==================== design 1
==> design_1/class_map.png <==
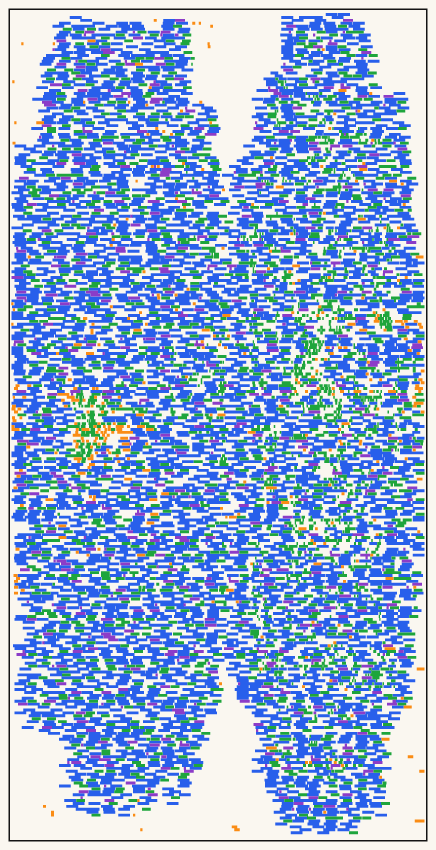

<file path="config.mk">
export PLATFORM = sky130hd
export DESIGN_NAME = microcode_sequencer_flat
export DESIGN_NICKNAME = d
export VERILOG_FILES = /design/src/rtl/microcode_sequencer_if.sv /design/src/rtl/microcode_sequencer.sv /design/src/flat_wrapper.sv
export SDC_FILE = /design/constraint.sdc
export NUM_CORES = 2
export LEC_CHECK = 0
export ABC_AREA = 0
export CAP_MARGIN = 20
export CORE_ASPECT_RATIO = 2
export CORE_UTILIZATION = 50
export DETAILED_ROUTE_END_ITERATION = 16
export PLACE_DENSITY_LB_ADDON = 0.15
export SLEW_MARGIN = 20
export SYNTH_ARGS = -nofsm -noshare
export SYNTH_HDL_FRONTEND = slang
export SYNTH_SLANG_ARGS = --single-unit
</file>
<file path="constraint.sdc">
create_clock -name clock -period 6.2 [get_ports clock]
set_input_delay 1.24 -clock clock [delete_from_list [all_inputs] [get_ports clock]]
set_output_delay 1.24 -clock clock [all_outputs]
set_load 0.005 [all_outputs]
</file>
<file path="src/rtl/microcode_sequencer_if.sv">
// Loader, instruction-register and datapath-facing signals of the microcode sequencer.
// master = loader/IR/datapath side, slave = sequencer.
interface microcode_sequencer_if #(
    parameter int CTRL_W   = 23,
    parameter int UADDR_W  = 6,
    parameter int OPCODE_W = 8
);
    logic                       start;
    logic [OPCODE_W-1:0]        opcode;
    logic                       mem_ready;
    logic                       uc_we;
    logic [UADDR_W-1:0]         uc_addr;
    logic [CTRL_W+UADDR_W+2:0]  uc_wdata;
    logic                       dt_we;
    logic [OPCODE_W-1:0]        dt_opcode;
    logic [UADDR_W-1:0]         dt_uaddr;
    logic [CTRL_W-1:0]          control_out;
    logic [UADDR_W-1:0]         upc;
    logic                       busy;
    logic                       halted;
    logic                       illegal_op;

    modport master (
        output start, opcode, mem_ready, uc_we, uc_addr, uc_wdata,
               dt_we, dt_opcode, dt_uaddr,
        input  control_out, upc, busy, halted, illegal_op
    );

    modport slave (
        input  start, opcode, mem_ready, uc_we, uc_addr, uc_wdata,
               dt_we, dt_opcode, dt_uaddr,
        output control_out, upc, busy, halted, illegal_op
    );
endinterface

</file>
<file path="src/rtl/microcode_sequencer.sv">
// Microcode sequencer: loadable store + opcode dispatch table driving a registered control word.
// Control word appears one cycle after upc addresses it; mem_ready low stalls wait-flagged words.
module microcode_sequencer #(
    parameter int CTRL_W   = 23,
    parameter int UADDR_W  = 6,
    parameter int OPCODE_W = 8
) (
    input  logic                  clock,
    input  logic                  reset,
    microcode_sequencer_if.slave  bus
);
    localparam int WORD_W = CTRL_W + UADDR_W + 3;

    typedef enum logic [1:0] {S_IDLE, S_RUN, S_HALTED} state_t;

    logic [WORD_W-1:0]     store [2**UADDR_W];
    logic [UADDR_W-1:0]    dtab  [2**OPCODE_W];
    logic [2**OPCODE_W-1:0] dval;

    state_t              state, state_next;
    logic [UADDR_W-1:0]  upc_reg, upc_next;
    logic [CTRL_W-1:0]   ctrl_reg, ctrl_next;
    logic                ill_reg, ill_next;
    logic                busy_reg, halted_reg;

    logic [WORD_W-1:0]   word;
    logic                w_wait;
    logic [1:0]          w_seq;
    logic [UADDR_W-1:0]  w_next;
    logic [CTRL_W-1:0]   w_ctrl;
    logic                load_ok;

    assign load_ok = (state != S_RUN);
    assign word    = store[upc_reg];
    assign w_wait  = word[WORD_W-1];
    assign w_seq   = word[WORD_W-2 -: 2];
    assign w_next  = word[CTRL_W +: UADDR_W];
    assign w_ctrl  = word[CTRL_W-1:0];

    // Tables are not reset; only the dispatch valid bits are.
    always_ff @(posedge clock) begin
        if (bus.uc_we && load_ok)
            store[bus.uc_addr] <= bus.uc_wdata;
        if (bus.dt_we && load_ok)
            dtab[bus.dt_opcode] <= bus.dt_uaddr;
    end

    always_comb begin
        state_next = state;
        upc_next   = upc_reg;
        ctrl_next  = '0;
        ill_next   = ill_reg;
        case (state)
            S_IDLE, S_HALTED: begin
                if (bus.start) begin
                    state_next = S_RUN;
                    upc_next   = '0;
                    ill_next   = 1'b0;
                end
            end
            S_RUN: begin
                ctrl_next = w_ctrl;
                // A wait stall outranks every sequencing action, including HALT and DISPATCH.
                if (!(w_wait && !bus.mem_ready)) begin
                    case (w_seq)
                        2'd0: upc_next = upc_reg + UADDR_W'(1);
                        2'd1: upc_next = w_next;
                        2'd2: begin
                            if (dval[bus.opcode]) begin
                                upc_next = dtab[bus.opcode];
                            end else begin
                                ctrl_next  = '0;
                                state_next = S_HALTED;
                                ill_next   = 1'b1;
                            end
                        end
                        default: state_next = S_HALTED;
                    endcase
                end
            end
            default: state_next = S_IDLE;
        endcase
    end

    always_ff @(posedge clock) begin
        if (reset) begin
            state      <= S_IDLE;
            upc_reg    <= '0;
            ctrl_reg   <= '0;
            ill_reg    <= 1'b0;
            busy_reg   <= 1'b0;
            halted_reg <= 1'b0;
            dval       <= '0;
        end else begin
            state      <= state_next;
            upc_reg    <= upc_next;
            ctrl_reg   <= ctrl_next;
            ill_reg    <= ill_next;
            busy_reg   <= (state_next == S_RUN);
            halted_reg <= (state_next == S_HALTED);
            if (bus.dt_we && load_ok)
                dval[bus.dt_opcode] <= 1'b1;
        end
    end

    assign bus.control_out = ctrl_reg;
    assign bus.upc         = upc_reg;
    assign bus.busy        = busy_reg;
    assign bus.halted      = halted_reg;
    assign bus.illegal_op  = ill_reg;
endmodule

</file>
<file path="src/flat_wrapper.sv">
// flat-port wrapper written by rule: the top's interface ports become plain ports
module microcode_sequencer_flat 
#(
    parameter int CTRL_W   = 23,
    parameter int UADDR_W  = 6,
    parameter int OPCODE_W = 8
)
  (clock, reset, bus_start, bus_opcode, bus_mem_ready, bus_uc_we, bus_uc_addr, bus_uc_wdata, bus_dt_we, bus_dt_opcode, bus_dt_uaddr, bus_control_out, bus_upc, bus_busy, bus_halted, bus_illegal_op);
  microcode_sequencer_if #(.CTRL_W(CTRL_W), .UADDR_W(UADDR_W), .OPCODE_W(OPCODE_W)) bus_i ();
  input  logic clock;
  input  logic reset;
  input wire logic [$bits(bus_i.start)-1:0] bus_start;
  input wire logic [$bits(bus_i.opcode)-1:0] bus_opcode;
  input wire logic [$bits(bus_i.mem_ready)-1:0] bus_mem_ready;
  input wire logic [$bits(bus_i.uc_we)-1:0] bus_uc_we;
  input wire logic [$bits(bus_i.uc_addr)-1:0] bus_uc_addr;
  input wire logic [$bits(bus_i.uc_wdata)-1:0] bus_uc_wdata;
  input wire logic [$bits(bus_i.dt_we)-1:0] bus_dt_we;
  input wire logic [$bits(bus_i.dt_opcode)-1:0] bus_dt_opcode;
  input wire logic [$bits(bus_i.dt_uaddr)-1:0] bus_dt_uaddr;
  output wire logic [$bits(bus_i.control_out)-1:0] bus_control_out;
  output wire logic [$bits(bus_i.upc)-1:0] bus_upc;
  output wire logic [$bits(bus_i.busy)-1:0] bus_busy;
  output wire logic [$bits(bus_i.halted)-1:0] bus_halted;
  output wire logic [$bits(bus_i.illegal_op)-1:0] bus_illegal_op;
  assign bus_i.start = bus_start;
  assign bus_i.opcode = bus_opcode;
  assign bus_i.mem_ready = bus_mem_ready;
  assign bus_i.uc_we = bus_uc_we;
  assign bus_i.uc_addr = bus_uc_addr;
  assign bus_i.uc_wdata = bus_uc_wdata;
  assign bus_i.dt_we = bus_dt_we;
  assign bus_i.dt_opcode = bus_dt_opcode;
  assign bus_i.dt_uaddr = bus_dt_uaddr;
  assign bus_control_out = bus_i.control_out;
  assign bus_upc = bus_i.upc;
  assign bus_busy = bus_i.busy;
  assign bus_halted = bus_i.halted;
  assign bus_illegal_op = bus_i.illegal_op;
  microcode_sequencer #(.CTRL_W(CTRL_W), .UADDR_W(UADDR_W), .OPCODE_W(OPCODE_W)) u_core (.clock(clock), .reset(reset), .bus(bus_i));
endmodule
</file>
==================== design 2
==> config.mk <==
export PLATFORM = sky130hd
export DESIGN_NAME = ddfs_qw_flat
export DESIGN_NICKNAME = d
export VERILOG_FILES = /design/src/rtl/ddfs_qw_pkg.sv /design/src/rtl/ddfs_qw_if.sv /design/src/rtl/ddfs_qw_rom.sv /design/src/rtl/ddfs_qw.sv /design/src/flat_wrapper.sv
export SDC_FILE = /design/constraint.sdc
export NUM_CORES = 1
export LEC_CHECK = 0
export CAP_MARGIN = 10
export CORE_MARGIN = 2
export CORE_UTILIZATION = 59
export DETAILED_ROUTE_END_ITERATION = 10
export PLACE_DENSITY = 0.86
export SLEW_MARGIN = 20
export SYNTH_ARGS = -nofsm -noshare
export SYNTH_HDL_FRONTEND = slang
export SYNTH_SLANG_ARGS = --single-unit
==> constraint.sdc <==
create_clock -name clk -period 4.08 [get_ports clk]
set_input_delay 0.816 -clock clk [delete_from_list [all_inputs] [get_ports clk]]
set_output_delay 0.816 -clock clk [all_outputs]
set_load 0.05 [all_outputs]
==> src/rtl/ddfs_qw_pkg.sv <==
// Shared constants and helpers for the quarter-wave DDFS.
// The ROM table is computed here at elaboration so no external init file is needed.
package ddfs_pkg;

   localparam int DEF_ACC_W  = 24;
   localparam int DEF_ADDR_W = 10;
   localparam int DEF_OUT_W  = 8;

   // Bit positions inside the two-bit quadrant field at the top of the phase
   localparam int QUAD_MIRROR_BIT = 0;
   localparam int QUAD_SIGN_BIT   = 1;

   localparam longint PI_Q30 = 64'd3373259426;

   typedef enum logic {
      LOAD_IDLE = 1'b0,
      LOAD_PEND = 1'b1
   } load_state_t;

   function automatic int clog2(input int value);
      int result;
      result = 0;
      while ((1 << result) < value) result++;
      return result;
   endfunction

   // rom[k] = round((2**(out_w-1)-1) * sin((k+0.5)*pi/2**(addr_w-1))),
   // evaluated with a Q30 Taylor series; the half-LSB offset keeps mirroring exact.
   function automatic int rom_sample(input int k, input int addr_w, input int out_w);
      longint x;
      longint x2;
      longint term;
      longint sum;
      longint amp;
      x    = (longint'(2 * k + 1) * PI_Q30) >>> addr_w;
      x2   = (x * x) >>> 30;
      term = x;
      sum  = x;
      for (int n = 1; n <= 9; n++) begin
         term = -((term * x2) >>> 30) / longint'((2 * n) * (2 * n + 1));
         sum  = sum + term;
      end
      amp = (longint'(1) <<< (out_w - 1)) - 1;
      return int'((sum * amp + (longint'(1) <<< 29)) >>> 30);
   endfunction

endpackage

==> src/rtl/ddfs_qw_if.sv <==
// Control and sample bus between the register block, the DDFS and the DAC datapath.
interface ddfs_qw_if
   import ddfs_pkg::*;
#(
   parameter int ACC_W  = DEF_ACC_W,
   parameter int ADDR_W = DEF_ADDR_W,
   parameter int OUT_W  = DEF_OUT_W
);
   logic                     en;
   logic [ACC_W-1:0]         fcw;
   logic                     fcw_valid;
   logic                     fcw_ready;
   logic [ADDR_W-1:0]        phase_off;
   logic                     sync_clr;
   logic signed [OUT_W-1:0]  dout;
   logic                     dout_valid;
   logic                     wrap;

   modport master (
      output en, fcw, fcw_valid, phase_off, sync_clr,
      input  fcw_ready, dout, dout_valid, wrap
   );

   modport slave (
      input  en, fcw, fcw_valid, phase_off, sync_clr,
      output fcw_ready, dout, dout_valid, wrap
   );
endinterface

==> src/rtl/ddfs_qw_rom.sv <==
// Quarter-wave sine magnitude ROM with a registered one-cycle read.
module ddfs_qw_rom
   import ddfs_pkg::*;
#(
   parameter int AW = DEF_ADDR_W - 2,
   parameter int DW = DEF_OUT_W - 1
) (
   input  logic          clk,
   input  logic          rst_n,
   input  logic [AW-1:0] addr,
   output logic [DW-1:0] mag
);

   logic [DW-1:0] rom_tbl [2**AW];

   for (genvar k = 0; k < 2**AW; k++) begin : g_entry
      localparam int sample_val = rom_sample(k, AW + 2, DW + 1);
      assign rom_tbl[k] = DW'(sample_val);
   end

   always_ff @(posedge clk or negedge rst_n) begin
      if (!rst_n) mag <= '0;
      else        mag <= rom_tbl[addr];
   end

endmodule

==> src/rtl/ddfs_qw.sv <==
// Parametrised DDFS: phase accumulator, valid/ready frequency-word load and
// a three-stage quarter-wave sine pipeline producing signed samples.
module ddfs_qw
   import ddfs_pkg::*;
#(
   parameter int ACC_W    = DEF_ACC_W,
   parameter int ADDR_W   = DEF_ADDR_W,
   parameter int OUT_W    = DEF_OUT_W,
   parameter bit COHERENT = 1'b1
) (
   input  logic     clk,
   input  logic     rst_n,
   ddfs_qw_if.slave bus
);

   logic [ACC_W-1:0]        acc;
   logic [ACC_W-1:0]        fcw_act;
   logic [ACC_W:0]          acc_sum;
   logic                    carry;
   logic                    wrap_q;
   logic                    fcw_ready_q;
   logic [ADDR_W-1:0]       phase;
   logic [ADDR_W-3:0]       idx;
   logic [ADDR_W-3:0]       rom_addr;
   logic                    neg_s1;
   logic                    neg_s2;
   logic [OUT_W-2:0]        mag;
   logic signed [OUT_W-1:0] dout_q;
   logic [3:0]              valid_sr;

   assign acc_sum = {1'b0, acc} + {1'b0, fcw_act};
   assign carry   = bus.en & ~bus.sync_clr & acc_sum[ACC_W];

   // Clear beats enable; a cleared cycle never reports a wrap
   always_ff @(posedge clk or negedge rst_n) begin
      if (!rst_n) begin
         acc    <= '0;
         wrap_q <= 1'b0;
      end else begin
         wrap_q <= carry;
         if (bus.sync_clr)  acc <= '0;
         else if (bus.en)   acc <= acc_sum[ACC_W-1:0];
      end
   end

   if (COHERENT) begin : g_coherent
      load_state_t      load_state;
      logic [ACC_W-1:0] pend;

      // A word accepted on a wrap edge is not the one released by that wrap
      always_ff @(posedge clk or negedge rst_n) begin
         if (!rst_n) begin
            load_state  <= LOAD_IDLE;
            pend        <= '0;
            fcw_act     <= '0;
            fcw_ready_q <= 1'b1;
         end else begin
            case (load_state)
               LOAD_IDLE: begin
                  if (bus.fcw_valid) begin
                     pend        <= bus.fcw;
                     load_state  <= LOAD_PEND;
                     fcw_ready_q <= 1'b0;
                  end
               end
               LOAD_PEND: begin
                  if (carry || bus.sync_clr) begin
                     fcw_act     <= pend;
                     load_state  <= LOAD_IDLE;
                     fcw_ready_q <= 1'b1;
                  end
               end
               default: begin
                  load_state  <= LOAD_IDLE;
                  fcw_ready_q <= 1'b1;
               end
            endcase
         end
      end
   end else begin : g_direct
      assign fcw_ready_q = 1'b1;

      always_ff @(posedge clk or negedge rst_n) begin
         if (!rst_n)             fcw_act <= '0;
         else if (bus.fcw_valid) fcw_act <= bus.fcw;
      end
   end

   assign phase = acc[ACC_W-1 -: ADDR_W] + bus.phase_off;
   assign idx   = phase[ADDR_W-3:0];

   // Odd quadrants read the table backwards, the upper half is negated later
   always_ff @(posedge clk or negedge rst_n) begin
      if (!rst_n) begin
         rom_addr <= '0;
         neg_s1   <= 1'b0;
         neg_s2   <= 1'b0;
         dout_q   <= '0;
         valid_sr <= '0;
      end else begin
         rom_addr <= phase[ADDR_W-2+QUAD_MIRROR_BIT] ? ~idx : idx;
         neg_s1   <= phase[ADDR_W-2+QUAD_SIGN_BIT];
         neg_s2   <= neg_s1;
         dout_q   <= neg_s2 ? -{1'b0, mag} : {1'b0, mag};
         valid_sr <= {valid_sr[2:0], bus.en};
      end
   end

   ddfs_qw_rom #(
      .AW (ADDR_W - 2),
      .DW (OUT_W - 1)
   ) u_rom (
      .clk   (clk),
      .rst_n (rst_n),
      .addr  (rom_addr),
      .mag   (mag)
   );

   assign bus.dout       = dout_q;
   assign bus.dout_valid = valid_sr[3];
   assign bus.wrap       = wrap_q;
   assign bus.fcw_ready  = fcw_ready_q;

endmodule

==> src/flat_wrapper.sv <==
// flat-port wrapper written by rule: the top's interface ports become plain ports
module ddfs_qw_flat import ddfs_pkg::*;
#(
   parameter int ACC_W    = DEF_ACC_W,
   parameter int ADDR_W   = DEF_ADDR_W,
   parameter int OUT_W    = DEF_OUT_W,
   parameter bit COHERENT = 1'b1
)
  (clk, rst_n, bus_en, bus_fcw, bus_fcw_valid, bus_phase_off, bus_sync_clr, bus_fcw_ready, bus_dout, bus_dout_valid, bus_wrap);
  ddfs_qw_if #(.ACC_W(ACC_W), .ADDR_W(ADDR_W), .OUT_W(OUT_W)) bus_i ();
  input  logic clk;
  input  logic rst_n;
  input wire logic [$bits(bus_i.en)-1:0] bus_en;
  input wire logic [$bits(bus_i.fcw)-1:0] bus_fcw;
  input wire logic [$bits(bus_i.fcw_valid)-1:0] bus_fcw_valid;
  input wire logic [$bits(bus_i.phase_off)-1:0] bus_phase_off;
  input wire logic [$bits(bus_i.sync_clr)-1:0] bus_sync_clr;
  output wire logic [$bits(bus_i.fcw_ready)-1:0] bus_fcw_ready;
  output wire logic [$bits(bus_i.dout)-1:0] bus_dout;
  output wire logic [$bits(bus_i.dout_valid)-1:0] bus_dout_valid;
  output wire logic [$bits(bus_i.wrap)-1:0] bus_wrap;
  assign bus_i.en = bus_en;
  assign bus_i.fcw = bus_fcw;
  assign bus_i.fcw_valid = bus_fcw_valid;
  assign bus_i.phase_off = bus_phase_off;
  assign bus_i.sync_clr = bus_sync_clr;
  assign bus_fcw_ready = bus_i.fcw_ready;
  assign bus_dout = bus_i.dout;
  assign bus_dout_valid = bus_i.dout_valid;
  assign bus_wrap = bus_i.wrap;
  ddfs_qw #(.ACC_W(ACC_W), .ADDR_W(ADDR_W), .OUT_W(OUT_W), .COHERENT(COHERENT)) u_core (.clk(clk), .rst_n(rst_n), .bus(bus_i));
endmodule

==> layout pictures side by side <==
Cell placement.
panel A
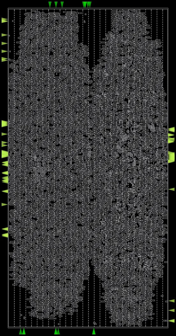
panel B
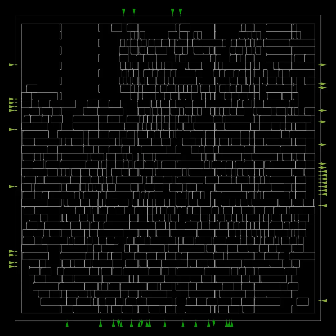
| picture | from |
|---|---|
| panel B | design 2 |
| panel A | design 1 |
Of these, highest utilization: panel B
Of these, most cells: panel A

==> design_1/m3.png <==
The bar under the picture is 100 um long.
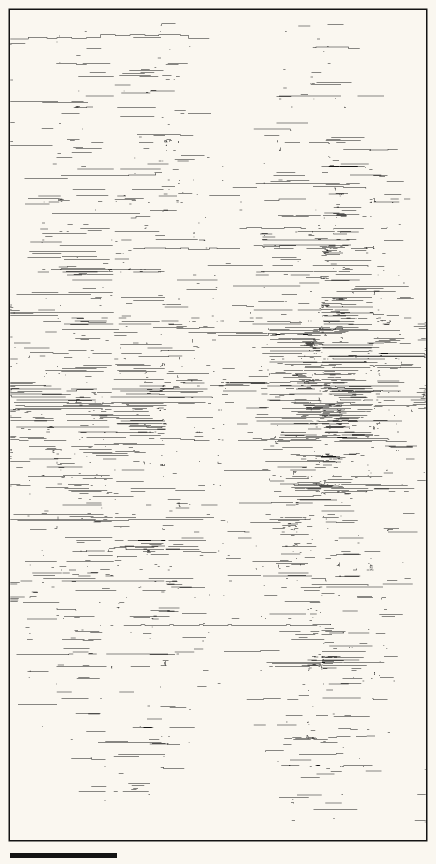
- nets with wire on the layer: 857
- share of all routed wire: 5.8%
- longest straight run: 119 um
- main direction: horizontal
DR vias: 72600
Detailed Route WL: 432 mm
GRT met3 Usage: 0.0410

About design_1/class_map.png:
- green: remaining logic cells (cells 2467; share of their area 21%)
- blue: registers (cells 3880; share of their area 70%)
- purple: clock drivers and dummy loads (cells 615; share of their area 6.8%)
- orange: remaining buffers and delay cells (cells 388; share of their area 2.4%)

==> run summary, design 1 <==
run results: logic area=0.0336 mm^2, asr flop ratio synth=0, Slew Limit Fails=0, Yosys top cell area share=0.725, Post-CTS Setup Inserts=0, register with the most flip-flops=u_core.store, fin util=0.566, HPWL Detailed=273 mm, non-clk buf share=0.0229, share of post-route cells with drive strength above 1=0.278, setup slack, reg-to-reg=630 ps, Post-Syn Instances=6717, setup ws final=635 ps, clock sink total=3880, top-count cell post-synth=edfxtp_1, setup_tns=0 ps, commonest non-fill, non-tap cell in the layout=edfxtp_1, RSZ-0062 raised after global routing=false, fin cells=11200, Top Registers=u_core.store (2048), u_core.dtab (1536), u_core.dval (256), HP Start=u_core.dval[38], status=finished, final reports clean, Signal buffers=388, Die W=387 um, I/O pin count=98, Reg clk slew, reported paths=60 ps, clock latency (worst-skew pair)=920 ps, ClkCell Share=0.0665, largest net degree at the start of global routing=209, router iterations before antenna repair=8, WHS Endpoint=u_core.dval[38], syn nets=6788, # resized after CTS=0, Yosys Chip Area=0.148 mm^2, Power Dens Cells=319 mW/mm^2, Top Layout Cells=edfxtp_1 (3584), mux4_2 (1105), nor2_1 (386), top post-synthesis cells by count=edfxtp_1 (3584), mux4_2 (1105), nor2_1 (451), dfxtp_1 (296), o21a_1 (213), GP Congestion=0.999, Crit Path Category=flip-flop to flip-flop, Final Hold Violating Endpoints=0
[design 1: metal layers]
| layer | part of all wire | global-route usage | wire length (um) |
|---|---|---|---|
| met2 | 0.54 | 0.533 | 236000 |
| met4 | 0.073 | 0.183 | 31500 |
| met3 | 0.058 | 0.0410 | 25000 |
| met5 | 0.000097 | 0 | 42 |
| met1 | 0.32 | 0.313 | 140000 |
[design 1: logic make-up (layout without fill, tap and decap cells)]
| family | Yosys count | in the layout |
|---|---|---|
| AOI/OAI and AO/OA | 462 | 462 |
| and+or+nand+nor | 753 | 753 |
| DFF | 3880 | 3880 |
| buffers and inverters | 382 | 1015 |
| muxes | 1235 | 1235 |
| adders and majority gates | 5 | 5 |
| other | 0 | 13 |
[design 1: critical path, stage by stage (launching register included)]
cell and delay [ps]:
dfxtp_4 760, mux4_2 580, mux4_2 490, mux4_2 540
inv_1 110, ha_1 480, and3_1 330, o21ai_0 200
a31oi_1 660, nand4_1 490, and4_1 370, nor4_1 300
a211o_1 160
[design 1: report_power, final]
part | switching, mW | internal, mW | leakage, nW | total, mW
clock | 9.49 | 12.2 | 5.43 | 21.7
sequential | 0.0591 | 28.6 | 34.6 | 28.7
combinational | 1.84 | 1.12 | 11.2 | 2.97
==> design_2/class_map.png <==
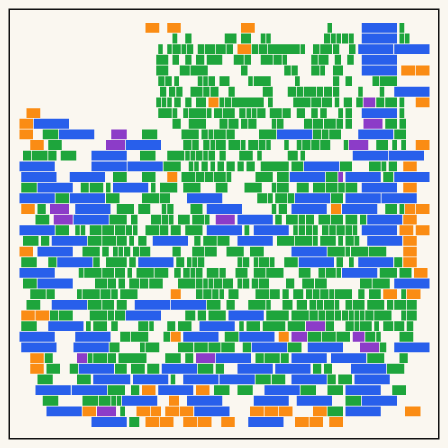
- orange: remaining buffers and delay cells (cells 58; share of their area 7.8%)
- blue: registers (cells 104; share of their area 36%)
- green: remaining logic cells (cells 532; share of their area 53%)
- purple: clock drivers and dummy loads (cells 16; share of their area 2.6%)
Seq area share: 0.356
# rows: 38
Design Area, Final: 0.00732 mm^2
core area: 0.0108 mm^2
fin util: 0.675

==> run summary, design 2 <==
run results: # fillers=825, setup slack, reg-to-reg=940 ps, WP depth=9, Arr. time, crit path=3420 ps, clock sink total=104, CTS root buf=clkbuf_8, Reg2Reg Capture Point=u_core.fcw_act[20], Flops after synth=104, M1 WL=6.73 mm, top post-synthesis cells by area=dfrtp_1 (39%), ha_1 (8.4%), mux2_2 (4.3%), status=finished, final reports clean, CP max FO=24, Final Hold Violating Endpoints=0, router iterations before antenna repair=5, Hold/Removal Path Class=flip-flop to flip-flop, Setup Viol. Count Final=0, WL met3=878 um, CP delay by family, top=AND-OR/OR-AND gates, hold slack=358 ps, Clock power frac=0.091, tool warnings=34, LEAKAGE=3.26 nW
## design 2: area by class of cell
class,count,area (um^2),area share
sequential,104,2600,0.356
tap,140,175,0.0239
clock inverter,5,47.5,0.00649
inverter,19,71.3,0.00974
multi-input combinational,513,3720,0.509
timing repair buffer,58,559,0.0764
clock buffer,11,141,0.0193
## design 2: synth_stat cells (3+ instances only)
library cell,number
o31ai_1,4
inv_1,19
o21ai_0,49
mux2i_1,14
nand2_1,44
a31o_2,3
nand3_1,8
a21oi_1,45
mux2_2,25
nor2b_1,12
a211o_1,3
and2_1,3
buf_1,6
and3_1,26
a22o_1,6
xor2_1,12
or3_1,3
xnor2_1,27
a211oi_1,12
a21o_1,15
dfrtp_1,103
nor3_1,5
ha_1,44
o22ai_1,3
o21a_1,5
a221o_1,28
nand2b_1,14
nor2_1,52
a31oi_1,8
o211ai_1,9
clkbuf_1,26
## design 2: kinds of logic (layout without fill, tap and decap cells)
group                    Yosys count  count (layout)  synth area share
flip-flops                       104             104             0.398
AND/OR/NAND/NOR                  172             172             0.126
adder cells (fa/ha/maj)           46              46            0.0903
buffers and inverters             53              93            0.0327
multiplexers                      41              41            0.0714
AND-OR/OR-AND                    215             215             0.229
XOR/XNOR                          39              39            0.0522

==================== design 3
`src/rtl/mem_lsu.sv`:
```
// mem_lsu: memory-stage load/store unit with req/ack data port.
// Ports: pipeline side (memRead/memWrite/funct3/addr/wdata -> stall/readData/misalign/busErr), memory side (mem_*).
module mem_lsu #(
  parameter int XLEN    = 64,
  parameter int TIMEOUT = 255
) (
  input  logic              clk,
  input  logic              reset,
  input  logic              memRead_i,
  input  logic              memWrite_i,
  input  logic [2:0]        funct3_i,
  input  logic [XLEN-1:0]   addr_i,
  input  logic [XLEN-1:0]   wdata_i,
  output logic              stall_o,
  output logic [XLEN-1:0]   readData_o,
  output logic              misalign_o,
  output logic              busErr_o,
  output logic              mem_req_o,
  output logic              mem_we_o,
  output logic [XLEN-1:0]   mem_addr_o,
  output logic [XLEN-1:0]   mem_wdata_o,
  output logic [XLEN/8-1:0] mem_wstrb_o,
  input  logic [XLEN-1:0]   mem_rdata_i,
  input  logic              mem_ack_i
);

  localparam int NB = XLEN / 8;
  localparam int OB = $clog2(NB);
  localparam int CW = (TIMEOUT > 0) ? $clog2(TIMEOUT + 1) : 1;
  localparam logic [CW-1:0] TMAX = CW'(TIMEOUT);

  typedef enum logic [1:0] {
    S_IDLE,
    S_WAIT,
    S_DONE
  } state_t;

  state_t r_state;
  state_t w_next;

  logic            r_req;
  logic            r_we;
  logic [XLEN-1:0] r_addr;
  logic [XLEN-1:0] r_wdata;
  logic [NB-1:0]   r_wstrb;
  logic [2:0]      r_f3;
  logic [OB-1:0]   r_off;
  logic [CW-1:0]   r_cnt;
  logic [XLEN-1:0] r_rdata;

  logic            w_op;
  logic [OB-1:0]   w_off;
  logic [OB-1:0]   w_mask;
  logic [NB-1:0]   w_bstrb;
  logic            w_mis;
  logic            w_go;
  logic            w_tmo;
  logic [XLEN-1:0] w_lane;
  logic [XLEN-1:0] w_fmt;

  // Both strobes high is treated as a bubble.
  assign w_op  = (memRead_i | memWrite_i)
               & ~(memRead_i & memWrite_i);
  assign w_off = addr_i[OB-1:0];

  always_comb begin
    w_mask  = '0;
    w_bstrb = '0;
    unique case (funct3_i[1:0])
      2'b00: begin
        w_mask  = OB'(0);
        w_bstrb = NB'(8'h01);
      end
      2'b01: begin
        w_mask  = OB'(1);
        w_bstrb = NB'(8'h03);
      end
      2'b10: begin
        w_mask  = OB'(3);
        w_bstrb = NB'(8'h0F);
      end
      default: begin
        w_mask  = OB'(7);
        w_bstrb = '1;
      end
    endcase
  end

  assign w_mis = |(w_off & w_mask);
  assign w_go  = (r_state == S_IDLE)
               & w_op & ~w_mis;
  assign w_tmo = (TIMEOUT != 0)
               && (r_cnt == TMAX);

  assign w_lane = mem_rdata_i >> {r_off, 3'b000};

  always_comb begin
    w_fmt = w_lane;
    unique case (r_f3)
      3'b000: w_fmt = XLEN'($signed(w_lane[7:0]));
      3'b001: w_fmt = XLEN'($signed(w_lane[15:0]));
      3'b010: w_fmt = XLEN'($signed(w_lane[31:0]));
      3'b100: w_fmt = XLEN'(w_lane[7:0]);
      3'b101: w_fmt = XLEN'(w_lane[15:0]);
      3'b110: w_fmt = XLEN'(w_lane[31:0]);
      default: w_fmt = w_lane;
    endcase
  end

  always_ff @(posedge clk) begin
    if (reset) r_state <= S_IDLE;
    else       r_state <= w_next;
  end

  always_comb begin
    w_next = r_state;
    unique case (r_state)
      S_IDLE: if (w_go) w_next = S_WAIT;
      S_WAIT: if (mem_ack_i || w_tmo)
                w_next = S_DONE;
      S_DONE: w_next = S_IDLE;
      default: w_next = S_IDLE;
    endcase
  end

  always_comb begin
    stall_o    = 1'b0;
    misalign_o = 1'b0;
    busErr_o   = 1'b0;
    unique case (r_state)
      S_IDLE: begin
        stall_o    = w_op & ~w_mis;
        misalign_o = w_op & w_mis;
      end
      S_WAIT: begin
        stall_o  = 1'b1;
        busErr_o = ~mem_ack_i & w_tmo;
      end
      default: ;
    endcase
  end

  always_ff @(posedge clk) begin
    if (reset) begin
      r_req   <= 1'b0;
      r_we    <= 1'b0;
      r_addr  <= '0;
      r_wdata <= '0;
      r_wstrb <= '0;
      r_f3    <= '0;
      r_off   <= '0;
      r_cnt   <= '0;
      r_rdata <= '0;
    end else if (w_go) begin
      r_req   <= 1'b1;
      r_we    <= memWrite_i;
      r_addr  <= {addr_i[XLEN-1:OB], OB'(0)};
      r_wdata <= memWrite_i
               ? (wdata_i << {w_off, 3'b000})
               : '0;
      r_wstrb <= memWrite_i
               ? (w_bstrb << w_off) : '0;
      r_f3    <= funct3_i;
      r_off   <= w_off;
      r_cnt   <= '0;
    end else if (r_state == S_WAIT) begin
      if (mem_ack_i || w_tmo) begin
        // Drive the memory port back to idle.
        r_req   <= 1'b0;
        r_we    <= 1'b0;
        r_addr  <= '0;
        r_wdata <= '0;
        r_wstrb <= '0;
        if (mem_ack_i) begin
          if (!r_we) r_rdata <= w_fmt;
        end else begin
          r_rdata <= '0;
        end
      end else if (r_cnt != TMAX) begin
        r_cnt <= r_cnt + 1'b1;
      end
    end
  end

  assign readData_o  = r_rdata;
  assign mem_req_o   = r_req;
  assign mem_we_o    = r_we;
  assign mem_addr_o  = r_addr;
  assign mem_wdata_o = r_wdata;
  assign mem_wstrb_o = r_wstrb;

endmodule

```
`config.mk`:
```
export PLATFORM = sky130hd
export DESIGN_NAME = mem_lsu
export DESIGN_NICKNAME = d
export VERILOG_FILES = /design/src/rtl/mem_lsu.sv
export SDC_FILE = /design/constraint.sdc
export NUM_CORES = 1
export LEC_CHECK = 0
export ABC_AREA = 1
export CAP_MARGIN = 20
export CORE_UTILIZATION = 45
export CTS_BUF_LIST = sky130_fd_sc_hd__clkbuf_16
export CTS_CLUSTER_SIZE = 25
export DETAILED_ROUTE_END_ITERATION = 10
export GPL_TIMING_DRIVEN = 0
export PLACE_DENSITY = 0.8
export SETUP_SLACK_MARGIN = 0.4
export SYNTH_ARGS = -nofsm -noshare
export SYNTH_HDL_FRONTEND = slang
export SYNTH_SLANG_ARGS = --single-unit
export TNS_END_PERCENT = 20
```
`constraint.sdc`:
```
create_clock -name clk -period 2.15 [get_ports clk]
set_input_delay 0.3225 -clock clk [delete_from_list [all_inputs] [get_ports clk]]
set_output_delay 0.3225 -clock clk [all_outputs]
set_load 0.02 [all_outputs]
```
==================== design 4
## config.mk

```make
export PLATFORM = sky130hd
export DESIGN_NAME = uart_bus_ctrl
export DESIGN_NICKNAME = d
export VERILOG_FILES = /design/src/rtl/uart_bus_ctrl.sv
export SDC_FILE = /design/constraint.sdc
export NUM_CORES = 1
export LEC_CHECK = 0
export CORE_MARGIN = 1
export CORE_UTILIZATION = 46
export CTS_BUF_LIST = sky130_fd_sc_hd__clkbuf_8
export CTS_CLUSTER_DIAMETER = 120
export DETAILED_ROUTE_END_ITERATION = 10
export GPL_ROUTABILITY_DRIVEN = 0
export PLACE_DENSITY_LB_ADDON = 0.2
export SLEW_MARGIN = 40
export SYNTH_ARGS = -nofsm -noshare
export SYNTH_HDL_FRONTEND = slang
export SYNTH_SLANG_ARGS = --single-unit
```

## constraint.sdc

```tcl
create_clock -name clk -period 2.7 [get_ports clk]
set_input_delay 0.405 -clock clk [delete_from_list [all_inputs] [get_ports clk]]
set_output_delay 0.405 -clock clk [all_outputs]
set_load 0.05 [all_outputs]
```

## src/rtl/uart_bus_ctrl.sv

```systemverilog
// Memory-mapped UART controller: RX byte FIFO, double-buffered TX sequencer,
// control/status register and a level interrupt for the CPU data bus.
module uart_bus_ctrl #(
  parameter int unsigned FIFO_DEPTH = 4,
  parameter logic [31:0] ADDR_TXD   = 32'h4000_0018,
  parameter logic [31:0] ADDR_RXD   = 32'h4000_001C,
  parameter logic [31:0] ADDR_CON   = 32'h4000_0020
) (
  input  logic        clk,
  input  logic        reset,
  input  logic [31:0] addr,
  input  logic [31:0] wdata,
  input  logic        memwrite,
  input  logic        memread,
  output logic [31:0] rdata,
  input  logic        rx_status,
  input  logic [7:0]  rx_data,
  input  logic        tx_status,
  output logic        tx_en,
  output logic [7:0]  tx_data,
  output logic        irq
);

  localparam int unsigned PtrW = (FIFO_DEPTH > 1) ? $clog2(FIFO_DEPTH) : 1;
  localparam int unsigned CntW = PtrW + 1;

  typedef enum logic [1:0] {StIdle, StLaunch, StBusy, StDone} tx_state_e;

  tx_state_e       state_q;
  logic [7:0]      mem_q [FIFO_DEPTH];
  logic [PtrW-1:0] wr_ptr_q, rd_ptr_q;
  logic [CntW-1:0] count_q;
  logic            overrun_q, tx_pend_q, tx_done_q, rx_ie_q, tx_ie_q;
  logic [7:0]      tx_hold_q;

  logic        full, nonempty, pop, push, ovf_set, con_wr, txd_wr, flush, txd_accept;
  logic [2:0]  cnt_disp;
  logic [31:0] con_status;
  logic        unused_wdata;

  assign full     = (count_q == CntW'(FIFO_DEPTH));
  assign nonempty = (count_q != '0);
  assign pop      = memread && (addr == ADDR_RXD) && nonempty;
  // A pop in the same cycle frees a slot, so a full FIFO still accepts the byte.
  assign push     = rx_status && (!full || pop);
  assign ovf_set  = rx_status && full && !pop;
  assign con_wr   = memwrite && (addr == ADDR_CON);
  assign txd_wr   = memwrite && (addr == ADDR_TXD);
  assign flush    = con_wr && wdata[3];
  // tx_pend clears on the edge leaving LAUNCH, so a write landing then is taken.
  assign txd_accept = txd_wr && (!tx_pend_q || (state_q == StLaunch));
  assign unused_wdata = ^{wdata[31:8], wdata[4]};

  always_comb begin
    cnt_disp = (32'(count_q) > 32'd7) ? 3'd7 : 3'(count_q);
  end

  assign con_status = {21'b0, tx_ie_q, rx_ie_q, cnt_disp, tx_done_q, (state_q != StIdle),
                       tx_pend_q, overrun_q, full, nonempty};

  always_comb begin
    rdata = '0;
    if (memread) begin
      if (addr == ADDR_RXD) begin
        rdata = pop ? {24'b0, mem_q[rd_ptr_q]} : '0;
      end else if (addr == ADDR_CON) begin
        rdata = con_status;
      end
    end
  end

  assign irq = (rx_ie_q && nonempty) || (tx_ie_q && tx_done_q) || overrun_q;

  always_ff @(posedge clk) begin
    if (push && !flush) mem_q[wr_ptr_q] <= rx_data;
  end

  always_ff @(posedge clk or negedge reset) begin
    if (!reset) begin
      wr_ptr_q  <= '0;
      rd_ptr_q  <= '0;
      count_q   <= '0;
      overrun_q <= 1'b0;
    end else begin
      if (flush) begin
        wr_ptr_q <= '0;
        rd_ptr_q <= '0;
        count_q  <= '0;
      end else begin
        if (push) wr_ptr_q <= wr_ptr_q + PtrW'(1);
        if (pop)  rd_ptr_q <= rd_ptr_q + PtrW'(1);
        if (push && !pop)      count_q <= count_q + CntW'(1);
        else if (pop && !push) count_q <= count_q - CntW'(1);
      end
      if (ovf_set)                overrun_q <= 1'b1;
      else if (con_wr && wdata[2]) overrun_q <= 1'b0;
    end
  end

  always_ff @(posedge clk or negedge reset) begin
    if (!reset) begin
      state_q   <= StIdle;
      tx_en     <= 1'b0;
      tx_data   <= '0;
      tx_hold_q <= '0;
      tx_pend_q <= 1'b0;
      tx_done_q <= 1'b0;
      rx_ie_q   <= 1'b0;
      tx_ie_q   <= 1'b0;
    end else begin
      tx_en <= 1'b0;
      if (txd_accept) begin
        tx_hold_q <= wdata[7:0];
        tx_pend_q <= 1'b1;
      end else if (state_q == StLaunch) begin
        tx_pend_q <= 1'b0;
      end
      if (con_wr) begin
        rx_ie_q <= wdata[0];
        tx_ie_q <= wdata[1];
        if (wdata[5]) tx_done_q <= 1'b0;
      end
      case (state_q)
        StIdle: begin
          if (tx_pend_q && tx_status) begin
            state_q <= StLaunch;
            tx_en   <= 1'b1;
            tx_data <= tx_hold_q;
          end
        end
        StLaunch: state_q <= StBusy;
        StBusy:   if (!tx_status) state_q <= StDone;
        StDone: begin
          if (tx_status) begin
            tx_done_q <= 1'b1;
            state_q   <= StIdle;
          end
        end
        default: state_q <= StIdle;
      endcase
    end
  end

endmodule

```

==> design_4/ff_map.png <==
The bar under the picture is 20 um long. Other sequential cells in the stronger gray, the rest of the logic in the fainter gray.
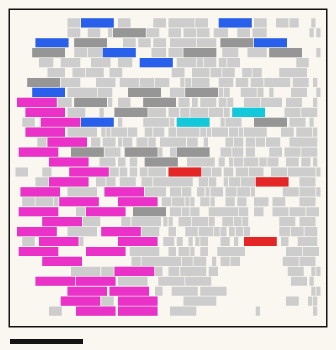
- red: cnt_disp (placed flops 3)
- magenta: mem_q (placed flops 32)
- cyan: state_q (placed flops 2)
- blue: tx_data (placed flops 8)

==> run summary, design 4 <==
run results: Setup Viol. Count Final=0, first-pass GRT wire length=11.9 mm, Top Registers=mem_q (32), tx_data (8), tx_hold_q (8), Hold/Removal Path Class=input port to asynchronous set/reset pin, yosys cell count=250, clock latency (worst-skew pair)=330 ps, Area-dominant class=registers, Top Layout Cells=clkdlybuf4s50_1 (40), buf_4 (37), edfxtp_1 (32), Post-Place Cells=445, Final Hold Violating Endpoints=0, CTS max path bufs=2, status=finished, final reports clean, YS warnings=0, core area=0.00683 mm^2, non-clk buf share=0.251, commonest non-fill, non-tap cell in the layout=clkdlybuf4s50_1, ClkCell Share=0.0458, Dominant comb cell=simple AND/OR/NAND/NOR gates, busiest grt layer=met2, Avg WL per Cell=16.6 um, asr flop ratio synth=0.492, grt met2 use=0.364, router iterations before antenna repair=4, flop count=63, worst-margin pin slew=860 ps, Largest register FFs=32, Total GRT Usage=0.211, CP Launch Type=input port, crit path time final=2630 ps, Detailed Route WL=7.78 mm, yosys adder share=0.0366, Setup Skew=7.31 ps, H-Tree Depth=3, Reg2Reg Capture Point=cnt_disp[1], slowest stage delay, CP=480 ps, Synth Area in Simple Gates=0.144, LEAKAGE=2.18 nW, total of max-cap violations=0, crit path to=rdata[2], number of cells on the worst reg-to-reg path=8, Tap Count=96, Post-route DRC=0, Inserted Diodes=0
-- design 4: synth_stat cells, types with 2 or more instances --
cell type	count	area [um^2]
a21oi_1	10	50.1
a22o_1	2	17.5
a31oi_1	2	12.5
and3_1	8	50.1
and4_1	3	26.3
and4b_1	3	30.0
buf_4	24	180
clkbuf_1	3	11.3
dfrtp_1	31	776
edfxtp_1	32	961
ha_1	8	100
inv_1	11	41.3
mux2_2	11	124
mux2_4	8	120
mux2i_1	4	40.0
mux4_2	8	180
nand2_1	14	52.6
nand2b_1	8	50.1
nand3_1	6	30.0
nand4_1	3	18.8
nor2_1	5	18.8
nor3_1	4	20.0
nor4_1	4	25.0
nor4_2	6	75.1
o21ai_0	8	40.0
or3_1	2	12.5
xnor2_1	2	17.5
-- design 4: through the flow --
| step | power (mW) | cell area, um^2 | setup slack, ps |
|---|---|---|---|
| 2_1_floorplan | 1.79 | 3360 | 13.6 |
| 3_3_place_gp | 2.07 | 4400 | -420 |
| 3_5_place_dp | 2.11 | 4400 | -425 |
| 4_1_cts | 3.04 | 4720 | -20.3 |
| 5_1_grt | 3.25 | 4890 | -11.9 |
| 6_report | 3.08 | 4890 | 71.1 |
==> design_3/ff_map.png <==
The bar under the picture is 50 um long. Other sequential cells in the stronger gray, the rest of the logic in the fainter gray.
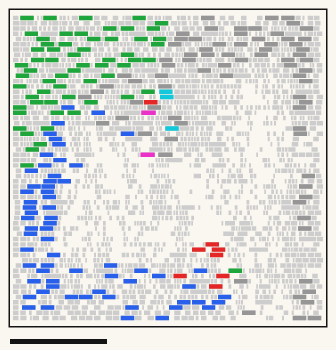
- green: mem_addr_o (placed flops 61; where top left)
- magenta: r_state (placed flops 2)
- cyan: r_f3 (placed flops 3)
- red: mem_wstrb_o (placed flops 8)
- blue: mem_wdata_o (placed flops 64)
- not colored: 77
Seq area share: 0.243
FF+latch area: 0.00431 mm^2

==> run summary, design 3 <==
run results: Reg2Reg Capture Point=readData_o[32], Max stage delay cell, worst path=dfxtp_2, cts bufs inserted=24, status=finished, final reports clean, mux share=0, Power Clock=4.30 mW, Post-Syn Area=0.0117 mm^2, fmax=0.468 GHz, top routing layer in use=met4, Synth Area in Simple Gates=0.315, Comb. pwr=3.74 mW, number of cells on the worst reg-to-reg path=11, CP Capture Type=output port, GP Congestion=1.13, Dominant comb cell=simple AND/OR/NAND/NOR gates, first-pass GRT wire length=94.6 mm, Comb gates=1368, setup_tns=0 ps, number of global-route vias before repair=15800, busiest grt layer=met2, WL met3=8.00 mm, worst-margin pin slew=875 ps, crit path time final=2140 ps, LEAKAGE=8.03 nW, initial antenna violation count=2, fin util=0.702, Layout Nets=2483, ClkCell Share=0.0456, CP Launch Type=flip-flop, total of max-cap violations=0, IO buf count=398, Design Area, Final=0.0178 mm^2
[design 3: cell usage after synthesis]
cell type / n / area (um^2)
or2_2: 22 / 138
o21ai_2: 1 / 8.76
buf_6: 3 / 33.8
xnor2_1: 1 / 8.76
a21oi_1: 278 / 1390
nand3_2: 1 / 10.0
a22oi_1: 6 / 45.0
clkinv_1: 1 / 3.75
nor2_2: 2 / 12.5
nor2_4: 1 / 11.3
o31ai_1: 1 / 7.51
buf_1: 13 / 48.8
nand2_4: 1 / 11.3
nor3_1: 2 / 10.0
clkbuf_1: 81 / 304
nand3b_1: 1 / 7.51
clkbuf_2: 1 / 5.00
o21ai_1: 3 / 15.0
a31o_2: 1 / 8.76
nand4_1: 2 / 12.5
xor2_1: 4 / 35.0
inv_2: 5 / 18.8
a211oi_1: 3 / 22.5
ha_1: 1 / 12.5
nand2_2: 3 / 18.8
nor3_2: 1 / 10.0
nand3_1: 270 / 1350
conb_1: 1 / 3.75
o211ai_1: 40 / 300
buf_2: 55 / 275
inv_1: 70 / 263
nand2_1: 500 / 1880
dfxtp_1: 215 / 4300
buf_4: 8 / 60.1
nor2_8: 1 / 20.0
nor2_1: 53 / 199
o21ai_0: 166 / 831

==> layout pictures side by side <==
Cell placement.
image #1
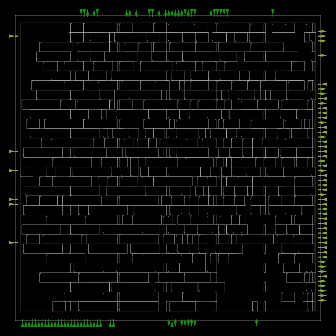
image #2
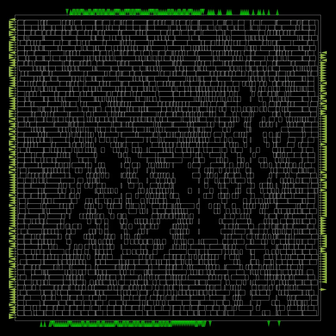
image #1: design 4
image #2: design 3
Of these, most cells: image #2
Of these, most sequential cells: image #2


==================== design 5
==> design_5/util_map.png <==
The die is cut into 12 by 8 equal tiles; white is low, dark blue is high, 0 to 100% covered.
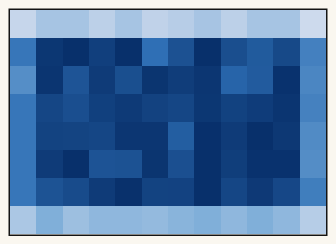

[src/rtl/uart_pkg.sv]
// Shared types and constants for the UART transmit path.
package uart_pkg;

    typedef enum logic [2:0] {
        IDLE,
        START,
        DATA,
        PARITY,
        STOP
    } tx_state_e;

    localparam logic PAR_EVEN = 1'b0;
    localparam logic PAR_ODD  = 1'b1;

endpackage

[src/rtl/uart_baud_timer.sv]
// Baud divider: counts CLKS_PER_BIT cycles per serial bit while run is high.
module uart_baud_timer #(
    parameter int unsigned CLKS_PER_BIT = 16
) (
    input  logic CLK,
    input  logic RST,
    input  logic run,
    output logic bit_end
);

    localparam int unsigned CNT_W = (CLKS_PER_BIT > 1) ? $clog2(CLKS_PER_BIT) : 1;
    localparam logic [CNT_W-1:0] CNT_MAX = CNT_W'(CLKS_PER_BIT - 1);

    logic [CNT_W-1:0] cnt_q;

    always_ff @(posedge CLK) begin
        if (RST || !run) begin
            cnt_q <= '0;
        end else if (cnt_q == CNT_MAX) begin
            cnt_q <= '0;
        end else begin
            cnt_q <= cnt_q + CNT_W'(1);
        end
    end

    assign bit_end = run && (cnt_q == CNT_MAX);

endmodule

[src/rtl/uart_tx_ctrl.sv]
// UART transmit controller: one frame (start, data LSB-first, optional parity, stop)
// per accepted byte, driving the serial line from a register.
module uart_tx_ctrl
    import uart_pkg::*;
#(
    parameter int unsigned DATA_WIDTH   = 8,
    parameter int unsigned CLKS_PER_BIT = 16
) (
    input  logic                  CLK,
    input  logic                  RST,
    input  logic [DATA_WIDTH-1:0] data_in,
    input  logic                  data_valid,
    output logic                  data_ready,
    input  logic                  par_en,
    input  logic                  par_typ,
    output logic                  tx_out,
    output logic                  busy
);

    localparam int unsigned BIT_W = (DATA_WIDTH > 1) ? $clog2(DATA_WIDTH) : 1;
    localparam logic [BIT_W-1:0] LAST_BIT = BIT_W'(DATA_WIDTH - 1);

    tx_state_e             state_q;
    logic [DATA_WIDTH-1:0] shreg_q;
    logic [BIT_W-1:0]      bit_cnt_q;
    logic                  par_en_q;
    logic                  par_bit_q;
    logic                  bit_end;

    assign data_ready = (state_q == IDLE) && !RST;

    // Timer runs only while a frame is in flight, so it is already cleared on accept.
    uart_baud_timer #(
        .CLKS_PER_BIT(CLKS_PER_BIT)
    ) u_baud_timer (
        .CLK    (CLK),
        .RST    (RST),
        .run    (state_q != IDLE),
        .bit_end(bit_end)
    );

    always_ff @(posedge CLK) begin
        if (RST) begin
            state_q   <= IDLE;
            tx_out    <= 1'b1;
            busy      <= 1'b0;
            shreg_q   <= '0;
            bit_cnt_q <= '0;
            par_en_q  <= 1'b0;
            par_bit_q <= 1'b0;
        end else begin
            unique case (state_q)
                IDLE: begin
                    if (data_valid && data_ready) begin
                        shreg_q   <= data_in;
                        par_en_q  <= par_en;
                        par_bit_q <= (par_typ == PAR_ODD) ? ~(^data_in) : ^data_in;
                        bit_cnt_q <= '0;
                        state_q   <= START;
                        tx_out    <= 1'b0;
                        busy      <= 1'b1;
                    end
                end
                START: begin
                    if (bit_end) begin
                        tx_out  <= shreg_q[0];
                        shreg_q <= shreg_q >> 1;
                        state_q <= DATA;
                    end
                end
                DATA: begin
                    if (bit_end) begin
                        if (bit_cnt_q != LAST_BIT) begin
                            bit_cnt_q <= bit_cnt_q + BIT_W'(1);
                            tx_out    <= shreg_q[0];
                            shreg_q   <= shreg_q >> 1;
                        end else if (par_en_q) begin
                            tx_out  <= par_bit_q;
                            state_q <= PARITY;
                        end else begin
                            tx_out  <= 1'b1;
                            state_q <= STOP;
                        end
                    end
                end
                PARITY: begin
                    if (bit_end) begin
                        tx_out  <= 1'b1;
                        state_q <= STOP;
                    end
                end
                STOP: begin
                    if (bit_end) begin
                        tx_out  <= 1'b1;
                        busy    <= 1'b0;
                        state_q <= IDLE;
                    end
                end
                default: begin
                    tx_out  <= 1'b1;
                    busy    <= 1'b0;
                    state_q <= IDLE;
                end
            endcase
        end
    end

endmodule
[config.mk]
export PLATFORM = sky130hd
export DESIGN_NAME = uart_tx_ctrl
export DESIGN_NICKNAME = d
export VERILOG_FILES = /design/src/rtl/uart_pkg.sv /design/src/rtl/uart_baud_timer.sv /design/src/rtl/uart_tx_ctrl.sv
export SDC_FILE = /design/constraint.sdc
export NUM_CORES = 1
export LEC_CHECK = 0
export ABC_AREA = 1
export CAP_MARGIN = 20
export CORE_ASPECT_RATIO = 0.7
export CORE_UTILIZATION = 57
export CTS_BUF_LIST = sky130_fd_sc_hd__clkbuf_8
export CTS_CLUSTER_DIAMETER = 60
export DETAILED_ROUTE_END_ITERATION = 7
export GPL_TIMING_DRIVEN = 0
export PLACE_DENSITY_LB_ADDON = 0.25
export SYNTH_ARGS = -nofsm -noshare
export SYNTH_HDL_FRONTEND = slang
export SYNTH_SLANG_ARGS = --single-unit
[constraint.sdc]
create_clock -name CLK -period 1.4 [get_ports CLK]
set_input_delay 0.21 -clock CLK [delete_from_list [all_inputs] [get_ports CLK]]
set_output_delay 0.21 -clock CLK [all_outputs]
set_load 0.01 [all_outputs]
==================== design 6
<file path="config.mk">
export PLATFORM = sky130hd
export DESIGN_NAME = bist_pattern_gen_flat
export DESIGN_NICKNAME = d
export VERILOG_FILES = /design/src/rtl/bist_pattern_gen_if.sv /design/src/rtl/bist_pattern_gen.sv /design/src/flat_wrapper.sv
export SDC_FILE = /design/constraint.sdc
export NUM_CORES = 1
export LEC_CHECK = 0
export CORE_MARGIN = 2
export CORE_UTILIZATION = 49
export CTS_CLUSTER_DIAMETER = 40
export CTS_CLUSTER_SIZE = 40
export DETAILED_ROUTE_END_ITERATION = 7
export GPL_TIMING_DRIVEN = 0
export PLACE_DENSITY = 0.78
export SKIP_CTS_REPAIR_TIMING = 1
export SLEW_MARGIN = 20
export SYNTH_ARGS = -nofsm -noshare
export SYNTH_HDL_FRONTEND = slang
export SYNTH_SLANG_ARGS = --single-unit
</file>
<file path="constraint.sdc">
create_clock -name clk -period 2.4 [get_ports clk]
set_input_delay 0.48 -clock clk [delete_from_list [all_inputs] [get_ports clk]]
set_output_delay 0.48 -clock clk [all_outputs]
set_load 0.02 [all_outputs]
</file>
<file path="src/rtl/bist_pattern_gen_if.sv">
// Pattern handshake between the BIST source and the CUT/capture stage.
// pat_valid/pat_ready accept; pat_out is the vector driven into the CUT.
interface bist_pattern_gen_if #(
  parameter int WIDTH = 2
);
  logic [WIDTH-1:0] pat_out;
  logic             pat_valid;
  logic             pat_ready;

  modport master (
    output pat_out,
    output pat_valid,
    input  pat_ready
  );

  modport slave (
    input  pat_out,
    input  pat_valid,
    output pat_ready
  );
endinterface

</file>
<file path="src/rtl/bist_pattern_gen.sv">
// LFSR test pattern source with pattern count and valid/ready handoff.
// Define BIST_ALLZERO_EN to append the all-zero vector to every run.
module bist_pattern_gen #(
  parameter int               WIDTH   = 2,
  parameter logic [WIDTH-1:0] TAPS    = 2'b11,
  parameter int               NUM_PAT = 3,
  parameter int               CW      = 16
) (
  input  logic             clk,
  input  logic             rst,
  input  logic             start,
  input  logic [WIDTH-1:0] seed,
  input  logic             seed_load,
  bist_pattern_gen_if.master pat,
  output logic [CW-1:0]    pat_count,
  output logic             busy,
  output logic             done
);

`ifdef BIST_ALLZERO_EN
  typedef enum logic [1:0] {
    IDLE = 2'd0,
    RUN  = 2'd1,
    ZERO = 2'd2,
    DONE = 2'd3
  } state_t;
`else
  typedef enum logic [1:0] {
    IDLE = 2'd0,
    RUN  = 2'd1,
    DONE = 2'd3
  } state_t;
`endif

  state_t           r_state;
  state_t           w_nxt_state;
  logic [WIDTH-1:0] r_lfsr;
  logic [WIDTH-1:0] w_nxt_lfsr;
  logic [CW-1:0]    r_cnt;
  logic [CW-1:0]    w_nxt_cnt;
  logic [CW-1:0]    w_cnt_inc;
  logic [WIDTH-1:0] w_lfsr_step;
  logic [WIDTH-1:0] w_seed_ok;

  assign w_cnt_inc   = r_cnt + CW'(1);
  assign w_lfsr_step = {r_lfsr[WIDTH-2:0], ^(r_lfsr & TAPS)};
  // An all-zero LFSR would lock up, so a zero seed becomes 1.
  assign w_seed_ok   = (seed == '0) ? WIDTH'(1) : seed;

  always_ff @(posedge clk) begin
    if (rst) begin
      r_state <= IDLE;
      r_lfsr  <= WIDTH'(1);
      r_cnt   <= '0;
    end else begin
      r_state <= w_nxt_state;
      r_lfsr  <= w_nxt_lfsr;
      r_cnt   <= w_nxt_cnt;
    end
  end

  always_comb begin
    w_nxt_state = r_state;
    w_nxt_lfsr  = r_lfsr;
    w_nxt_cnt   = r_cnt;
    unique case (r_state)
      IDLE: begin
        if (seed_load) w_nxt_lfsr = w_seed_ok;
        if (start) begin
          w_nxt_state = RUN;
          w_nxt_cnt   = '0;
        end
      end
      RUN: begin
        if (pat.pat_ready) begin
          w_nxt_lfsr = w_lfsr_step;
          w_nxt_cnt  = w_cnt_inc;
          if (w_cnt_inc == CW'(NUM_PAT)) begin
`ifdef BIST_ALLZERO_EN
            w_nxt_state = ZERO;
`else
            w_nxt_state = DONE;
`endif
          end
        end
      end
`ifdef BIST_ALLZERO_EN
      ZERO: begin
        if (pat.pat_ready) begin
          w_nxt_cnt   = w_cnt_inc;
          w_nxt_state = DONE;
        end
      end
`endif
      DONE: w_nxt_state = IDLE;
      default: w_nxt_state = IDLE;
    endcase
  end

  // Outputs decode from state only; pat_ready never reaches pat_valid.
  always_comb begin
    pat.pat_valid = 1'b0;
    pat.pat_out   = r_lfsr;
    busy          = 1'b0;
    done          = 1'b0;
    unique case (r_state)
      RUN: begin
        pat.pat_valid = 1'b1;
        busy          = 1'b1;
      end
`ifdef BIST_ALLZERO_EN
      ZERO: begin
        pat.pat_valid = 1'b1;
        pat.pat_out   = '0;
        busy          = 1'b1;
      end
`endif
      DONE: done = 1'b1;
      default: ;
    endcase
  end

  assign pat_count = r_cnt;

endmodule

</file>
<file path="src/flat_wrapper.sv">
// flat-port wrapper written by rule: the top's interface ports become plain ports
module bist_pattern_gen_flat 
#(
  parameter int               WIDTH   = 2,
  parameter logic [WIDTH-1:0] TAPS    = 2'b11,
  parameter int               NUM_PAT = 3,
  parameter int               CW      = 16
)
  (clk, rst, start, seed, seed_load, pat_count, busy, done, pat_pat_out, pat_pat_valid, pat_pat_ready);
  bist_pattern_gen_if #(.WIDTH(WIDTH)) pat_i ();
  input  logic clk;
  input  logic rst;
  input  logic start;
  input  logic [WIDTH-1:0] seed;
  input  logic seed_load;
  output logic [CW-1:0] pat_count;
  output logic busy;
  output logic done;
  output wire logic [$bits(pat_i.pat_out)-1:0] pat_pat_out;
  output wire logic [$bits(pat_i.pat_valid)-1:0] pat_pat_valid;
  input wire logic [$bits(pat_i.pat_ready)-1:0] pat_pat_ready;
  assign pat_pat_out = pat_i.pat_out;
  assign pat_pat_valid = pat_i.pat_valid;
  assign pat_i.pat_ready = pat_pat_ready;
  bist_pattern_gen #(.WIDTH(WIDTH), .TAPS(TAPS), .NUM_PAT(NUM_PAT), .CW(CW)) u_core (.clk(clk), .rst(rst), .start(start), .seed(seed), .seed_load(seed_load), .pat(pat_i), .pat_count(pat_count), .busy(busy), .done(done));
endmodule
</file>
==================== design 7
**src/rtl/tanh_4bit_preact_accum.sv**
```systemverilog
// tanh_4bit_preact_accum
// Accumulates N_TERMS products of an unsigned 4-bit activation and a signed
// 4-bit weight, then shifts and saturates the sum into a 4-bit two's-complement
// code that drives a downstream 4-bit tanh stage. A two-state handshake
// (ACC collecting, HOLD presenting) separates the term stream from the result.
module tanh_4bit_preact_accum #(
  parameter int N_TERMS = 4,
  parameter int ACC_W   = 10,
  parameter int SHIFT   = 4
) (
  input  logic       clk,
  input  logic       rst_n,
  input  logic       flush,
  input  logic       in_valid,
  output logic       in_ready,
  input  logic [3:0] x,
  input  logic [3:0] w,
  output logic       out_valid,
  input  logic       out_ready,
  output logic [3:0] out_code
);

  localparam int CNT_W = (N_TERMS > 1) ? $clog2(N_TERMS) : 1;
  localparam logic [CNT_W-1:0] LAST_IDX = CNT_W'(N_TERMS - 1);

  typedef enum logic {
    ACC  = 1'b0,
    HOLD = 1'b1
  } state_t;

  state_t                   state;
  logic        [CNT_W-1:0]  count;
  logic signed [ACC_W-1:0]  acc;

  logic signed [7:0]        x_ext;
  logic signed [7:0]        w_ext;
  logic signed [7:0]        prod;
  logic signed [ACC_W-1:0]  prod_ext;
  logic signed [ACC_W-1:0]  sum;
  logic signed [ACC_W-1:0]  shifted;
  logic                     pos_ovf;
  logic                     neg_ovf;
  logic        [3:0]        sat_code;
  logic                     take_term;
  logic                     last_term;

  // x is zero-extended so it stays non-negative; w is sign-extended. The
  // product magnitude never exceeds 120, so 8 signed bits hold it exactly.
  assign x_ext    = {4'b0000, x};
  assign w_ext    = {{4{w[3]}}, w};
  assign prod     = x_ext * w_ext;
  assign prod_ext = {{(ACC_W-8){prod[7]}}, prod};
  assign sum      = acc + prod_ext;
  assign shifted  = sum >>> SHIFT;

  // The shifted value fits in 4 bits only when every bit from bit 3 up
  // matches the sign bit; otherwise clamp toward the side the sign indicates.
  assign pos_ovf  = ~shifted[ACC_W-1] & (|shifted[ACC_W-2:3]);
  assign neg_ovf  =  shifted[ACC_W-1] & ~(&shifted[ACC_W-2:3]);
  assign sat_code = pos_ovf ? 4'b0111 :
                    neg_ovf ? 4'b1000 :
                              shifted[3:0];

  assign in_ready  = (state == ACC);
  assign take_term = in_valid & in_ready;
  assign last_term = (count == LAST_IDX);

  // Term collection, result hand-off and flush; flush overrides both a term
  // acceptance and a downstream consume in the same cycle.
  always_ff @(posedge clk or negedge rst_n) begin
    if (!rst_n) begin
      state     <= ACC;
      acc       <= '0;
      count     <= '0;
      out_code  <= 4'b0000;
      out_valid <= 1'b0;
    end else if (flush) begin
      state     <= ACC;
      acc       <= '0;
      count     <= '0;
      out_valid <= 1'b0;
    end else begin
      case (state)
        ACC: begin
          if (take_term) begin
            if (last_term) begin
              out_code  <= sat_code;
              out_valid <= 1'b1;
              acc       <= '0;
              count     <= '0;
              state     <= HOLD;
            end else begin
              acc   <= sum;
              count <= count + CNT_W'(1);
            end
          end
        end
        HOLD: begin
          if (out_ready) begin
            out_valid <= 1'b0;
            state     <= ACC;
          end
        end
        default: begin
          state     <= ACC;
          out_valid <= 1'b0;
        end
      endcase
    end
  end

endmodule

```
**config.mk**
```make
export PLATFORM = sky130hd
export DESIGN_NAME = tanh_4bit_preact_accum
export DESIGN_NICKNAME = d
export VERILOG_FILES = /design/src/rtl/tanh_4bit_preact_accum.sv
export SDC_FILE = /design/constraint.sdc
export NUM_CORES = 1
export LEC_CHECK = 0
export CAP_MARGIN = 25
export CORE_ASPECT_RATIO = 1.5
export CORE_MARGIN = 2
export CORE_UTILIZATION = 35
export DETAILED_ROUTE_END_ITERATION = 12
export HOLD_SLACK_MARGIN = 0.1
export PLACE_DENSITY = 0.57
export SYNTH_ARGS = -nofsm -noshare
export SYNTH_HDL_FRONTEND = slang
export SYNTH_SLANG_ARGS = --single-unit
export TNS_END_PERCENT = 1
```
**constraint.sdc**
```tcl
create_clock -name clk -period 2.8 [get_ports clk]
set_clock_uncertainty 0.05 [all_clocks]
set_input_delay 0.28 -clock clk [delete_from_list [all_inputs] [get_ports clk]]
set_output_delay 0.28 -clock clk [all_outputs]
set_load 0.02 [all_outputs]
```

==> notes/layouts.md <==
Pictures saved along the way, in no particular order.

Sequential cells grouped by signal name.
The bar under the picture is 20 um long. Other sequential cells in the stronger gray, the rest of the logic in the fainter gray.
shot_01.png
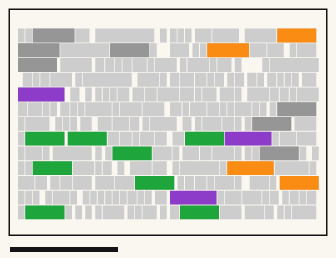
shot_02.png
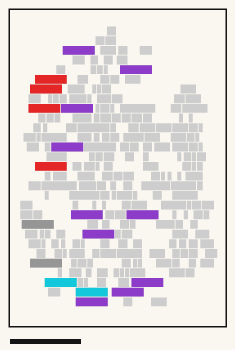
shot_03.png
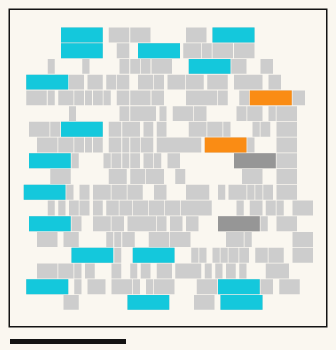
design 6 -> shot_03.png
design 5 -> shot_01.png
design 7 -> shot_02.png
- smallest die: shot_01.png

==> design_7/m3.png <==
The bar under the picture is 20 um long.
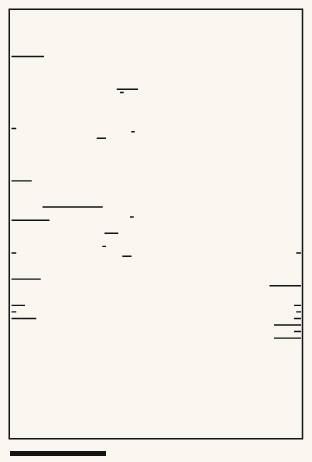
- share of all routed wire: 1.8%
- main direction: horizontal
- longest straight run: 12.2 um
- nets with wire on the layer: 21
DR vias: 1546
Detailed Route WL: 4.27 mm
GRT met3 Usage: 0.0146

==> run summary, design 7 <==
run results: status=finished with violations, total of max-cap violations=0, crit path DRT=2880 ps, fin cells=297, Reg clk slew, reported paths=80 ps, router iterations before antenna repair=4, I/O pin count=19, Hold Path Cell Cnt=1, violated checks=setup timing, Synth Seq Share=0.268, setup ws final=-1640 ps, cts bufs inserted=3, Top Layout Cells=buf_4 (35), ha_1 (22), dfrtp_1 (18), Setup Viol. Count Final=11, initial antenna violation count=0, Final Hold Violating Endpoints=0, Switching Power=0.657 mW, crit path time final=4440 ps, GRT overflow=0, Unique masters post-synth=39, Total GRT Usage=0.179, Top Registers=acc (10), out_code (4), count (2)
==> design 7: through the flow <==
stage               setup TNS (ps)  instance area, um^2  power (mW)
detailed placement          -20970                 2190        1.31
global placement            -20120                 2190        1.27
floorplan                   -12740                 1690       0.938
global route                -14780                 2340        1.75
finish                      -13340                 2340        1.63
CTS                         -14410                 2320        1.61
==> design 7: what timing repair did <==
action / in CTS / in global routing
setup endpoints to repair: 11 / 11
pin swaps: 17 / 10
resized: 29 / 9
setup buffers: 1 / 1
==> design 7: area by class of cell <==
type / instances / area share
multi-input combinational: 144 / 0.540
sequential: 18 / 0.192
timing repair buffer: 54 / 0.189
tap: 64 / 0.0342
clock buffer: 4 / 0.0235
inverter: 13 / 0.0208
==> design 7: synthesized netlist by cell type (all sizes together) (2+ instances only) <==
master,count,area share
ha,25,0.19
dfrtp,18,0.27
nand2,15,0.034
nor2,15,0.034
a21oi,13,0.052
inv,13,0.029
o21ai,11,0.033
and2,8,0.030
fa,6,0.071
nand2b,6,0.022
a22o,5,0.026
xor2,5,0.026
o22ai,4,0.019
xnor2,4,0.032
a211oi,3,0.013
a21o,3,0.013
nand3b,3,0.013
nand3,2,0.0060
nor3,2,0.0060
or3,2,0.0074
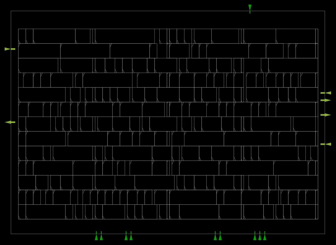
(design_5/placed.png)
Seq area share: 0.246
# fillers: 58
# rows: 13
fin cells: 263

==> design_5/class_map.png <==
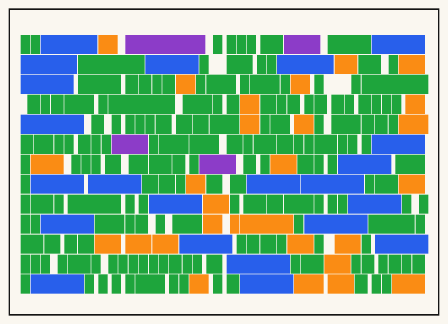
- blue: registers (cells 22; share of their area 25%)
- orange: remaining buffers and delay cells (cells 28; share of their area 14%)
- purple: clock drivers and dummy loads (cells 4; share of their area 3.9%)
- green: remaining logic cells (cells 179; share of their area 57%)

About design_5/util_map.png:
- tiles over 75% full: 62%
- fullest tile: 100%
- mean over tiles: 76%

==> run summary, design 5 <==
run results: Post-Syn Instances=202, status=finished with violations, CP delay by family, top=simple AND/OR/NAND/NOR gates, M1 GR Usage=0.420, RSZ-0062 raised after global routing=true, headroom to the max-slew limit=0.614, first-pass GRT wire length=6.12 mm, YS warnings=0, HPWL Detailed=2.34 mm, top routing layer in use=met4, slowest stage delay, CP=400 ps, Initial DRC Count=269, Max stage delay cell, worst path=dfxtp_4, Flops after synth=22, Max rail drop VDD=1.95 mV, crit path to=shreg_q[5], IO buf count=15, metal2 WL=2.48 mm, Reg clk slew, reported paths=100 ps, setup ws final=-142 ps, crit path time final=1540 ps, Inserted Diodes=0, router iterations before antenna repair=8, busiest grt layer=met2, Setup Viol. Count Final=18, Reg2Reg Capture Point=shreg_q[5], top post-synthesis cells by count=nand2_1 (54), nor2_1 (41), dfxtp_1 (22), inv_1 (22), nand3_1 (11), syn nets=218, pre-CTS WS=-401 ps, violated checks=setup timing, number of global-route vias before repair=1385, Synth Seq Share=0.348, H-Tree Depth=1, chip area=0.00241 mm^2, CP Launch Type=flip-flop, yosys cell count=202, fp util=0.643, Critical path origin=state_q[2], Unique masters post-synth=25, logic area=912 um^2, Syn Area/Cell=6.26 um^2
[design 5: what timing repair did]
action / in CTS / in global routing
setup buffers: 3 / 8
pin swaps: 6 / 11
hold endpoints to repair: 0 / 0
gates resized: 37 / 44
gates cloned: 1 / 0
setup endpoints to repair: 14 / 16
[design 5: where the power goes]
part | switching, mW | total, mW | internal (mW)
combinational | 2.11 | 3.26 | 1.15
sequential | 0.273 | 1.18 | 0.912
clock | 0.250 | 0.633 | 0.384
[design 5: area by class of cell]
type                       instances  share of cell area
clock inverter                     1              0.0161
inverter                          27              0.0663
tap                               30              0.0201
multi-input combinational        152               0.488
clock buffer                       3              0.0221
sequential                        22               0.246
timing repair buffer              26               0.134
buffer                             2             0.00803
[design 5: cell families (layout without fill, tap and decap cells)]
kind of cell / after synthesis / in the layout / share of synthesized area
flops: 22 / 22 / 0.348
xor+xnor: 3 / 3 / 0.0208
buf+inv: 29 / 59 / 0.0940
simple gates: 119 / 120 / 0.396
fa+ha+maj: 3 / 3 / 0.0297
compound gates: 26 / 26 / 0.112
==> design_6/class_map.png <==
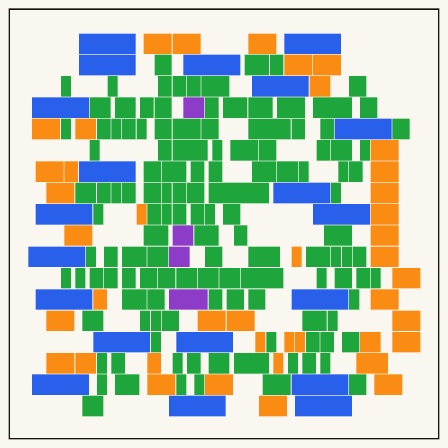
- purple: clock drivers and dummy loads (cells 4; share of their area 2.3%)
- blue: registers (cells 20; share of their area 25%)
- orange: remaining buffers and delay cells (cells 41; share of their area 22%)
- green: remaining logic cells (cells 129; share of their area 50%)
core area: 0.00245 mm^2
Seq area share: 0.247
fin util: 0.661

==> design_6/util_map.png <==
The die is cut into 11 by 11 equal tiles; white is low, dark blue is high, 0 to 100% covered.
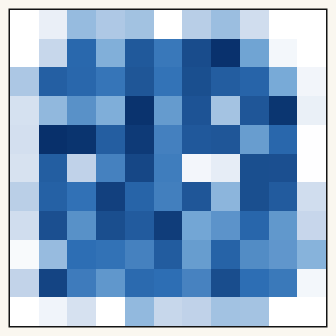
- mean over tiles: 53%
- fullest tile: 100%
- nearly empty tiles: 9.9%
- densest ninth of the die: middle
- tiles over 75% full: 35%

==> run summary, design 6 <==
run results: Area-dominant class=multi-input combinational cells, top-count cell post-synth=nor2_1, router iterations before antenna repair=4, largest net degree at the start of global routing=12, worst-margin pin slew=505 ps, overall power=0.641 mW, Unique masters post-synth=47, Inverters, non-clock=5, Syn Area/Cell=7.71 um^2, Layout Nets=204, Slew Limit Fails=0, Dominant flop cell=dfxtp_1, Crit Path Category=input port to flip-flop, setup_tns=0 ps, Post-route DRC=0, setup slack, reg-to-reg=130 ps, RSZ-0062 raised after global routing=false, fin crit share=0.947, Flops after synth=20, chip area=0.00298 mm^2, Synth Seq Share=0.319, Tap Count=30, Via density=6.05, CTS root buf=clkbuf_4, CTS tree=done, HPWL Detailed=2.46 mm, status=finished, final reports clean, number of global-route vias before repair=1188
## design 6: routing by layer
layer	global-route usage	routed length, um
met1	0.328	1450
met2	0.411	1600
met3	0.0246	224
met4	0.108	69
met5	0	0
## design 6: registers in the layout (all words and copies together), names as in the netlist
register,count
u_core.r_state,2
u_core.pat.pat_out,2
u_core.pat_count,16
## design 6: placed cells by master (no fill, tap or decap), types with 6 or more instances in the layout
| master | n |
|---|---|
| clkbuf_1 | 6 |
| nor2_1 | 22 |
| o21ai_0 | 10 |
| nand2_1 | 9 |
| a31oi_1 | 8 |
| clkdlybuf4s50_1 | 27 |
| a22oi_1 | 6 |
| a21oi_1 | 11 |
| dfxtp_1 | 20 |
| nor3_1 | 9 |
## design 6: power by group
group          switching, mW  total (mW)  internal, mW  leakage, nW
clock network          0.109       0.201        0.0926       0.0210
registers            0.00745       0.345         0.338        0.162
logic                 0.0547      0.0943        0.0396        0.411
## design 6: worst max-delay path, stage by stage
cell	delay [ps]
clkdlybuf4s50_1	530
nand2_2	80
or4b_1	520
or4_1	570
a2111oi_2	300

==================== design 8
[config.mk]
export PLATFORM = sky130hd
export DESIGN_NAME = pc_unit
export DESIGN_NICKNAME = d
export VERILOG_FILES = /design/src/rtl/kgp_pkg.sv /design/src/rtl/ras_stack.sv /design/src/rtl/pc_unit.sv
export SDC_FILE = /design/constraint.sdc
export NUM_CORES = 1
export LEC_CHECK = 0
export CAP_MARGIN = 20
export CORE_UTILIZATION = 45
export DETAILED_ROUTE_END_ITERATION = 10
export GPL_TIMING_DRIVEN = 0
export PLACE_DENSITY_LB_ADDON = 0.25
export SYNTH_ARGS = -nofsm -noshare
export SYNTH_HDL_FRONTEND = slang
export SYNTH_SLANG_ARGS = --single-unit
[constraint.sdc]
create_clock -name clk -period 3.1 [get_ports clk]
set_clock_uncertainty 0.2 [all_clocks]
set_input_delay 0.31 -clock clk [delete_from_list [all_inputs] [get_ports clk]]
set_output_delay 0.31 -clock clk [all_outputs]
set_load 0.005 [all_outputs]
[src/rtl/kgp_pkg.sv]
// Shared KGP-RISC fetch-stage constants and the next-PC source selector.
package kgp_pkg;

  localparam int          DEF_ADDR_W      = 32;
  localparam int          DEF_INSTR_BYTES = 4;
  localparam logic [31:0] DEF_RESET_VEC   = 32'h0000_0000;

  typedef enum logic [1:0] {
    PC_SEQ   = 2'd0,
    PC_REDIR = 2'd1,
    PC_CALL  = 2'd2,
    PC_RET   = 2'd3
  } pc_sel_e;

endpackage

[src/rtl/ras_stack.sv]
// Circular return-address stack. A push when full overwrites the oldest entry.
// Holds all state while en is low.
module ras_stack #(
  parameter int DEPTH = 4,
  parameter int W     = 32
) (
  input  logic                   clk,
  input  logic                   rst,
  input  logic                   en,
  input  logic                   push,
  input  logic                   pop,
  input  logic [W-1:0]           din,
  output logic [W-1:0]           top,
  output logic [$clog2(DEPTH):0] count,
  output logic                   empty
);

  localparam int               PW   = $clog2(DEPTH);
  localparam int               CW   = PW + 1;
  localparam logic [PW-1:0]    ONE  = PW'(1);
  localparam logic [CW-1:0]    FULL = CW'(DEPTH);

  logic [W-1:0]  mem [DEPTH];
  logic [PW-1:0] ptr;

  assign top   = mem[ptr];
  assign empty = (count == '0);

  // ptr always names the newest entry; wrapping lets pushes overwrite the oldest.
  always_ff @(posedge clk) begin
    if (rst) begin
      ptr   <= '0;
      count <= '0;
    end else if (en) begin
      if (push) begin
        ptr <= ptr + ONE;
        if (count != FULL) count <= count + CW'(1);
      end else if (pop && !empty) begin
        ptr   <= ptr - ONE;
        count <= count - CW'(1);
      end
    end
  end

  always_ff @(posedge clk) begin
    if (!rst && en && push) mem[ptr + ONE] <= din;
  end

endmodule

[src/rtl/pc_unit.sv]
// Architectural PC with prioritised next-PC selection, alignment checking and a return-address stack.
// pc, ras_count and the underflow/misalign pulses are registered one cycle after the request.
module pc_unit
  import kgp_pkg::*;
#(
  parameter int                ADDR_W      = DEF_ADDR_W,
  parameter logic [ADDR_W-1:0] RESET_VEC   = ADDR_W'(DEF_RESET_VEC),
  parameter int                INSTR_BYTES = DEF_INSTR_BYTES,
  parameter int                RAS_DEPTH   = 4
) (
  input  logic                       clk,
  input  logic                       rst,
  input  logic                       stall,
  input  logic                       redirect,
  input  logic                       call,
  input  logic                       ret,
  input  logic [ADDR_W-1:0]          target,
  output logic [ADDR_W-1:0]          pc,
  output logic [ADDR_W-1:0]          pc_plus,
  output logic [$clog2(RAS_DEPTH):0] ras_count,
  output logic                       ras_empty,
  output logic                       underflow,
  output logic                       misalign
);

  localparam logic [ADDR_W-1:0] LOW_MASK = ADDR_W'(INSTR_BYTES - 1);
  localparam logic [ADDR_W-1:0] STEP     = ADDR_W'(INSTR_BYTES);

  pc_sel_e           sel;
  logic [ADDR_W-1:0] ras_top;
  logic [ADDR_W-1:0] target_al;
  logic              target_mis;
  logic              push;
  logic              pop;

  // Only the highest-priority request is acted on; the rest are dropped.
  always_comb begin
    sel = PC_SEQ;
    if (redirect)  sel = PC_REDIR;
    else if (call) sel = PC_CALL;
    else if (ret)  sel = PC_RET;
  end

  assign pc_plus    = pc + STEP;
  assign target_al  = target & ~LOW_MASK;
  assign target_mis = |(target & LOW_MASK);
  assign push       = (sel == PC_CALL);
  assign pop        = (sel == PC_RET) && !ras_empty;

  ras_stack #(
    .DEPTH (RAS_DEPTH),
    .W     (ADDR_W)
  ) u_ras (
    .clk   (clk),
    .rst   (rst),
    .en    (!stall),
    .push  (push),
    .pop   (pop),
    .din   (pc_plus),
    .top   (ras_top),
    .count (ras_count),
    .empty (ras_empty)
  );

  always_ff @(posedge clk) begin
    if (rst) begin
      pc        <= RESET_VEC;
      underflow <= 1'b0;
      misalign  <= 1'b0;
    end else begin
      underflow <= 1'b0;
      misalign  <= 1'b0;
      if (!stall) begin
        case (sel)
          PC_REDIR, PC_CALL: begin
            pc       <= target_al;
            misalign <= target_mis;
          end
          PC_RET: begin
            if (ras_empty) begin
              pc        <= pc_plus;
              underflow <= 1'b1;
            end else begin
              pc <= ras_top;
            end
          end
          default: pc <= pc_plus;
        endcase
      end
    end
  end

endmodule

==================== design 9
$ cat src/rtl/instr_fetch_queue.sv
// Fetch stage: issues one synchronous imem read per accepted PC and queues
// {pc, word} pairs for the decoder, counting the in-flight read against capacity.
module instr_fetch_queue #(
    parameter int DATA_WIDTH = 32,
    parameter int ADDR_WIDTH = 32,
    parameter int DEPTH      = 4
) (
    input  logic                     Clock,
    input  logic                     Reset_n,
    input  logic [ADDR_WIDTH-1:0]    pc_in,
    input  logic                     pc_valid,
    output logic                     pc_ready,
    input  logic                     flush,
    output logic                     imem_rd_en,
    output logic [ADDR_WIDTH-1:0]    imem_addr,
    input  logic [DATA_WIDTH-1:0]    imem_data,
    output logic [DATA_WIDTH-1:0]    instr_out,
    output logic [ADDR_WIDTH-1:0]    instr_pc,
    output logic                     instr_valid,
    input  logic                     instr_ready,
    output logic [$clog2(DEPTH):0]   occupancy
);
    localparam int PW = $clog2(DEPTH);
    localparam int OW = PW + 1;
    localparam logic [OW-1:0] DEPTH_C = OW'(DEPTH);

    logic [PW-1:0]         wr_ptr_q, wr_ptr_d;
    logic [PW-1:0]         rd_ptr_q, rd_ptr_d;
    logic [OW-1:0]         occ_q, occ_d;
    logic                  inflight_q, inflight_d;
    logic [ADDR_WIDTH-1:0] pc_q, pc_d;

    logic [DATA_WIDTH-1:0] data_mem [DEPTH];
    logic [ADDR_WIDTH-1:0] pc_mem   [DEPTH];

    logic                  fire, push, pop;
    logic [OW-1:0]         committed;

    // The outstanding read reserves a slot, so a full queue can never overflow.
    assign committed  = occ_q + OW'(inflight_q);
    assign pc_ready   = !flush && (committed < DEPTH_C);
    assign fire       = pc_valid && pc_ready;
    assign imem_rd_en = fire;
    assign imem_addr  = fire ? pc_in : '0;

    assign push        = inflight_q && !flush;
    assign instr_valid = (occ_q != '0);
    assign pop         = instr_valid && instr_ready;

    assign instr_out = instr_valid ? data_mem[rd_ptr_q] : '0;
    assign instr_pc  = instr_valid ? pc_mem[rd_ptr_q]   : '0;
    assign occupancy = occ_q;

    always_comb begin
        wr_ptr_d   = wr_ptr_q;
        rd_ptr_d   = rd_ptr_q;
        occ_d      = occ_q;
        inflight_d = fire;
        pc_d       = fire ? pc_in : pc_q;
        if (flush) begin
            wr_ptr_d   = '0;
            rd_ptr_d   = '0;
            occ_d      = '0;
            inflight_d = 1'b0;
        end else begin
            if (push) wr_ptr_d = wr_ptr_q + PW'(1);
            if (pop)  rd_ptr_d = rd_ptr_q + PW'(1);
            case ({push, pop})
                2'b10:   occ_d = occ_q + OW'(1);
                2'b01:   occ_d = occ_q - OW'(1);
                default: occ_d = occ_q;
            endcase
        end
    end

    always_ff @(posedge Clock or negedge Reset_n) begin
        if (!Reset_n) begin
            wr_ptr_q   <= '0;
            rd_ptr_q   <= '0;
            occ_q      <= '0;
            inflight_q <= 1'b0;
            pc_q       <= '0;
        end else begin
            wr_ptr_q   <= wr_ptr_d;
            rd_ptr_q   <= rd_ptr_d;
            occ_q      <= occ_d;
            inflight_q <= inflight_d;
            pc_q       <= pc_d;
        end
    end

    // Storage needs no reset: occupancy alone decides which entries are live.
    always_ff @(posedge Clock) begin
        if (push) begin
            data_mem[wr_ptr_q] <= imem_data;
            pc_mem[wr_ptr_q]   <= pc_q;
        end
    end
endmodule

$ cat config.mk
export PLATFORM = sky130hd
export DESIGN_NAME = instr_fetch_queue
export DESIGN_NICKNAME = d
export VERILOG_FILES = /design/src/rtl/instr_fetch_queue.sv
export SDC_FILE = /design/constraint.sdc
export NUM_CORES = 1
export LEC_CHECK = 0
export ABC_AREA = 0
export CAP_MARGIN = 0
export CORE_ASPECT_RATIO = 1.2
export CORE_MARGIN = 5
export CORE_UTILIZATION = 49
export CTS_CLUSTER_DIAMETER = 100
export DETAILED_ROUTE_END_ITERATION = 12
export PLACE_DENSITY = 0.87
export SLEW_MARGIN = 40
export SYNTH_ARGS = -nofsm -noshare
export SYNTH_HDL_FRONTEND = slang
export SYNTH_SLANG_ARGS = --single-unit
export TNS_END_PERCENT = 20
$ cat constraint.sdc
create_clock -name Clock -period 3.1 [get_ports Clock]
set_clock_uncertainty 0.15 [all_clocks]
set_input_delay 0.31 -clock Clock [delete_from_list [all_inputs] [get_ports Clock]]
set_output_delay 0.31 -clock Clock [all_outputs]
set_load 0.05 [all_outputs]
==================== design 10
### src/rtl/bus_arbiter.sv
// CPU/DMA shared memory bus arbiter: CPU wins ties, DMA bursts are capped at BURST_MAX cycles.
// Define ARB_FAIRNESS_EN to force a DMA turn after STARVE_LIMIT CPU cycles with DMA pending.
module bus_arbiter #(
  parameter int unsigned BURST_MAX    = 8,
  parameter int unsigned STARVE_LIMIT = 4
) (
  input  logic        clk,
  input  logic        rst,
  input  logic        cpu_req,
  input  logic [15:0] cpu_address,
  input  logic        cpu_read_write,
  input  logic [7:0]  cpu_data_write,
  output logic        cpu_grant,
  input  logic        dma_req,
  input  logic [15:0] dma_address,
  input  logic        dma_read_write,
  input  logic [7:0]  dma_data_write,
  output logic        dma_grant,
  output logic [15:0] mem_address,
  output logic        mem_read_write,
  output logic [7:0]  mem_data_write,
  input  logic [7:0]  mem_data_read,
  output logic [7:0]  data_read
);

  localparam int unsigned CNT_W = 8;
  localparam logic [CNT_W-1:0] BURST_MAX_C = CNT_W'(BURST_MAX);

  typedef enum logic [1:0] {
    IDLE    = 2'd0,
    CPU_OWN = 2'd1,
    DMA_OWN = 2'd2
  } state_e;

  state_e           state_q, state_d;
  logic [CNT_W-1:0] burst_q, burst_d;
  logic             cpu_grant_q, cpu_grant_d;
  logic             dma_grant_q, dma_grant_d;
  logic             starve_hit_c;
  logic             burst_at_limit_c;

  // burst_q holds completed DMA cycles, so the current cycle is the last when it equals BURST_MAX-1
  assign burst_at_limit_c = (burst_q >= BURST_MAX_C - CNT_W'(1));

  always_comb begin
    state_d = state_q;
    case (state_q)
      IDLE: begin
        if (cpu_req)      state_d = CPU_OWN;
        else if (dma_req) state_d = DMA_OWN;
      end
      CPU_OWN: begin
        if (!cpu_req)          state_d = dma_req ? DMA_OWN : IDLE;
        else if (starve_hit_c) state_d = DMA_OWN;
      end
      DMA_OWN: begin
        if (!dma_req)                          state_d = cpu_req ? CPU_OWN : IDLE;
        else if (cpu_req && burst_at_limit_c)  state_d = CPU_OWN;
      end
      default: state_d = IDLE;
    endcase

    burst_d = '0;
    if ((state_q == DMA_OWN) && (state_d == DMA_OWN)) begin
      burst_d = (burst_q == BURST_MAX_C) ? burst_q : burst_q + CNT_W'(1);
    end

    cpu_grant_d = (state_d == CPU_OWN);
    dma_grant_d = (state_d == DMA_OWN);
  end

  always_ff @(posedge clk) begin
    if (rst) begin
      state_q     <= IDLE;
      burst_q     <= '0;
      cpu_grant_q <= 1'b0;
      dma_grant_q <= 1'b0;
    end else begin
      state_q     <= state_d;
      burst_q     <= burst_d;
      cpu_grant_q <= cpu_grant_d;
      dma_grant_q <= dma_grant_d;
    end
  end

`ifdef ARB_FAIRNESS_EN
  localparam logic [CNT_W-1:0] STARVE_LIMIT_C = CNT_W'(STARVE_LIMIT);

  logic [CNT_W-1:0] starve_q, starve_d;

  assign starve_hit_c = dma_req && (starve_q >= STARVE_LIMIT_C - CNT_W'(1));

  always_comb begin
    starve_d = '0;
    if ((state_q == CPU_OWN) && (state_d == CPU_OWN) && dma_req) begin
      starve_d = starve_q + CNT_W'(1);
    end
  end

  always_ff @(posedge clk) begin
    if (rst) starve_q <= '0;
    else     starve_q <= starve_d;
  end
`else
  logic unused_starve_limit;

  assign starve_hit_c        = 1'b0;
  assign unused_starve_limit = ^(CNT_W'(STARVE_LIMIT));
`endif

  // Shared bus follows the registered owner, so fields switch together at edges only
  always_comb begin
    mem_address    = 16'h0000;
    mem_read_write = 1'b1;
    mem_data_write = 8'h00;
    case (state_q)
      CPU_OWN: begin
        mem_address    = cpu_address;
        mem_read_write = cpu_read_write;
        mem_data_write = cpu_data_write;
      end
      DMA_OWN: begin
        mem_address    = dma_address;
        mem_read_write = dma_read_write;
        mem_data_write = dma_data_write;
      end
      default: ;
    endcase
  end

  assign cpu_grant = cpu_grant_q;
  assign dma_grant = dma_grant_q;
  assign data_read = mem_data_read;

endmodule

### config.mk
export PLATFORM = sky130hd
export DESIGN_NAME = bus_arbiter
export DESIGN_NICKNAME = d
export VERILOG_FILES = /design/src/rtl/bus_arbiter.sv
export SDC_FILE = /design/constraint.sdc
export NUM_CORES = 1
export LEC_CHECK = 0
export CORE_UTILIZATION = 30
export CTS_CLUSTER_SIZE = 25
export DETAILED_ROUTE_END_ITERATION = 10
export PLACE_DENSITY = 0.77
export SETUP_SLACK_MARGIN = 0.4
export SYNTH_ARGS = -nofsm -noshare
export SYNTH_HDL_FRONTEND = slang
export SYNTH_SLANG_ARGS = --single-unit
### constraint.sdc
create_clock -name clk -period 1.7 [get_ports clk]
set_input_delay 0.34 -clock clk [delete_from_list [all_inputs] [get_ports clk]]
set_output_delay 0.34 -clock clk [all_outputs]
set_load 0.02 [all_outputs]
==> design_8/placed.png <==
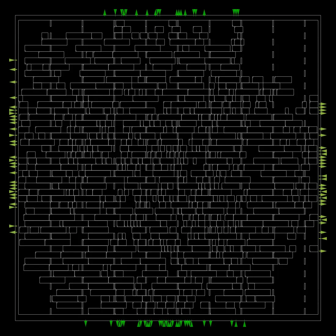
# fillers: 1238
fin cells: 954
# rows: 47
fin util: 0.628

==> run summary, design 8 <==
run results: clkbuf count=17, fin crit share=0.991, CTS max path bufs=2, number of global-route vias before repair=5724, status=finished, final reports clean, # resized after CTS=65, Die W=133 um, Yosys top cell area share=0.500, overall power=5.40 mW, setup ws final=26.5 ps, setup slack, reg-to-reg=500 ps, flop count=169, Crit Path Category=flip-flop to output port, Switching Power=1.36 mW, Arr. time, crit path=2560 ps, tool warnings=33, CTS root buf=clkbuf_16, setup_tns=0 ps, Buf/Inv on CP=2, first-pass GRT wire length=33.4 mm, Max stage delay cell, worst path=clkdlybuf4s50_1, post-synth top area cell=edfxtp_1, Initial DRC Count=590, DR vias=5834
design 8: worst max-delay path by stage:
stage,start,to,slack (ps)
3_3_place_gp,stall,u_ras.mem[1][18],-760
5_1_grt,pc[3],pc_plus[26],-40
2_1_floorplan,pc[2],pc_plus[24],610
4_1_cts,pc[3],pc_plus[24],-50
6_report,pc[7],pc_plus[11],30
3_5_place_dp,pc[2],pc_plus[24],-610
design 8: layout by cell type (no fill, tap or decap), drive strengths merged, types with 4 or more instances in the layout:
master	netlist	final
edfxtp	128	128
clkdlybuf4s50	0	95
buf	19	66
dfxtp	41	41
clkbuf	19	37
nor2	35	35
mux4	32	32
xnor2	23	23
a22oi	22	22
inv	18	21
nand4	20	20
o21ai	17	17
a21oi	16	16
nand2	13	13
and3	13	13
nor3	12	12
nand3	11	11
a31oi	9	9
xor2	9	9
a221o	8	8
o211ai	8	8
ha	8	8
o22ai	7	7
clkinv	1	7
a21o	6	6
nor4	6	6
or3	5	5
a221oi	5	5
dlygate4sd2	0	5
a211oi	4	4
clkinvlp	0	4
dlymetal6s2s	0	4
design 8: registers in the layout, indices dropped and copies added, names as in the netlist, named ones only:
signal,flops
u_ras.mem,128
underflow,1
misalign,1
u_ras.ptr,2
pc,32
u_ras.count,3
==> design_9/util_map.png <==
The die is cut into 15 by 18 equal tiles; white is low, dark blue is high, 0 to 100% covered.
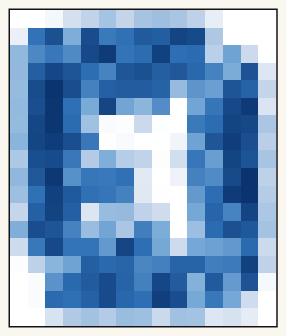
- emptiest ninth of the die: middle
- nearly empty tiles: 11%
- mean over tiles: 54%
fp util: 0.496
fin util: 0.636

==> run summary, design 9 <==
run results: asr flop ratio synth=0.135, status=finished, final reports clean, I/O pin count=171, commonest non-fill, non-tap cell in the layout=edfxtp_1, setup_tns=0 ps, Crit Path Category=flip-flop to output port, CTS root buf=clkbuf_16, Inverters, non-clock=5, Tap Count=320, setup ws final=176 ps, post-synth top area cell=edfxtp_1, Comb gates=241, clkbuf count=37, headroom to the max-slew limit=0.542, logic area=0.00286 mm^2, Max stage delay cell, worst path=clkdlybuf4s50_1, Avg WL per Cell=21.2 um, Layout Nets=843, Area-dominant class=registers, non-clk buf share=0.146, router iterations before antenna repair=4, top routing layer in use=met4, Setup Viol. Count Final=0, Post-Place Cells=1056, # resized after CTS=19, worst-margin pin slew=687 ps, number of enable flip-flop cells=256, initial antenna violation count=0, Signal buffers=196, Cell Chain, Critical Path=nand3_1 > nand2_1 > nand2_1 > nor2_1 > clkdlybuf4s50_1, metal2 WL=12.4 mm, yosys cell count=571
## design 9: cells by family after synthesis
group	Yosys count	synth area share
XOR/XNOR	4	0.00297
buffers and inverters	34	0.0229
multiplexers	97	0.163
flip-flops	296	0.736
adder cells (fa/ha/maj)	5	0.00594
AND-OR/OR-AND	6	0.00318
AND/OR/NAND/NOR	129	0.0662
## design 9: worst paths after layout
| kind | from | end | slack [ps] | cells past startpoint |
|---|---|---|---|---|
| hold reg to reg | pc_q[5] | pc_mem[0][5] | 360 | 0 |
| setup reg to reg | occupancy[2] | occupancy[2] | 640 | 7 |
| min in group Clock | imem_data[24] | data_mem[3][24] | 250 | 1 |
| setup / recovery | inflight_q | pc_ready | 180 | 5 |
| hold / removal | Reset_n | pc_q[17] | 190 | 2 |
| max in group asynchronous | Reset_n | pc_q[11] | 1910 | 3 |
## design 9: registers in the layout, indices dropped and copies added, names as in the netlist
signal      cells
wr_ptr_q        2
data_mem      128
pc_mem        128
rd_ptr_q        2
inflight_q      1
pc_q           32
occupancy       3
## design 9: where the power goes
group	switching, mW	internal [mW]	total (mW)
Combinational	1.26	0.873	2.13
Clock	1.45	2.00	3.45
Sequential	0.167	4.58	4.75
Total	2.88	7.46	10.3
==> design_10/placed.png <==
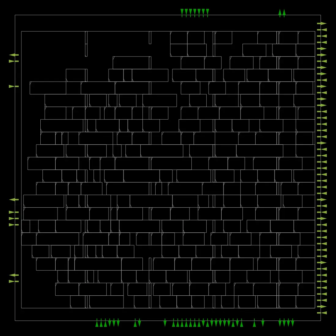
core area: 0.00380 mm^2
Tap Count: 48
fin util: 0.746
# fillers: 247
flop count: 12

==> design_10/util_map.png <==
The die is cut into 7 by 7 equal tiles; white is low, dark blue is high, 0 to 100% covered.
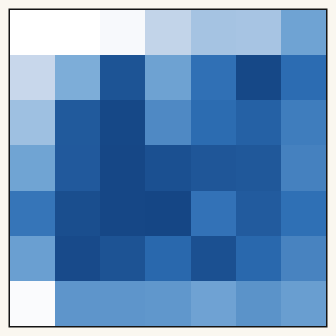
- mean over tiles: 64%
- emptiest ninth of the die: top left
- fullest tile: 91%
- tiles over 75% full: 43%
fp util: 0.324

==> run summary, design 10 <==
run results: Post-route DRC=0, Inserted Diodes=0, Syn Area/Cell=8.22 um^2, Arr. time, crit path=1450 ps, yosys cell count=150, slowest stage delay, CP=340 ps, Post-Syn Area=0.00123 mm^2, I/O pin count=97, # rows=22, chip area=0.00437 mm^2, status=finished with violations, Setup Skew=2.07 ps, YS warnings=0, violated checks=setup timing, Setup Viol. Count Final=25, Layout area overhead=130%, Yosys top cell area share=0.195, largest net degree at the start of global routing=14, Reg clk slew, reported paths=60 ps, Via density=5.38, router iterations before antenna repair=4, CP Capture Type=output port, CP max FO=10, initial antenna violation count=0, setup ws final=-86.7 ps, GRT overflow=0, Unique masters post-synth=40, GP Congestion=0.875, setup_tns=-1440 ps, CTS root buf=clkbuf_8
[design 10: report_power, final]
group          total [mW]  switching, mW  internal (mW)
clock               0.329          0.124          0.206
combinational       0.782          0.330          0.452
sequential          0.293        0.00710          0.286
total                1.40          0.460          0.944
[design 10: layer usage]
metal	track usage	up-vias	wire length (um)
met2	0.450	77	2720
met1	0.253	744	1990
met5	0	-	0
met3	0.0466	11	410
li1	-	723	-
met4	0.0931	0	115
[design 10: worst max-delay path, delay by kind of cell (launching register included)]
family	cells	cell delay (ps)
adders and majority gates	1	180
buffers and inverters	3	390
DFF	1	340
and+or+nand+nor	1	60
AOI/OAI and AO/OA	1	210
[design 10: placed cells by master (no fill, tap or decap), types with 4 or more instances in the layout]
cell,netlist,final
a22oi_2,0,25
dfxtp_4,0,4
xor2_1,5,5
dfxtp_1,12,6
nand3_1,7,7
clkbuf_8,0,4
ha_4,0,4
nor2b_4,1,23
buf_6,2,33
clkdlybuf4s50_1,0,52
nor3_2,7,5
buf_4,8,12
[design 10: final cells by class]
type,instances,share of cell area
Timing Repair Buffer,106,0.396
Tap cell,48,0.0212
Sequential cell,12,0.0909
Multi-Input combinational cell,112,0.461
Clock buffer,4,0.0194
Inverter,7,0.0119

==================== design 11
==> design_11/ff_map.png <==
The bar under the picture is 20 um long. Other sequential cells in the stronger gray, the rest of the logic in the fainter gray.
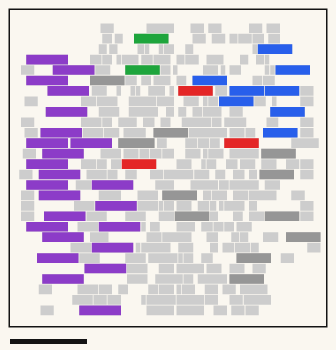

## config.mk

```make
export PLATFORM = sky130hd
export DESIGN_NAME = writeback_stage
export DESIGN_NICKNAME = d
export VERILOG_FILES = /design/src/rtl/pipe_pkg.sv /design/src/rtl/wb_fifo.sv /design/src/rtl/writeback_stage.sv
export SDC_FILE = /design/constraint.sdc
export NUM_CORES = 1
export LEC_CHECK = 0
export CAP_MARGIN = 15
export CORE_UTILIZATION = 40
export DETAILED_ROUTE_END_ITERATION = 10
export HOLD_SLACK_MARGIN = 0.05
export PLACE_DENSITY = 0.68
export SLEW_MARGIN = 20
export SYNTH_ARGS = -nofsm -noshare
export SYNTH_HDL_FRONTEND = slang
export SYNTH_HIERARCHICAL = 1
export SYNTH_SLANG_ARGS = --single-unit
```

## constraint.sdc

```tcl
create_clock -name clk -period 2.25 [get_ports clk]
set_clock_uncertainty 0.1 [all_clocks]
set_input_delay 0.45 -clock clk [delete_from_list [all_inputs] [get_ports clk]]
set_output_delay 0.45 -clock clk [all_outputs]
set_load 0.05 [all_outputs]
```

## src/rtl/pipe_pkg.sv

```systemverilog
`default_nettype none
// +----------------------------------------------------------------------------+
// | pipe_pkg: shared pipeline widths and the writeback entry type.             |
// | Rev 1.0                                                                    |
// +----------------------------------------------------------------------------+
package pipe_pkg;

    localparam int DATA_W = 8;
    localparam int ADDR_W = 3;

    typedef struct packed {
        logic              regwrite;
        logic [ADDR_W-1:0] dest;
        logic [DATA_W-1:0] data;
    } wb_entry_t;

    typedef enum logic [1:0] {
        OCC_EMPTY   = 2'd0,
        OCC_PARTIAL = 2'd1,
        OCC_FULL    = 2'd2
    } occ_t;

endpackage
`default_nettype wire

```

## src/rtl/wb_fifo.sv

```systemverilog
`default_nettype none
// +----------------------------------------------------------------------------+
// | wb_fifo: circular writeback buffer with age-ordered parallel read-out.     |
// | Rev 1.0                                                                    |
// +----------------------------------------------------------------------------+
module wb_fifo
    import pipe_pkg::*;
#(
    parameter int DEPTH = 2,
    parameter int CNT_W = $clog2(DEPTH + 1)
) (
    input  logic                  clk,
    input  logic                  reset,
    input  logic                  push,
    input  logic                  pop,
    input  wb_entry_t             wr_entry,
    output logic [CNT_W-1:0]      count,
    output logic                  full,
    output logic                  empty,
    output wb_entry_t [DEPTH-1:0] entries,
    output logic [DEPTH-1:0]      valid
);

    localparam int               PTR_W    = (DEPTH > 1) ? $clog2(DEPTH) : 1;
    localparam logic [CNT_W-1:0] FULL_CNT = CNT_W'(DEPTH);

    wb_entry_t [DEPTH-1:0] mem;
    logic [PTR_W-1:0]      head;
    logic [PTR_W-1:0]      tail;

    assign full  = (count == FULL_CNT);
    assign empty = (count == '0);

    always_ff @(posedge clk or negedge reset) begin
        if (!reset) begin
            head  <= '0;
            tail  <= '0;
            count <= '0;
        end else begin
            if (push) tail <= tail + 1'b1;
            if (pop)  head <= head + 1'b1;
            case ({push, pop})
                2'b10:   count <= count + 1'b1;
                2'b01:   count <= count - 1'b1;
                default: count <= count;
            endcase
        end
    end

    // Storage needs no reset: nothing is visible unless count marks it valid.
    always_ff @(posedge clk) begin
        if (push) mem[tail] <= wr_entry;
    end

    // Index 0 is the oldest entry (the head), higher indices are younger.
    always_comb begin
        entries = '0;
        valid   = '0;
        for (int k = 0; k < DEPTH; k++) begin
            entries[k] = mem[head + PTR_W'(k)];
            valid[k]   = (CNT_W'(k) < count);
        end
    end

endmodule
`default_nettype wire

```

## src/rtl/writeback_stage.sv

```systemverilog
`default_nettype none
// +----------------------------------------------------------------------------+
// | writeback_stage: buffers execute results, retires one per cycle to the     |
// | register file write port, forwards pending results. Rev 1.0                |
// +----------------------------------------------------------------------------+
module writeback_stage
    import pipe_pkg::*;
#(
    parameter int DATA_W = pipe_pkg::DATA_W,
    parameter int ADDR_W = pipe_pkg::ADDR_W,
    parameter int DEPTH  = 2
) (
    input  logic              clk,
    input  logic              reset,
    input  logic              ex_valid,
    output logic              ex_ready,
    input  logic [ADDR_W-1:0] ex_dest,
    input  logic [DATA_W-1:0] ex_data,
    input  logic              ex_regwrite,
    input  logic              wb_hold,
    output logic [ADDR_W-1:0] write_reg,
    output logic [DATA_W-1:0] write_data,
    output logic              regwrite,
    input  logic [ADDR_W-1:0] fwd_reg,
    input  logic [DATA_W-1:0] rf_data,
    output logic [DATA_W-1:0] fwd_data,
    output logic              fwd_hit,
    output logic [7:0]        retire_count
);

    localparam int CNT_W = $clog2(DEPTH + 1);

    wb_entry_t             wr_entry;
    wb_entry_t [DEPTH-1:0] entries;
    logic [DEPTH-1:0]      valid;
    logic [CNT_W-1:0]      count;
    logic                  full;
    logic                  empty;
    logic                  push;
    logic                  pop;
    occ_t                  occ;

    always_comb begin
        if (empty)     occ = OCC_EMPTY;
        else if (full) occ = OCC_FULL;
        else           occ = OCC_PARTIAL;
    end

    assign ex_ready = (occ != OCC_FULL);
    assign push     = ex_valid && ex_ready;
    assign pop      = (occ != OCC_EMPTY) && !wb_hold;

    assign wr_entry.regwrite = ex_regwrite;
    assign wr_entry.dest     = ex_dest;
    assign wr_entry.data     = ex_data;

    wb_fifo #(
        .DEPTH (DEPTH),
        .CNT_W (CNT_W)
    ) u_fifo (
        .clk      (clk),
        .reset    (reset),
        .push     (push),
        .pop      (pop),
        .wr_entry (wr_entry),
        .count    (count),
        .full     (full),
        .empty    (empty),
        .entries  (entries),
        .valid    (valid)
    );

    // write_reg/write_data hold their value between pops so the level-sensitive
    // register-file write sees a stable address and data.
    always_ff @(posedge clk or negedge reset) begin
        if (!reset) begin
            regwrite     <= 1'b0;
            write_reg    <= '0;
            write_data   <= '0;
            retire_count <= '0;
        end else if (pop) begin
            regwrite     <= entries[0].regwrite;
            write_reg    <= entries[0].dest;
            write_data   <= entries[0].data;
            retire_count <= retire_count + 8'd1;
        end else begin
            regwrite     <= 1'b0;
        end
    end

    // Lowest priority is evaluated first so younger matches overwrite older ones.
    always_comb begin
        fwd_data = rf_data;
        fwd_hit  = 1'b0;
        if (regwrite && (write_reg == fwd_reg)) begin
            fwd_data = write_data;
            fwd_hit  = 1'b1;
        end
        for (int k = 0; k < DEPTH; k++) begin
            if (valid[k] && entries[k].regwrite && (entries[k].dest == fwd_reg)) begin
                fwd_data = entries[k].data;
                fwd_hit  = 1'b1;
            end
        end
    end

endmodule
`default_nettype wire

```

==================== design 12
--- src/rtl/shift_taps_param.sv ---
// Parametrised tapped delay line with fill tracking and per-tap valid flags.
// Optional registered tap sum enabled by defining SHIFT_TAPS_SUM_EN.
module shift_taps_param #(
  parameter int WIDTH       = 8,
  parameter int DEPTH       = 64,
  parameter int NUM_TAPS    = 3,
  parameter int TAP_SPACING = 16
) (
  input  logic                      clk,
  input  logic                      rst_n,
  input  logic                      shift,
  input  logic                      clear,
  input  logic [WIDTH-1:0]          sr_in,
  output logic [NUM_TAPS*WIDTH-1:0] sr_taps,
  output logic [NUM_TAPS-1:0]       tap_valid,
  output logic [WIDTH-1:0]          sr_out,
  output logic                      out_valid,
  output logic [$clog2(DEPTH+1)-1:0] fill_level,
  output logic                      full
`ifdef SHIFT_TAPS_SUM_EN
  ,
  output logic [WIDTH+$clog2(NUM_TAPS+2)-1:0] tap_sum,
  output logic                      sum_valid
`endif
);

  localparam int FW = $clog2(DEPTH+1);

  if (NUM_TAPS*TAP_SPACING >= DEPTH || DEPTH < 2 || NUM_TAPS < 1) begin : g_bad
    $error("shift_taps_param: illegal DEPTH/NUM_TAPS/TAP_SPACING");
  end

  logic [WIDTH-1:0] stage [DEPTH];

  always_ff @(posedge clk or negedge rst_n) begin
    if (!rst_n) begin
      for (int j = 0; j < DEPTH; j++) stage[j] <= '0;
    end else if (clear) begin
      for (int j = 0; j < DEPTH; j++) stage[j] <= '0;
    end else if (shift) begin
      stage[0] <= sr_in;
      for (int j = 1; j < DEPTH; j++) stage[j] <= stage[j-1];
    end
  end

  always_ff @(posedge clk or negedge rst_n) begin
    if (!rst_n) begin
      fill_level <= '0;
    end else if (clear) begin
      fill_level <= '0;
    end else if (shift && fill_level != FW'(DEPTH)) begin
      fill_level <= fill_level + 1'b1;
    end
  end

  assign full      = (fill_level == FW'(DEPTH));
  assign out_valid = full;
  assign sr_out    = stage[DEPTH-1];

  for (genvar k = 0; k < NUM_TAPS; k++) begin : g_tap
    assign sr_taps[k*WIDTH +: WIDTH] = stage[(k+1)*TAP_SPACING-1];
    assign tap_valid[k] = (fill_level >= FW'((k+1)*TAP_SPACING));
  end

`ifdef SHIFT_TAPS_SUM_EN
  localparam int SW = WIDTH + $clog2(NUM_TAPS+2);

  logic [SW-1:0] sum_next;

  always_comb begin
    sum_next = '0;
    for (int k = 1; k <= NUM_TAPS; k++)
      sum_next = sum_next + SW'(stage[k*TAP_SPACING-1]);
    sum_next = sum_next + SW'(stage[DEPTH-1]);
  end

  // Sum trails the stage data by one edge.
  always_ff @(posedge clk or negedge rst_n) begin
    if (!rst_n) begin
      tap_sum   <= '0;
      sum_valid <= 1'b0;
    end else if (clear) begin
      tap_sum   <= '0;
      sum_valid <= 1'b0;
    end else begin
      tap_sum   <= sum_next;
      sum_valid <= full;
    end
  end
`endif

endmodule

--- config.mk ---
export PLATFORM = sky130hd
export DESIGN_NAME = shift_taps_param
export DESIGN_NICKNAME = d
export VERILOG_FILES = /design/src/rtl/shift_taps_param.sv
export SDC_FILE = /design/constraint.sdc
export NUM_CORES = 1
export LEC_CHECK = 0
export ABC_CLOCK_PERIOD_IN_PS = 1500
export CORE_ASPECT_RATIO = 1.2
export CORE_MARGIN = 1.5
export CORE_UTILIZATION = 40
export DETAILED_ROUTE_END_ITERATION = 10
export SLEW_MARGIN = 0
export SYNTH_ARGS = -nofsm -noshare
export SYNTH_HDL_FRONTEND = slang
export SYNTH_SLANG_ARGS = --single-unit
--- constraint.sdc ---
create_clock -name clk -period 1.5 [get_ports clk]
set_input_delay 0.3 -clock clk [delete_from_list [all_inputs] [get_ports clk]]
set_output_delay 0.3 -clock clk [all_outputs]
set_load 0.01 [all_outputs]

==> screenshots <==
Met3 routing.
(a)
The bar under the picture is 20 um long.
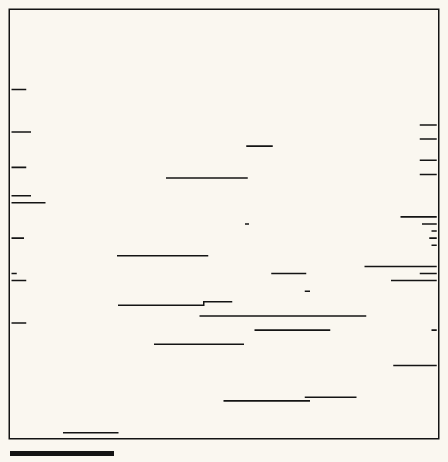
(b)
The bar under the picture is 50 um long.
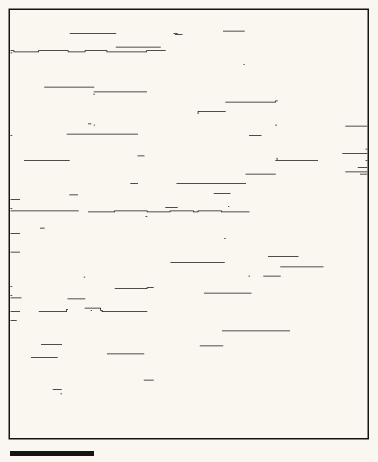
design 11 -> (a)
design 12 -> (b)
Of these, largest die: (b)

Key to (b):
- longest straight run: 42.1 um
- main direction: horizontal
- share of all routed wire: 2.9%
- nets with wire on the layer: 31

==> design_11/class_map.png <==
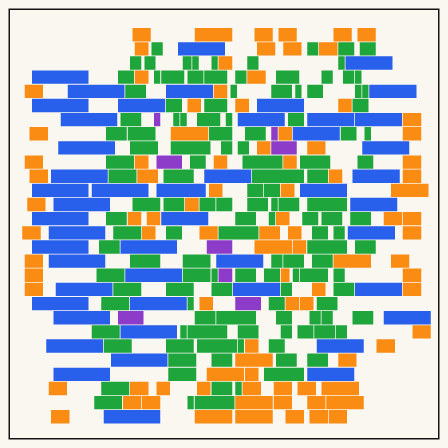
- green: remaining logic cells (cells 133; share of their area 37%)
- blue: registers (cells 48; share of their area 35%)
- orange: remaining buffers and delay cells (cells 91; share of their area 25%)
- purple: clock drivers and dummy loads (cells 8; share of their area 2.2%)

Notes on design_11/ff_map.png above:
- green: u_fifo/count (placed flops 2)
- red: write_reg (placed flops 3)
- purple: u_fifo/mem (placed flops 24)
- blue: retire_count (placed flops 8; where top right)
- not colored: 11

==> run summary, design 11 <==
run results: status=finished with violations, violated checks=setup timing, Largest register FFs=24, Max rail drop VDD=0.727 mV, CP Launch Type=flip-flop, DR vias=1796, Tap Count=75, post-synth top area cell=edfxtp_1, first-pass GRT wire length=9.09 mm, CTS tree=done, crit path time final=2910 ps, most frequent CP cell=buf_12, Die W=82.3 um, Post-Syn Instances=188, overall power=5.32 mW, Via density=5.06, Setup Viol. Count Final=9, Int Pwr=2.99 mW, Dominant flop cell=edfxtp_1, Power Dens Cells=1380 mW/mm^2, XOR Share, Synth=0.0709, IO buf count=56, Reg clk slew, reported paths=90 ps, setup ws final=-664 ps, Buf/Inv on CP=3, Slew Limit Fails=0
[design 11: logic make-up after synthesis]
family | Yosys count
adders and majority gates | 6
and+or+nand+nor | 50
AOI/OAI and AO/OA | 17
buffers and inverters | 11
muxes | 36
DFF | 48
xor gates and xnor gates | 20
[design 11: power groups by stage]
stage | Sequential (mW) | Combinational [mW] | Clock, mW
floorplan | 2.02 | 1.60 | 0
global placement | 1.48 | 3.23 | 0
detailed placement | 1.49 | 3.27 | 0
CTS | 1.48 | 3.34 | 0.516
global route | 1.52 | 3.53 | 0.551
finish | 1.48 | 3.34 | 0.502
[design 11: routing by layer]
| metal | GRT usage | vias to the layer above | wire length [um] |
|---|---|---|---|
| li1 | - | 865 | - |
| met1 | 0.234 | 882 | 2490 |
| met2 | 0.317 | 42 | 2800 |
| met3 | 0.0385 | 7 | 249 |
| met4 | 0.0579 | 0 | 70 |
| met5 | 0 | - | 0 |
[design 11: path summary, 6_finish.rpt]
kind / end / slack (ps)
max in group asynchronous: u_fifo/head / 1380
worst max register to register: u_fifo/count[1] / 330
worst min register to register: retire_count[7] / 360
worst max-delay path: fwd_data[1] / -660
min in group asynchronous: write_data[3] / 400
worst min-delay path: retire_count[7] / 360
==> design_12/ff_map.png <==
The bar under the picture is 50 um long. Other cells in gray.
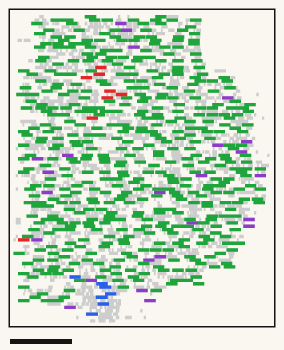
- red: sr_out (placed flops 8)
- blue: fill_level (placed flops 7)
- green: stage (placed flops 480; where all over the die)
- purple: sr_taps (placed flops 24; where all over the die)

==> run summary, design 12 <==
run results: status=finished with violations, violated checks=setup timing, Synth Seq Share=0.617, Avg WL per Cell=14.0 um, Inserted Diodes=0, post-synth top area cell=dfrtp_1, Max stage delay cell, worst path=dfrtp_1, fin crit share=1.33, Total GRT Usage=0.138, setup ws final=-497 ps, Setup Viol. Count Final=14, HPWL Detailed=21.7 mm, Reg-to-Reg Start=fill_level[4], setup_tns=-2600 ps, Max rail drop VDD=0.690 mV, fmax=0.501 GHz, fp util=0.407, router iterations before antenna repair=5, grt met2 use=0.225
design 12: kinds of logic after synthesis:
group                      after synthesis  synth area share
muxes                                  513             0.244
DFF                                    519             0.617
AOI/OAI and AO/OA                        7           0.00208
xor gates and xnor gates                 2          0.000832
and+or+nand+nor                        537            0.0990
buffers and inverters                  151            0.0361
adders and majority gates                2           0.00119
design 12: layout by cell type (no fill, tap or decap), types with 7 or more instances in the layout:
master	instances
clkinv_2	7
clkdlybuf4s50_1	8
buf_12	36
buf_2	31
clkbuf_8	12
mux2i_1	512
clkbuf_1	16
clkbuf_16	53
buf_6	19
nor2_1	515
buf_4	65
dfrtp_1	516
design 12: metrics by stage:
stage          cell area [um^2]  utilization  hold slack (ps)  std cells  setup slack, ps
2_1_floorplan             21100            -             4.41       1731            -61.1
3_3_place_gp              22800        0.442              133       2421             -481
3_5_place_dp              22800        0.442              136       2421             -476
4_1_cts                   24600        0.476             87.7       2534             -574
5_1_grt                   24700        0.477             90.7       2537             -593
6_report                  24700        0.477              122       2537             -497
design 12: final cells by class:
type	instances	area, um^2
clock inverters	12	163
repair buffers	165	1730
clock buffers	81	1550
fillers	4704	27000
flip-flops and latches	519	13000
well taps	697	872
multi-input cells	1061	7330
inverters	2	7.51

==================== design 13
`config.mk`:
```
export PLATFORM = sky130hd
export DESIGN_NAME = shift_latch_loader
export DESIGN_NICKNAME = d
export VERILOG_FILES = /design/src/rtl/shift_latch_loader.sv
export SDC_FILE = /design/constraint.sdc
export NUM_CORES = 1
export LEC_CHECK = 0
export CAP_MARGIN = 20
export CORE_ASPECT_RATIO = 1.75
export CORE_MARGIN = 1.5
export CORE_UTILIZATION = 24
export DETAILED_ROUTE_END_ITERATION = 8
export GPL_TIMING_DRIVEN = 0
export PLACE_DENSITY = 0.49
export SLEW_MARGIN = 20
export SYNTH_ARGS = -nofsm -noshare
export SYNTH_HDL_FRONTEND = slang
export SYNTH_SLANG_ARGS = --single-unit
```
`constraint.sdc`:
```
create_clock -name clk -period 4.4 [get_ports clk]
set_input_delay 1.1 -clock clk [delete_from_list [all_inputs] [get_ports clk]]
set_output_delay 1.1 -clock clk [all_outputs]
set_load 0.02 [all_outputs]
```
`src/rtl/shift_latch_loader.sv`:
```
// Serial-to-parallel loader that drives a downstream transparent D-latch bank.
// A word is shifted in MSB first, presented on par_d with one cycle of setup,
// strobed into the latches for STROBE_CYCLES cycles, then held for one cycle
// before done pulses. STROBE_CYCLES must lie in 1..15 (4-bit strobe counter).
// WIDTH must be at least 2.
module shift_latch_loader #(
    parameter int WIDTH         = 8,
    parameter int STROBE_CYCLES = 2
) (
    input  logic             clk,
    input  logic             rst,
    input  logic             start,
    input  logic             ser_in,
    input  logic             ser_valid,
    output logic [WIDTH-1:0] par_d,
    output logic             latch_c,
    output logic             busy,
    output logic             done
);

    localparam int CW = $clog2(WIDTH + 1);
    localparam logic [CW-1:0] LAST_BIT  = CW'(WIDTH - 1);
    localparam logic [3:0]    STRB_LOAD = 4'(STROBE_CYCLES - 1);

    typedef enum logic [2:0] {
        S_IDLE,
        S_SHIFT,
        S_SETUP,
        S_STROBE,
        S_HOLD
    } state_t;

    state_t          state;
    state_t          state_nx;
    logic [WIDTH-1:0] sreg;
    logic [CW-1:0]   bit_cnt;
    logic [3:0]      strb_cnt;
    logic            last_bit;

    // The WIDTH-th valid bit is being accepted this cycle.
    assign last_bit = (state == S_SHIFT) && ser_valid && (bit_cnt == LAST_BIT);

    // busy is a pure decode of the registered state, so it falls with reset.
    assign busy = (state != S_IDLE);

    // State register.
    always_ff @(posedge clk or posedge rst) begin
        // NOTE: sequential state uses non-blocking assignments so every
        // register samples the pre-edge values of its neighbours.
        if (rst) begin
            state <= S_IDLE;
        end else begin
            state <= state_nx;
        end
    end

    // Next-state decode; start is only looked at in IDLE, so requests made
    // while busy are dropped rather than queued.
    always_comb begin
        // NOTE: default first so no path leaves state_nx unassigned, which
        // would otherwise infer a latch.
        state_nx = state;
        unique case (state)
            S_IDLE:   if (start) state_nx = S_SHIFT;
            S_SHIFT:  if (last_bit) state_nx = S_SETUP;
            S_SETUP:  state_nx = S_STROBE;
            S_STROBE: if (strb_cnt == 4'd0) state_nx = S_HOLD;
            S_HOLD:   state_nx = S_IDLE;
            default:  state_nx = S_IDLE;
        endcase
    end

    // Datapath and registered outputs: shifter, counters, par_d, latch_c, done.
    always_ff @(posedge clk or posedge rst) begin
        if (rst) begin
            sreg     <= '0;
            bit_cnt  <= '0;
            strb_cnt <= '0;
            par_d    <= '0;
            latch_c  <= 1'b0;
            done     <= 1'b0;
        end else begin
            // latch_c follows the next state so it is high exactly in STROBE.
            latch_c <= (state_nx == S_STROBE);
            // The first IDLE cycle after HOLD carries the done pulse.
            done    <= (state == S_HOLD);
            unique case (state)
                S_IDLE: begin
                    if (start) begin
                        sreg    <= '0;
                        bit_cnt <= '0;
                    end
                end
                S_SHIFT: begin
                    if (ser_valid) begin
                        sreg    <= {sreg[WIDTH-2:0], ser_in};
                        bit_cnt <= bit_cnt + CW'(1);
                    end
                    // par_d only moves here, while the latches are closed.
                    if (last_bit) begin
                        par_d <= {sreg[WIDTH-2:0], ser_in};
                    end
                end
                S_SETUP: begin
                    // Reload on every entry to STROBE; exit when it reaches 0.
                    strb_cnt <= STRB_LOAD;
                end
                S_STROBE: begin
                    if (strb_cnt != 4'd0) begin
                        strb_cnt <= strb_cnt - 4'd1;
                    end
                end
                default: begin
                end
            endcase
        end
    end

endmodule

```
==> run summary <==
run results: Inserted Diodes=0, CP max FO=10, Hold-fix buffers, CTS=0, fp util=0.250, M1 GR Usage=0.108, Crit Path Category=flip-flop to output port, top post-synthesis cells by count=dfrtp_1 (28), mux2_2 (10), a22o_1 (8), o21ai_0 (8), inv_1 (6), largest net degree at the start of global routing=29, asr flop ratio synth=1.00, HP Start=strb_cnt[1], setup_tns=0 ps, setup slack, reg-to-reg=2680 ps, LEAKAGE=0.677 nW, status=finished, final reports clean, placed cell area=0.00139 mm^2, slowest stage delay, CP=600 ps, YS warnings=0, number of global-route vias before repair=808, pre-CTS WS=1530 ps, HPWL Detailed=1.59 mm, Max stage delay cell, worst path=clkdlybuf4s50_1, # rows=33, chip area=0.00535 mm^2, RSZ-0062 raised after global routing=false, fmax=0.367 GHz, Critical path origin=state[0], non-clk buf share=0.109, Layout area overhead=24.4%
-- power by group through the flow --
stage | Sequential, mW | Clock (mW) | Combinational [mW]
after floorplan | 0.433 | 0 | 0.197
after global placement | 0.415 | 0 | 0.325
after detailed placement | 0.420 | 0 | 0.332
after CTS | 0.415 | 0.210 | 0.333
after global routing | 0.429 | 0.219 | 0.361
final | 0.414 | 0.202 | 0.329
-- cell families after synthesis --
group,synth area share
adders and majority gates,0.0213
AOI/OAI and AO/OA,0.131
muxes,0.0957
buffers and inverters,0.0277
and+or+nand+nor,0.129
DFF,0.596
-- path summary, 6_finish.rpt --
kind / end / cells after the start
min reg2reg: strb_cnt[1] / 1
max in group asynchronous: sreg[1] / 2
min in group asynchronous: par_d[6] / 2
max: busy / 4
min: strb_cnt[1] / 1
max reg2reg: par_d[5] / 3
-- critical path, delay by kind of cell, from the launching register on --
| kind | cells | cell delay, ps |
|---|---|---|
| buf+inv | 3 | 910 |
| flops | 1 | 380 |
| simple gates | 1 | 70 |
-- per-layer routing --
layer	part of all wire	wire, um
met4	0.019	43
met2	0.51	1150
met3	0.038	85
met5	0	0
met1	0.43	977
==> design_13/placed.png <==
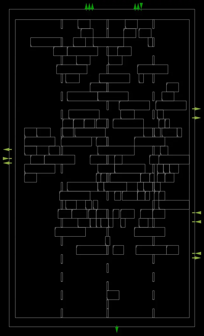
fin cells: 164
Tap Count: 52
Seq area share: 0.479
core area: 0.00471 mm^2
fin util: 0.311

==> design_13/ff_map.png <==
The bar under the picture is 20 um long. Other sequential cells in the stronger gray, the rest of the logic in the fainter gray.
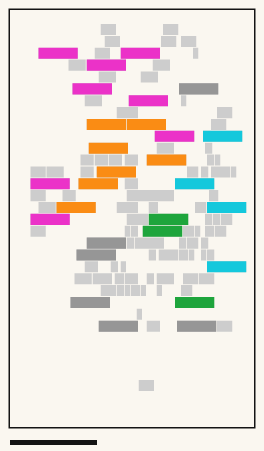
- cyan: strb_cnt (placed flops 4; where right middle)
- magenta: par_d (placed flops 8)
- orange: sreg (placed flops 7)
- green: state (placed flops 3)
- not colored: 6
FF+latch area: 701 um^2
sequential power: 0.414 mW



## Gallery

Cell placement.
Plate I
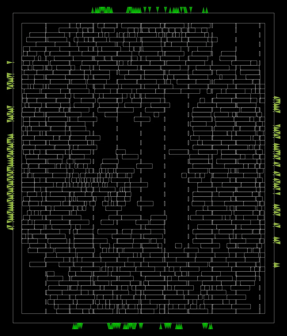
Plate II
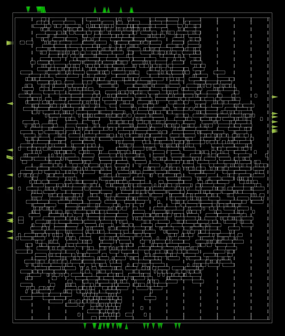
Plate III
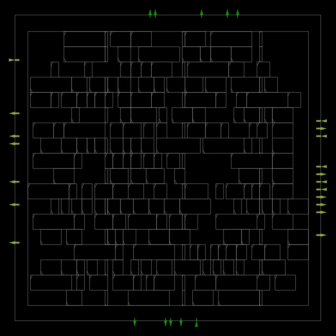
Plate IV
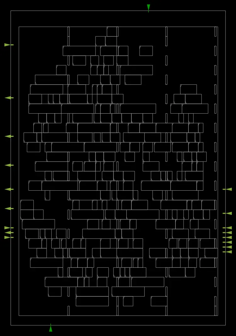
Plate V
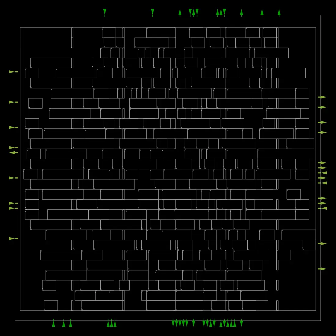
design 7 -> Plate IV
design 12 -> Plate II
design 11 -> Plate V
design 6 -> Plate III
design 9 -> Plate I


==> screenshots <==
Sequential cells grouped by signal name.
picture 1
The bar under the picture is 20 um long. Other sequential cells in the stronger gray, the rest of the logic in the fainter gray.
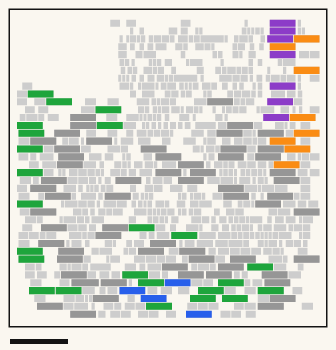
picture 2
The bar under the picture is 50 um long. Other sequential cells in the stronger gray, the rest of the logic in the fainter gray.
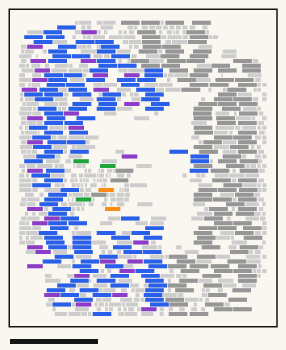
picture 3
The bar under the picture is 100 um long. Other sequential cells in the stronger gray, the rest of the logic in the fainter gray.
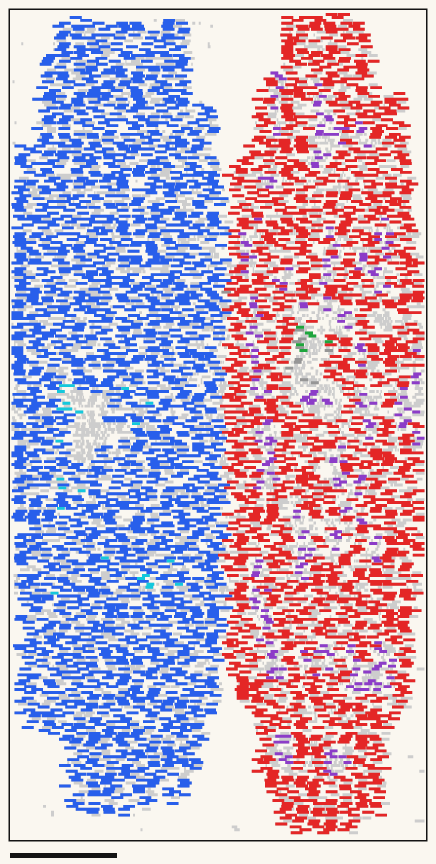
picture 4
The bar under the picture is 50 um long. Other sequential cells in the stronger gray, the rest of the logic in the fainter gray.
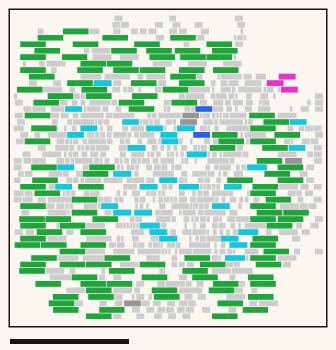
picture 5
The bar under the picture is 20 um long. Other sequential cells in the stronger gray, the rest of the logic in the fainter gray.
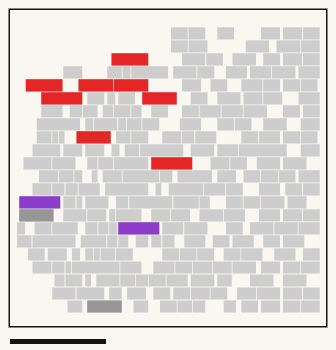
| picture | from |
|---|---|
| picture 1 | design 2 |
| picture 4 | design 8 |
| picture 5 | design 10 |
| picture 3 | design 1 |
| picture 2 | design 9 |
- most sequential cells: picture 3
- fewest sequential cells: picture 5

Key to picture 3:
- purple: u_core.dval (placed flops 256)
- blue: u_core.store (placed flops 2048)
- cyan: u_core.bus.control_out (placed flops 23; where left middle)
- red: u_core.dtab (placed flops 1536)
- green: u_core.bus.upc (placed flops 6)
- not colored: 11

Power is estimated from default activity; no workload was simulated.
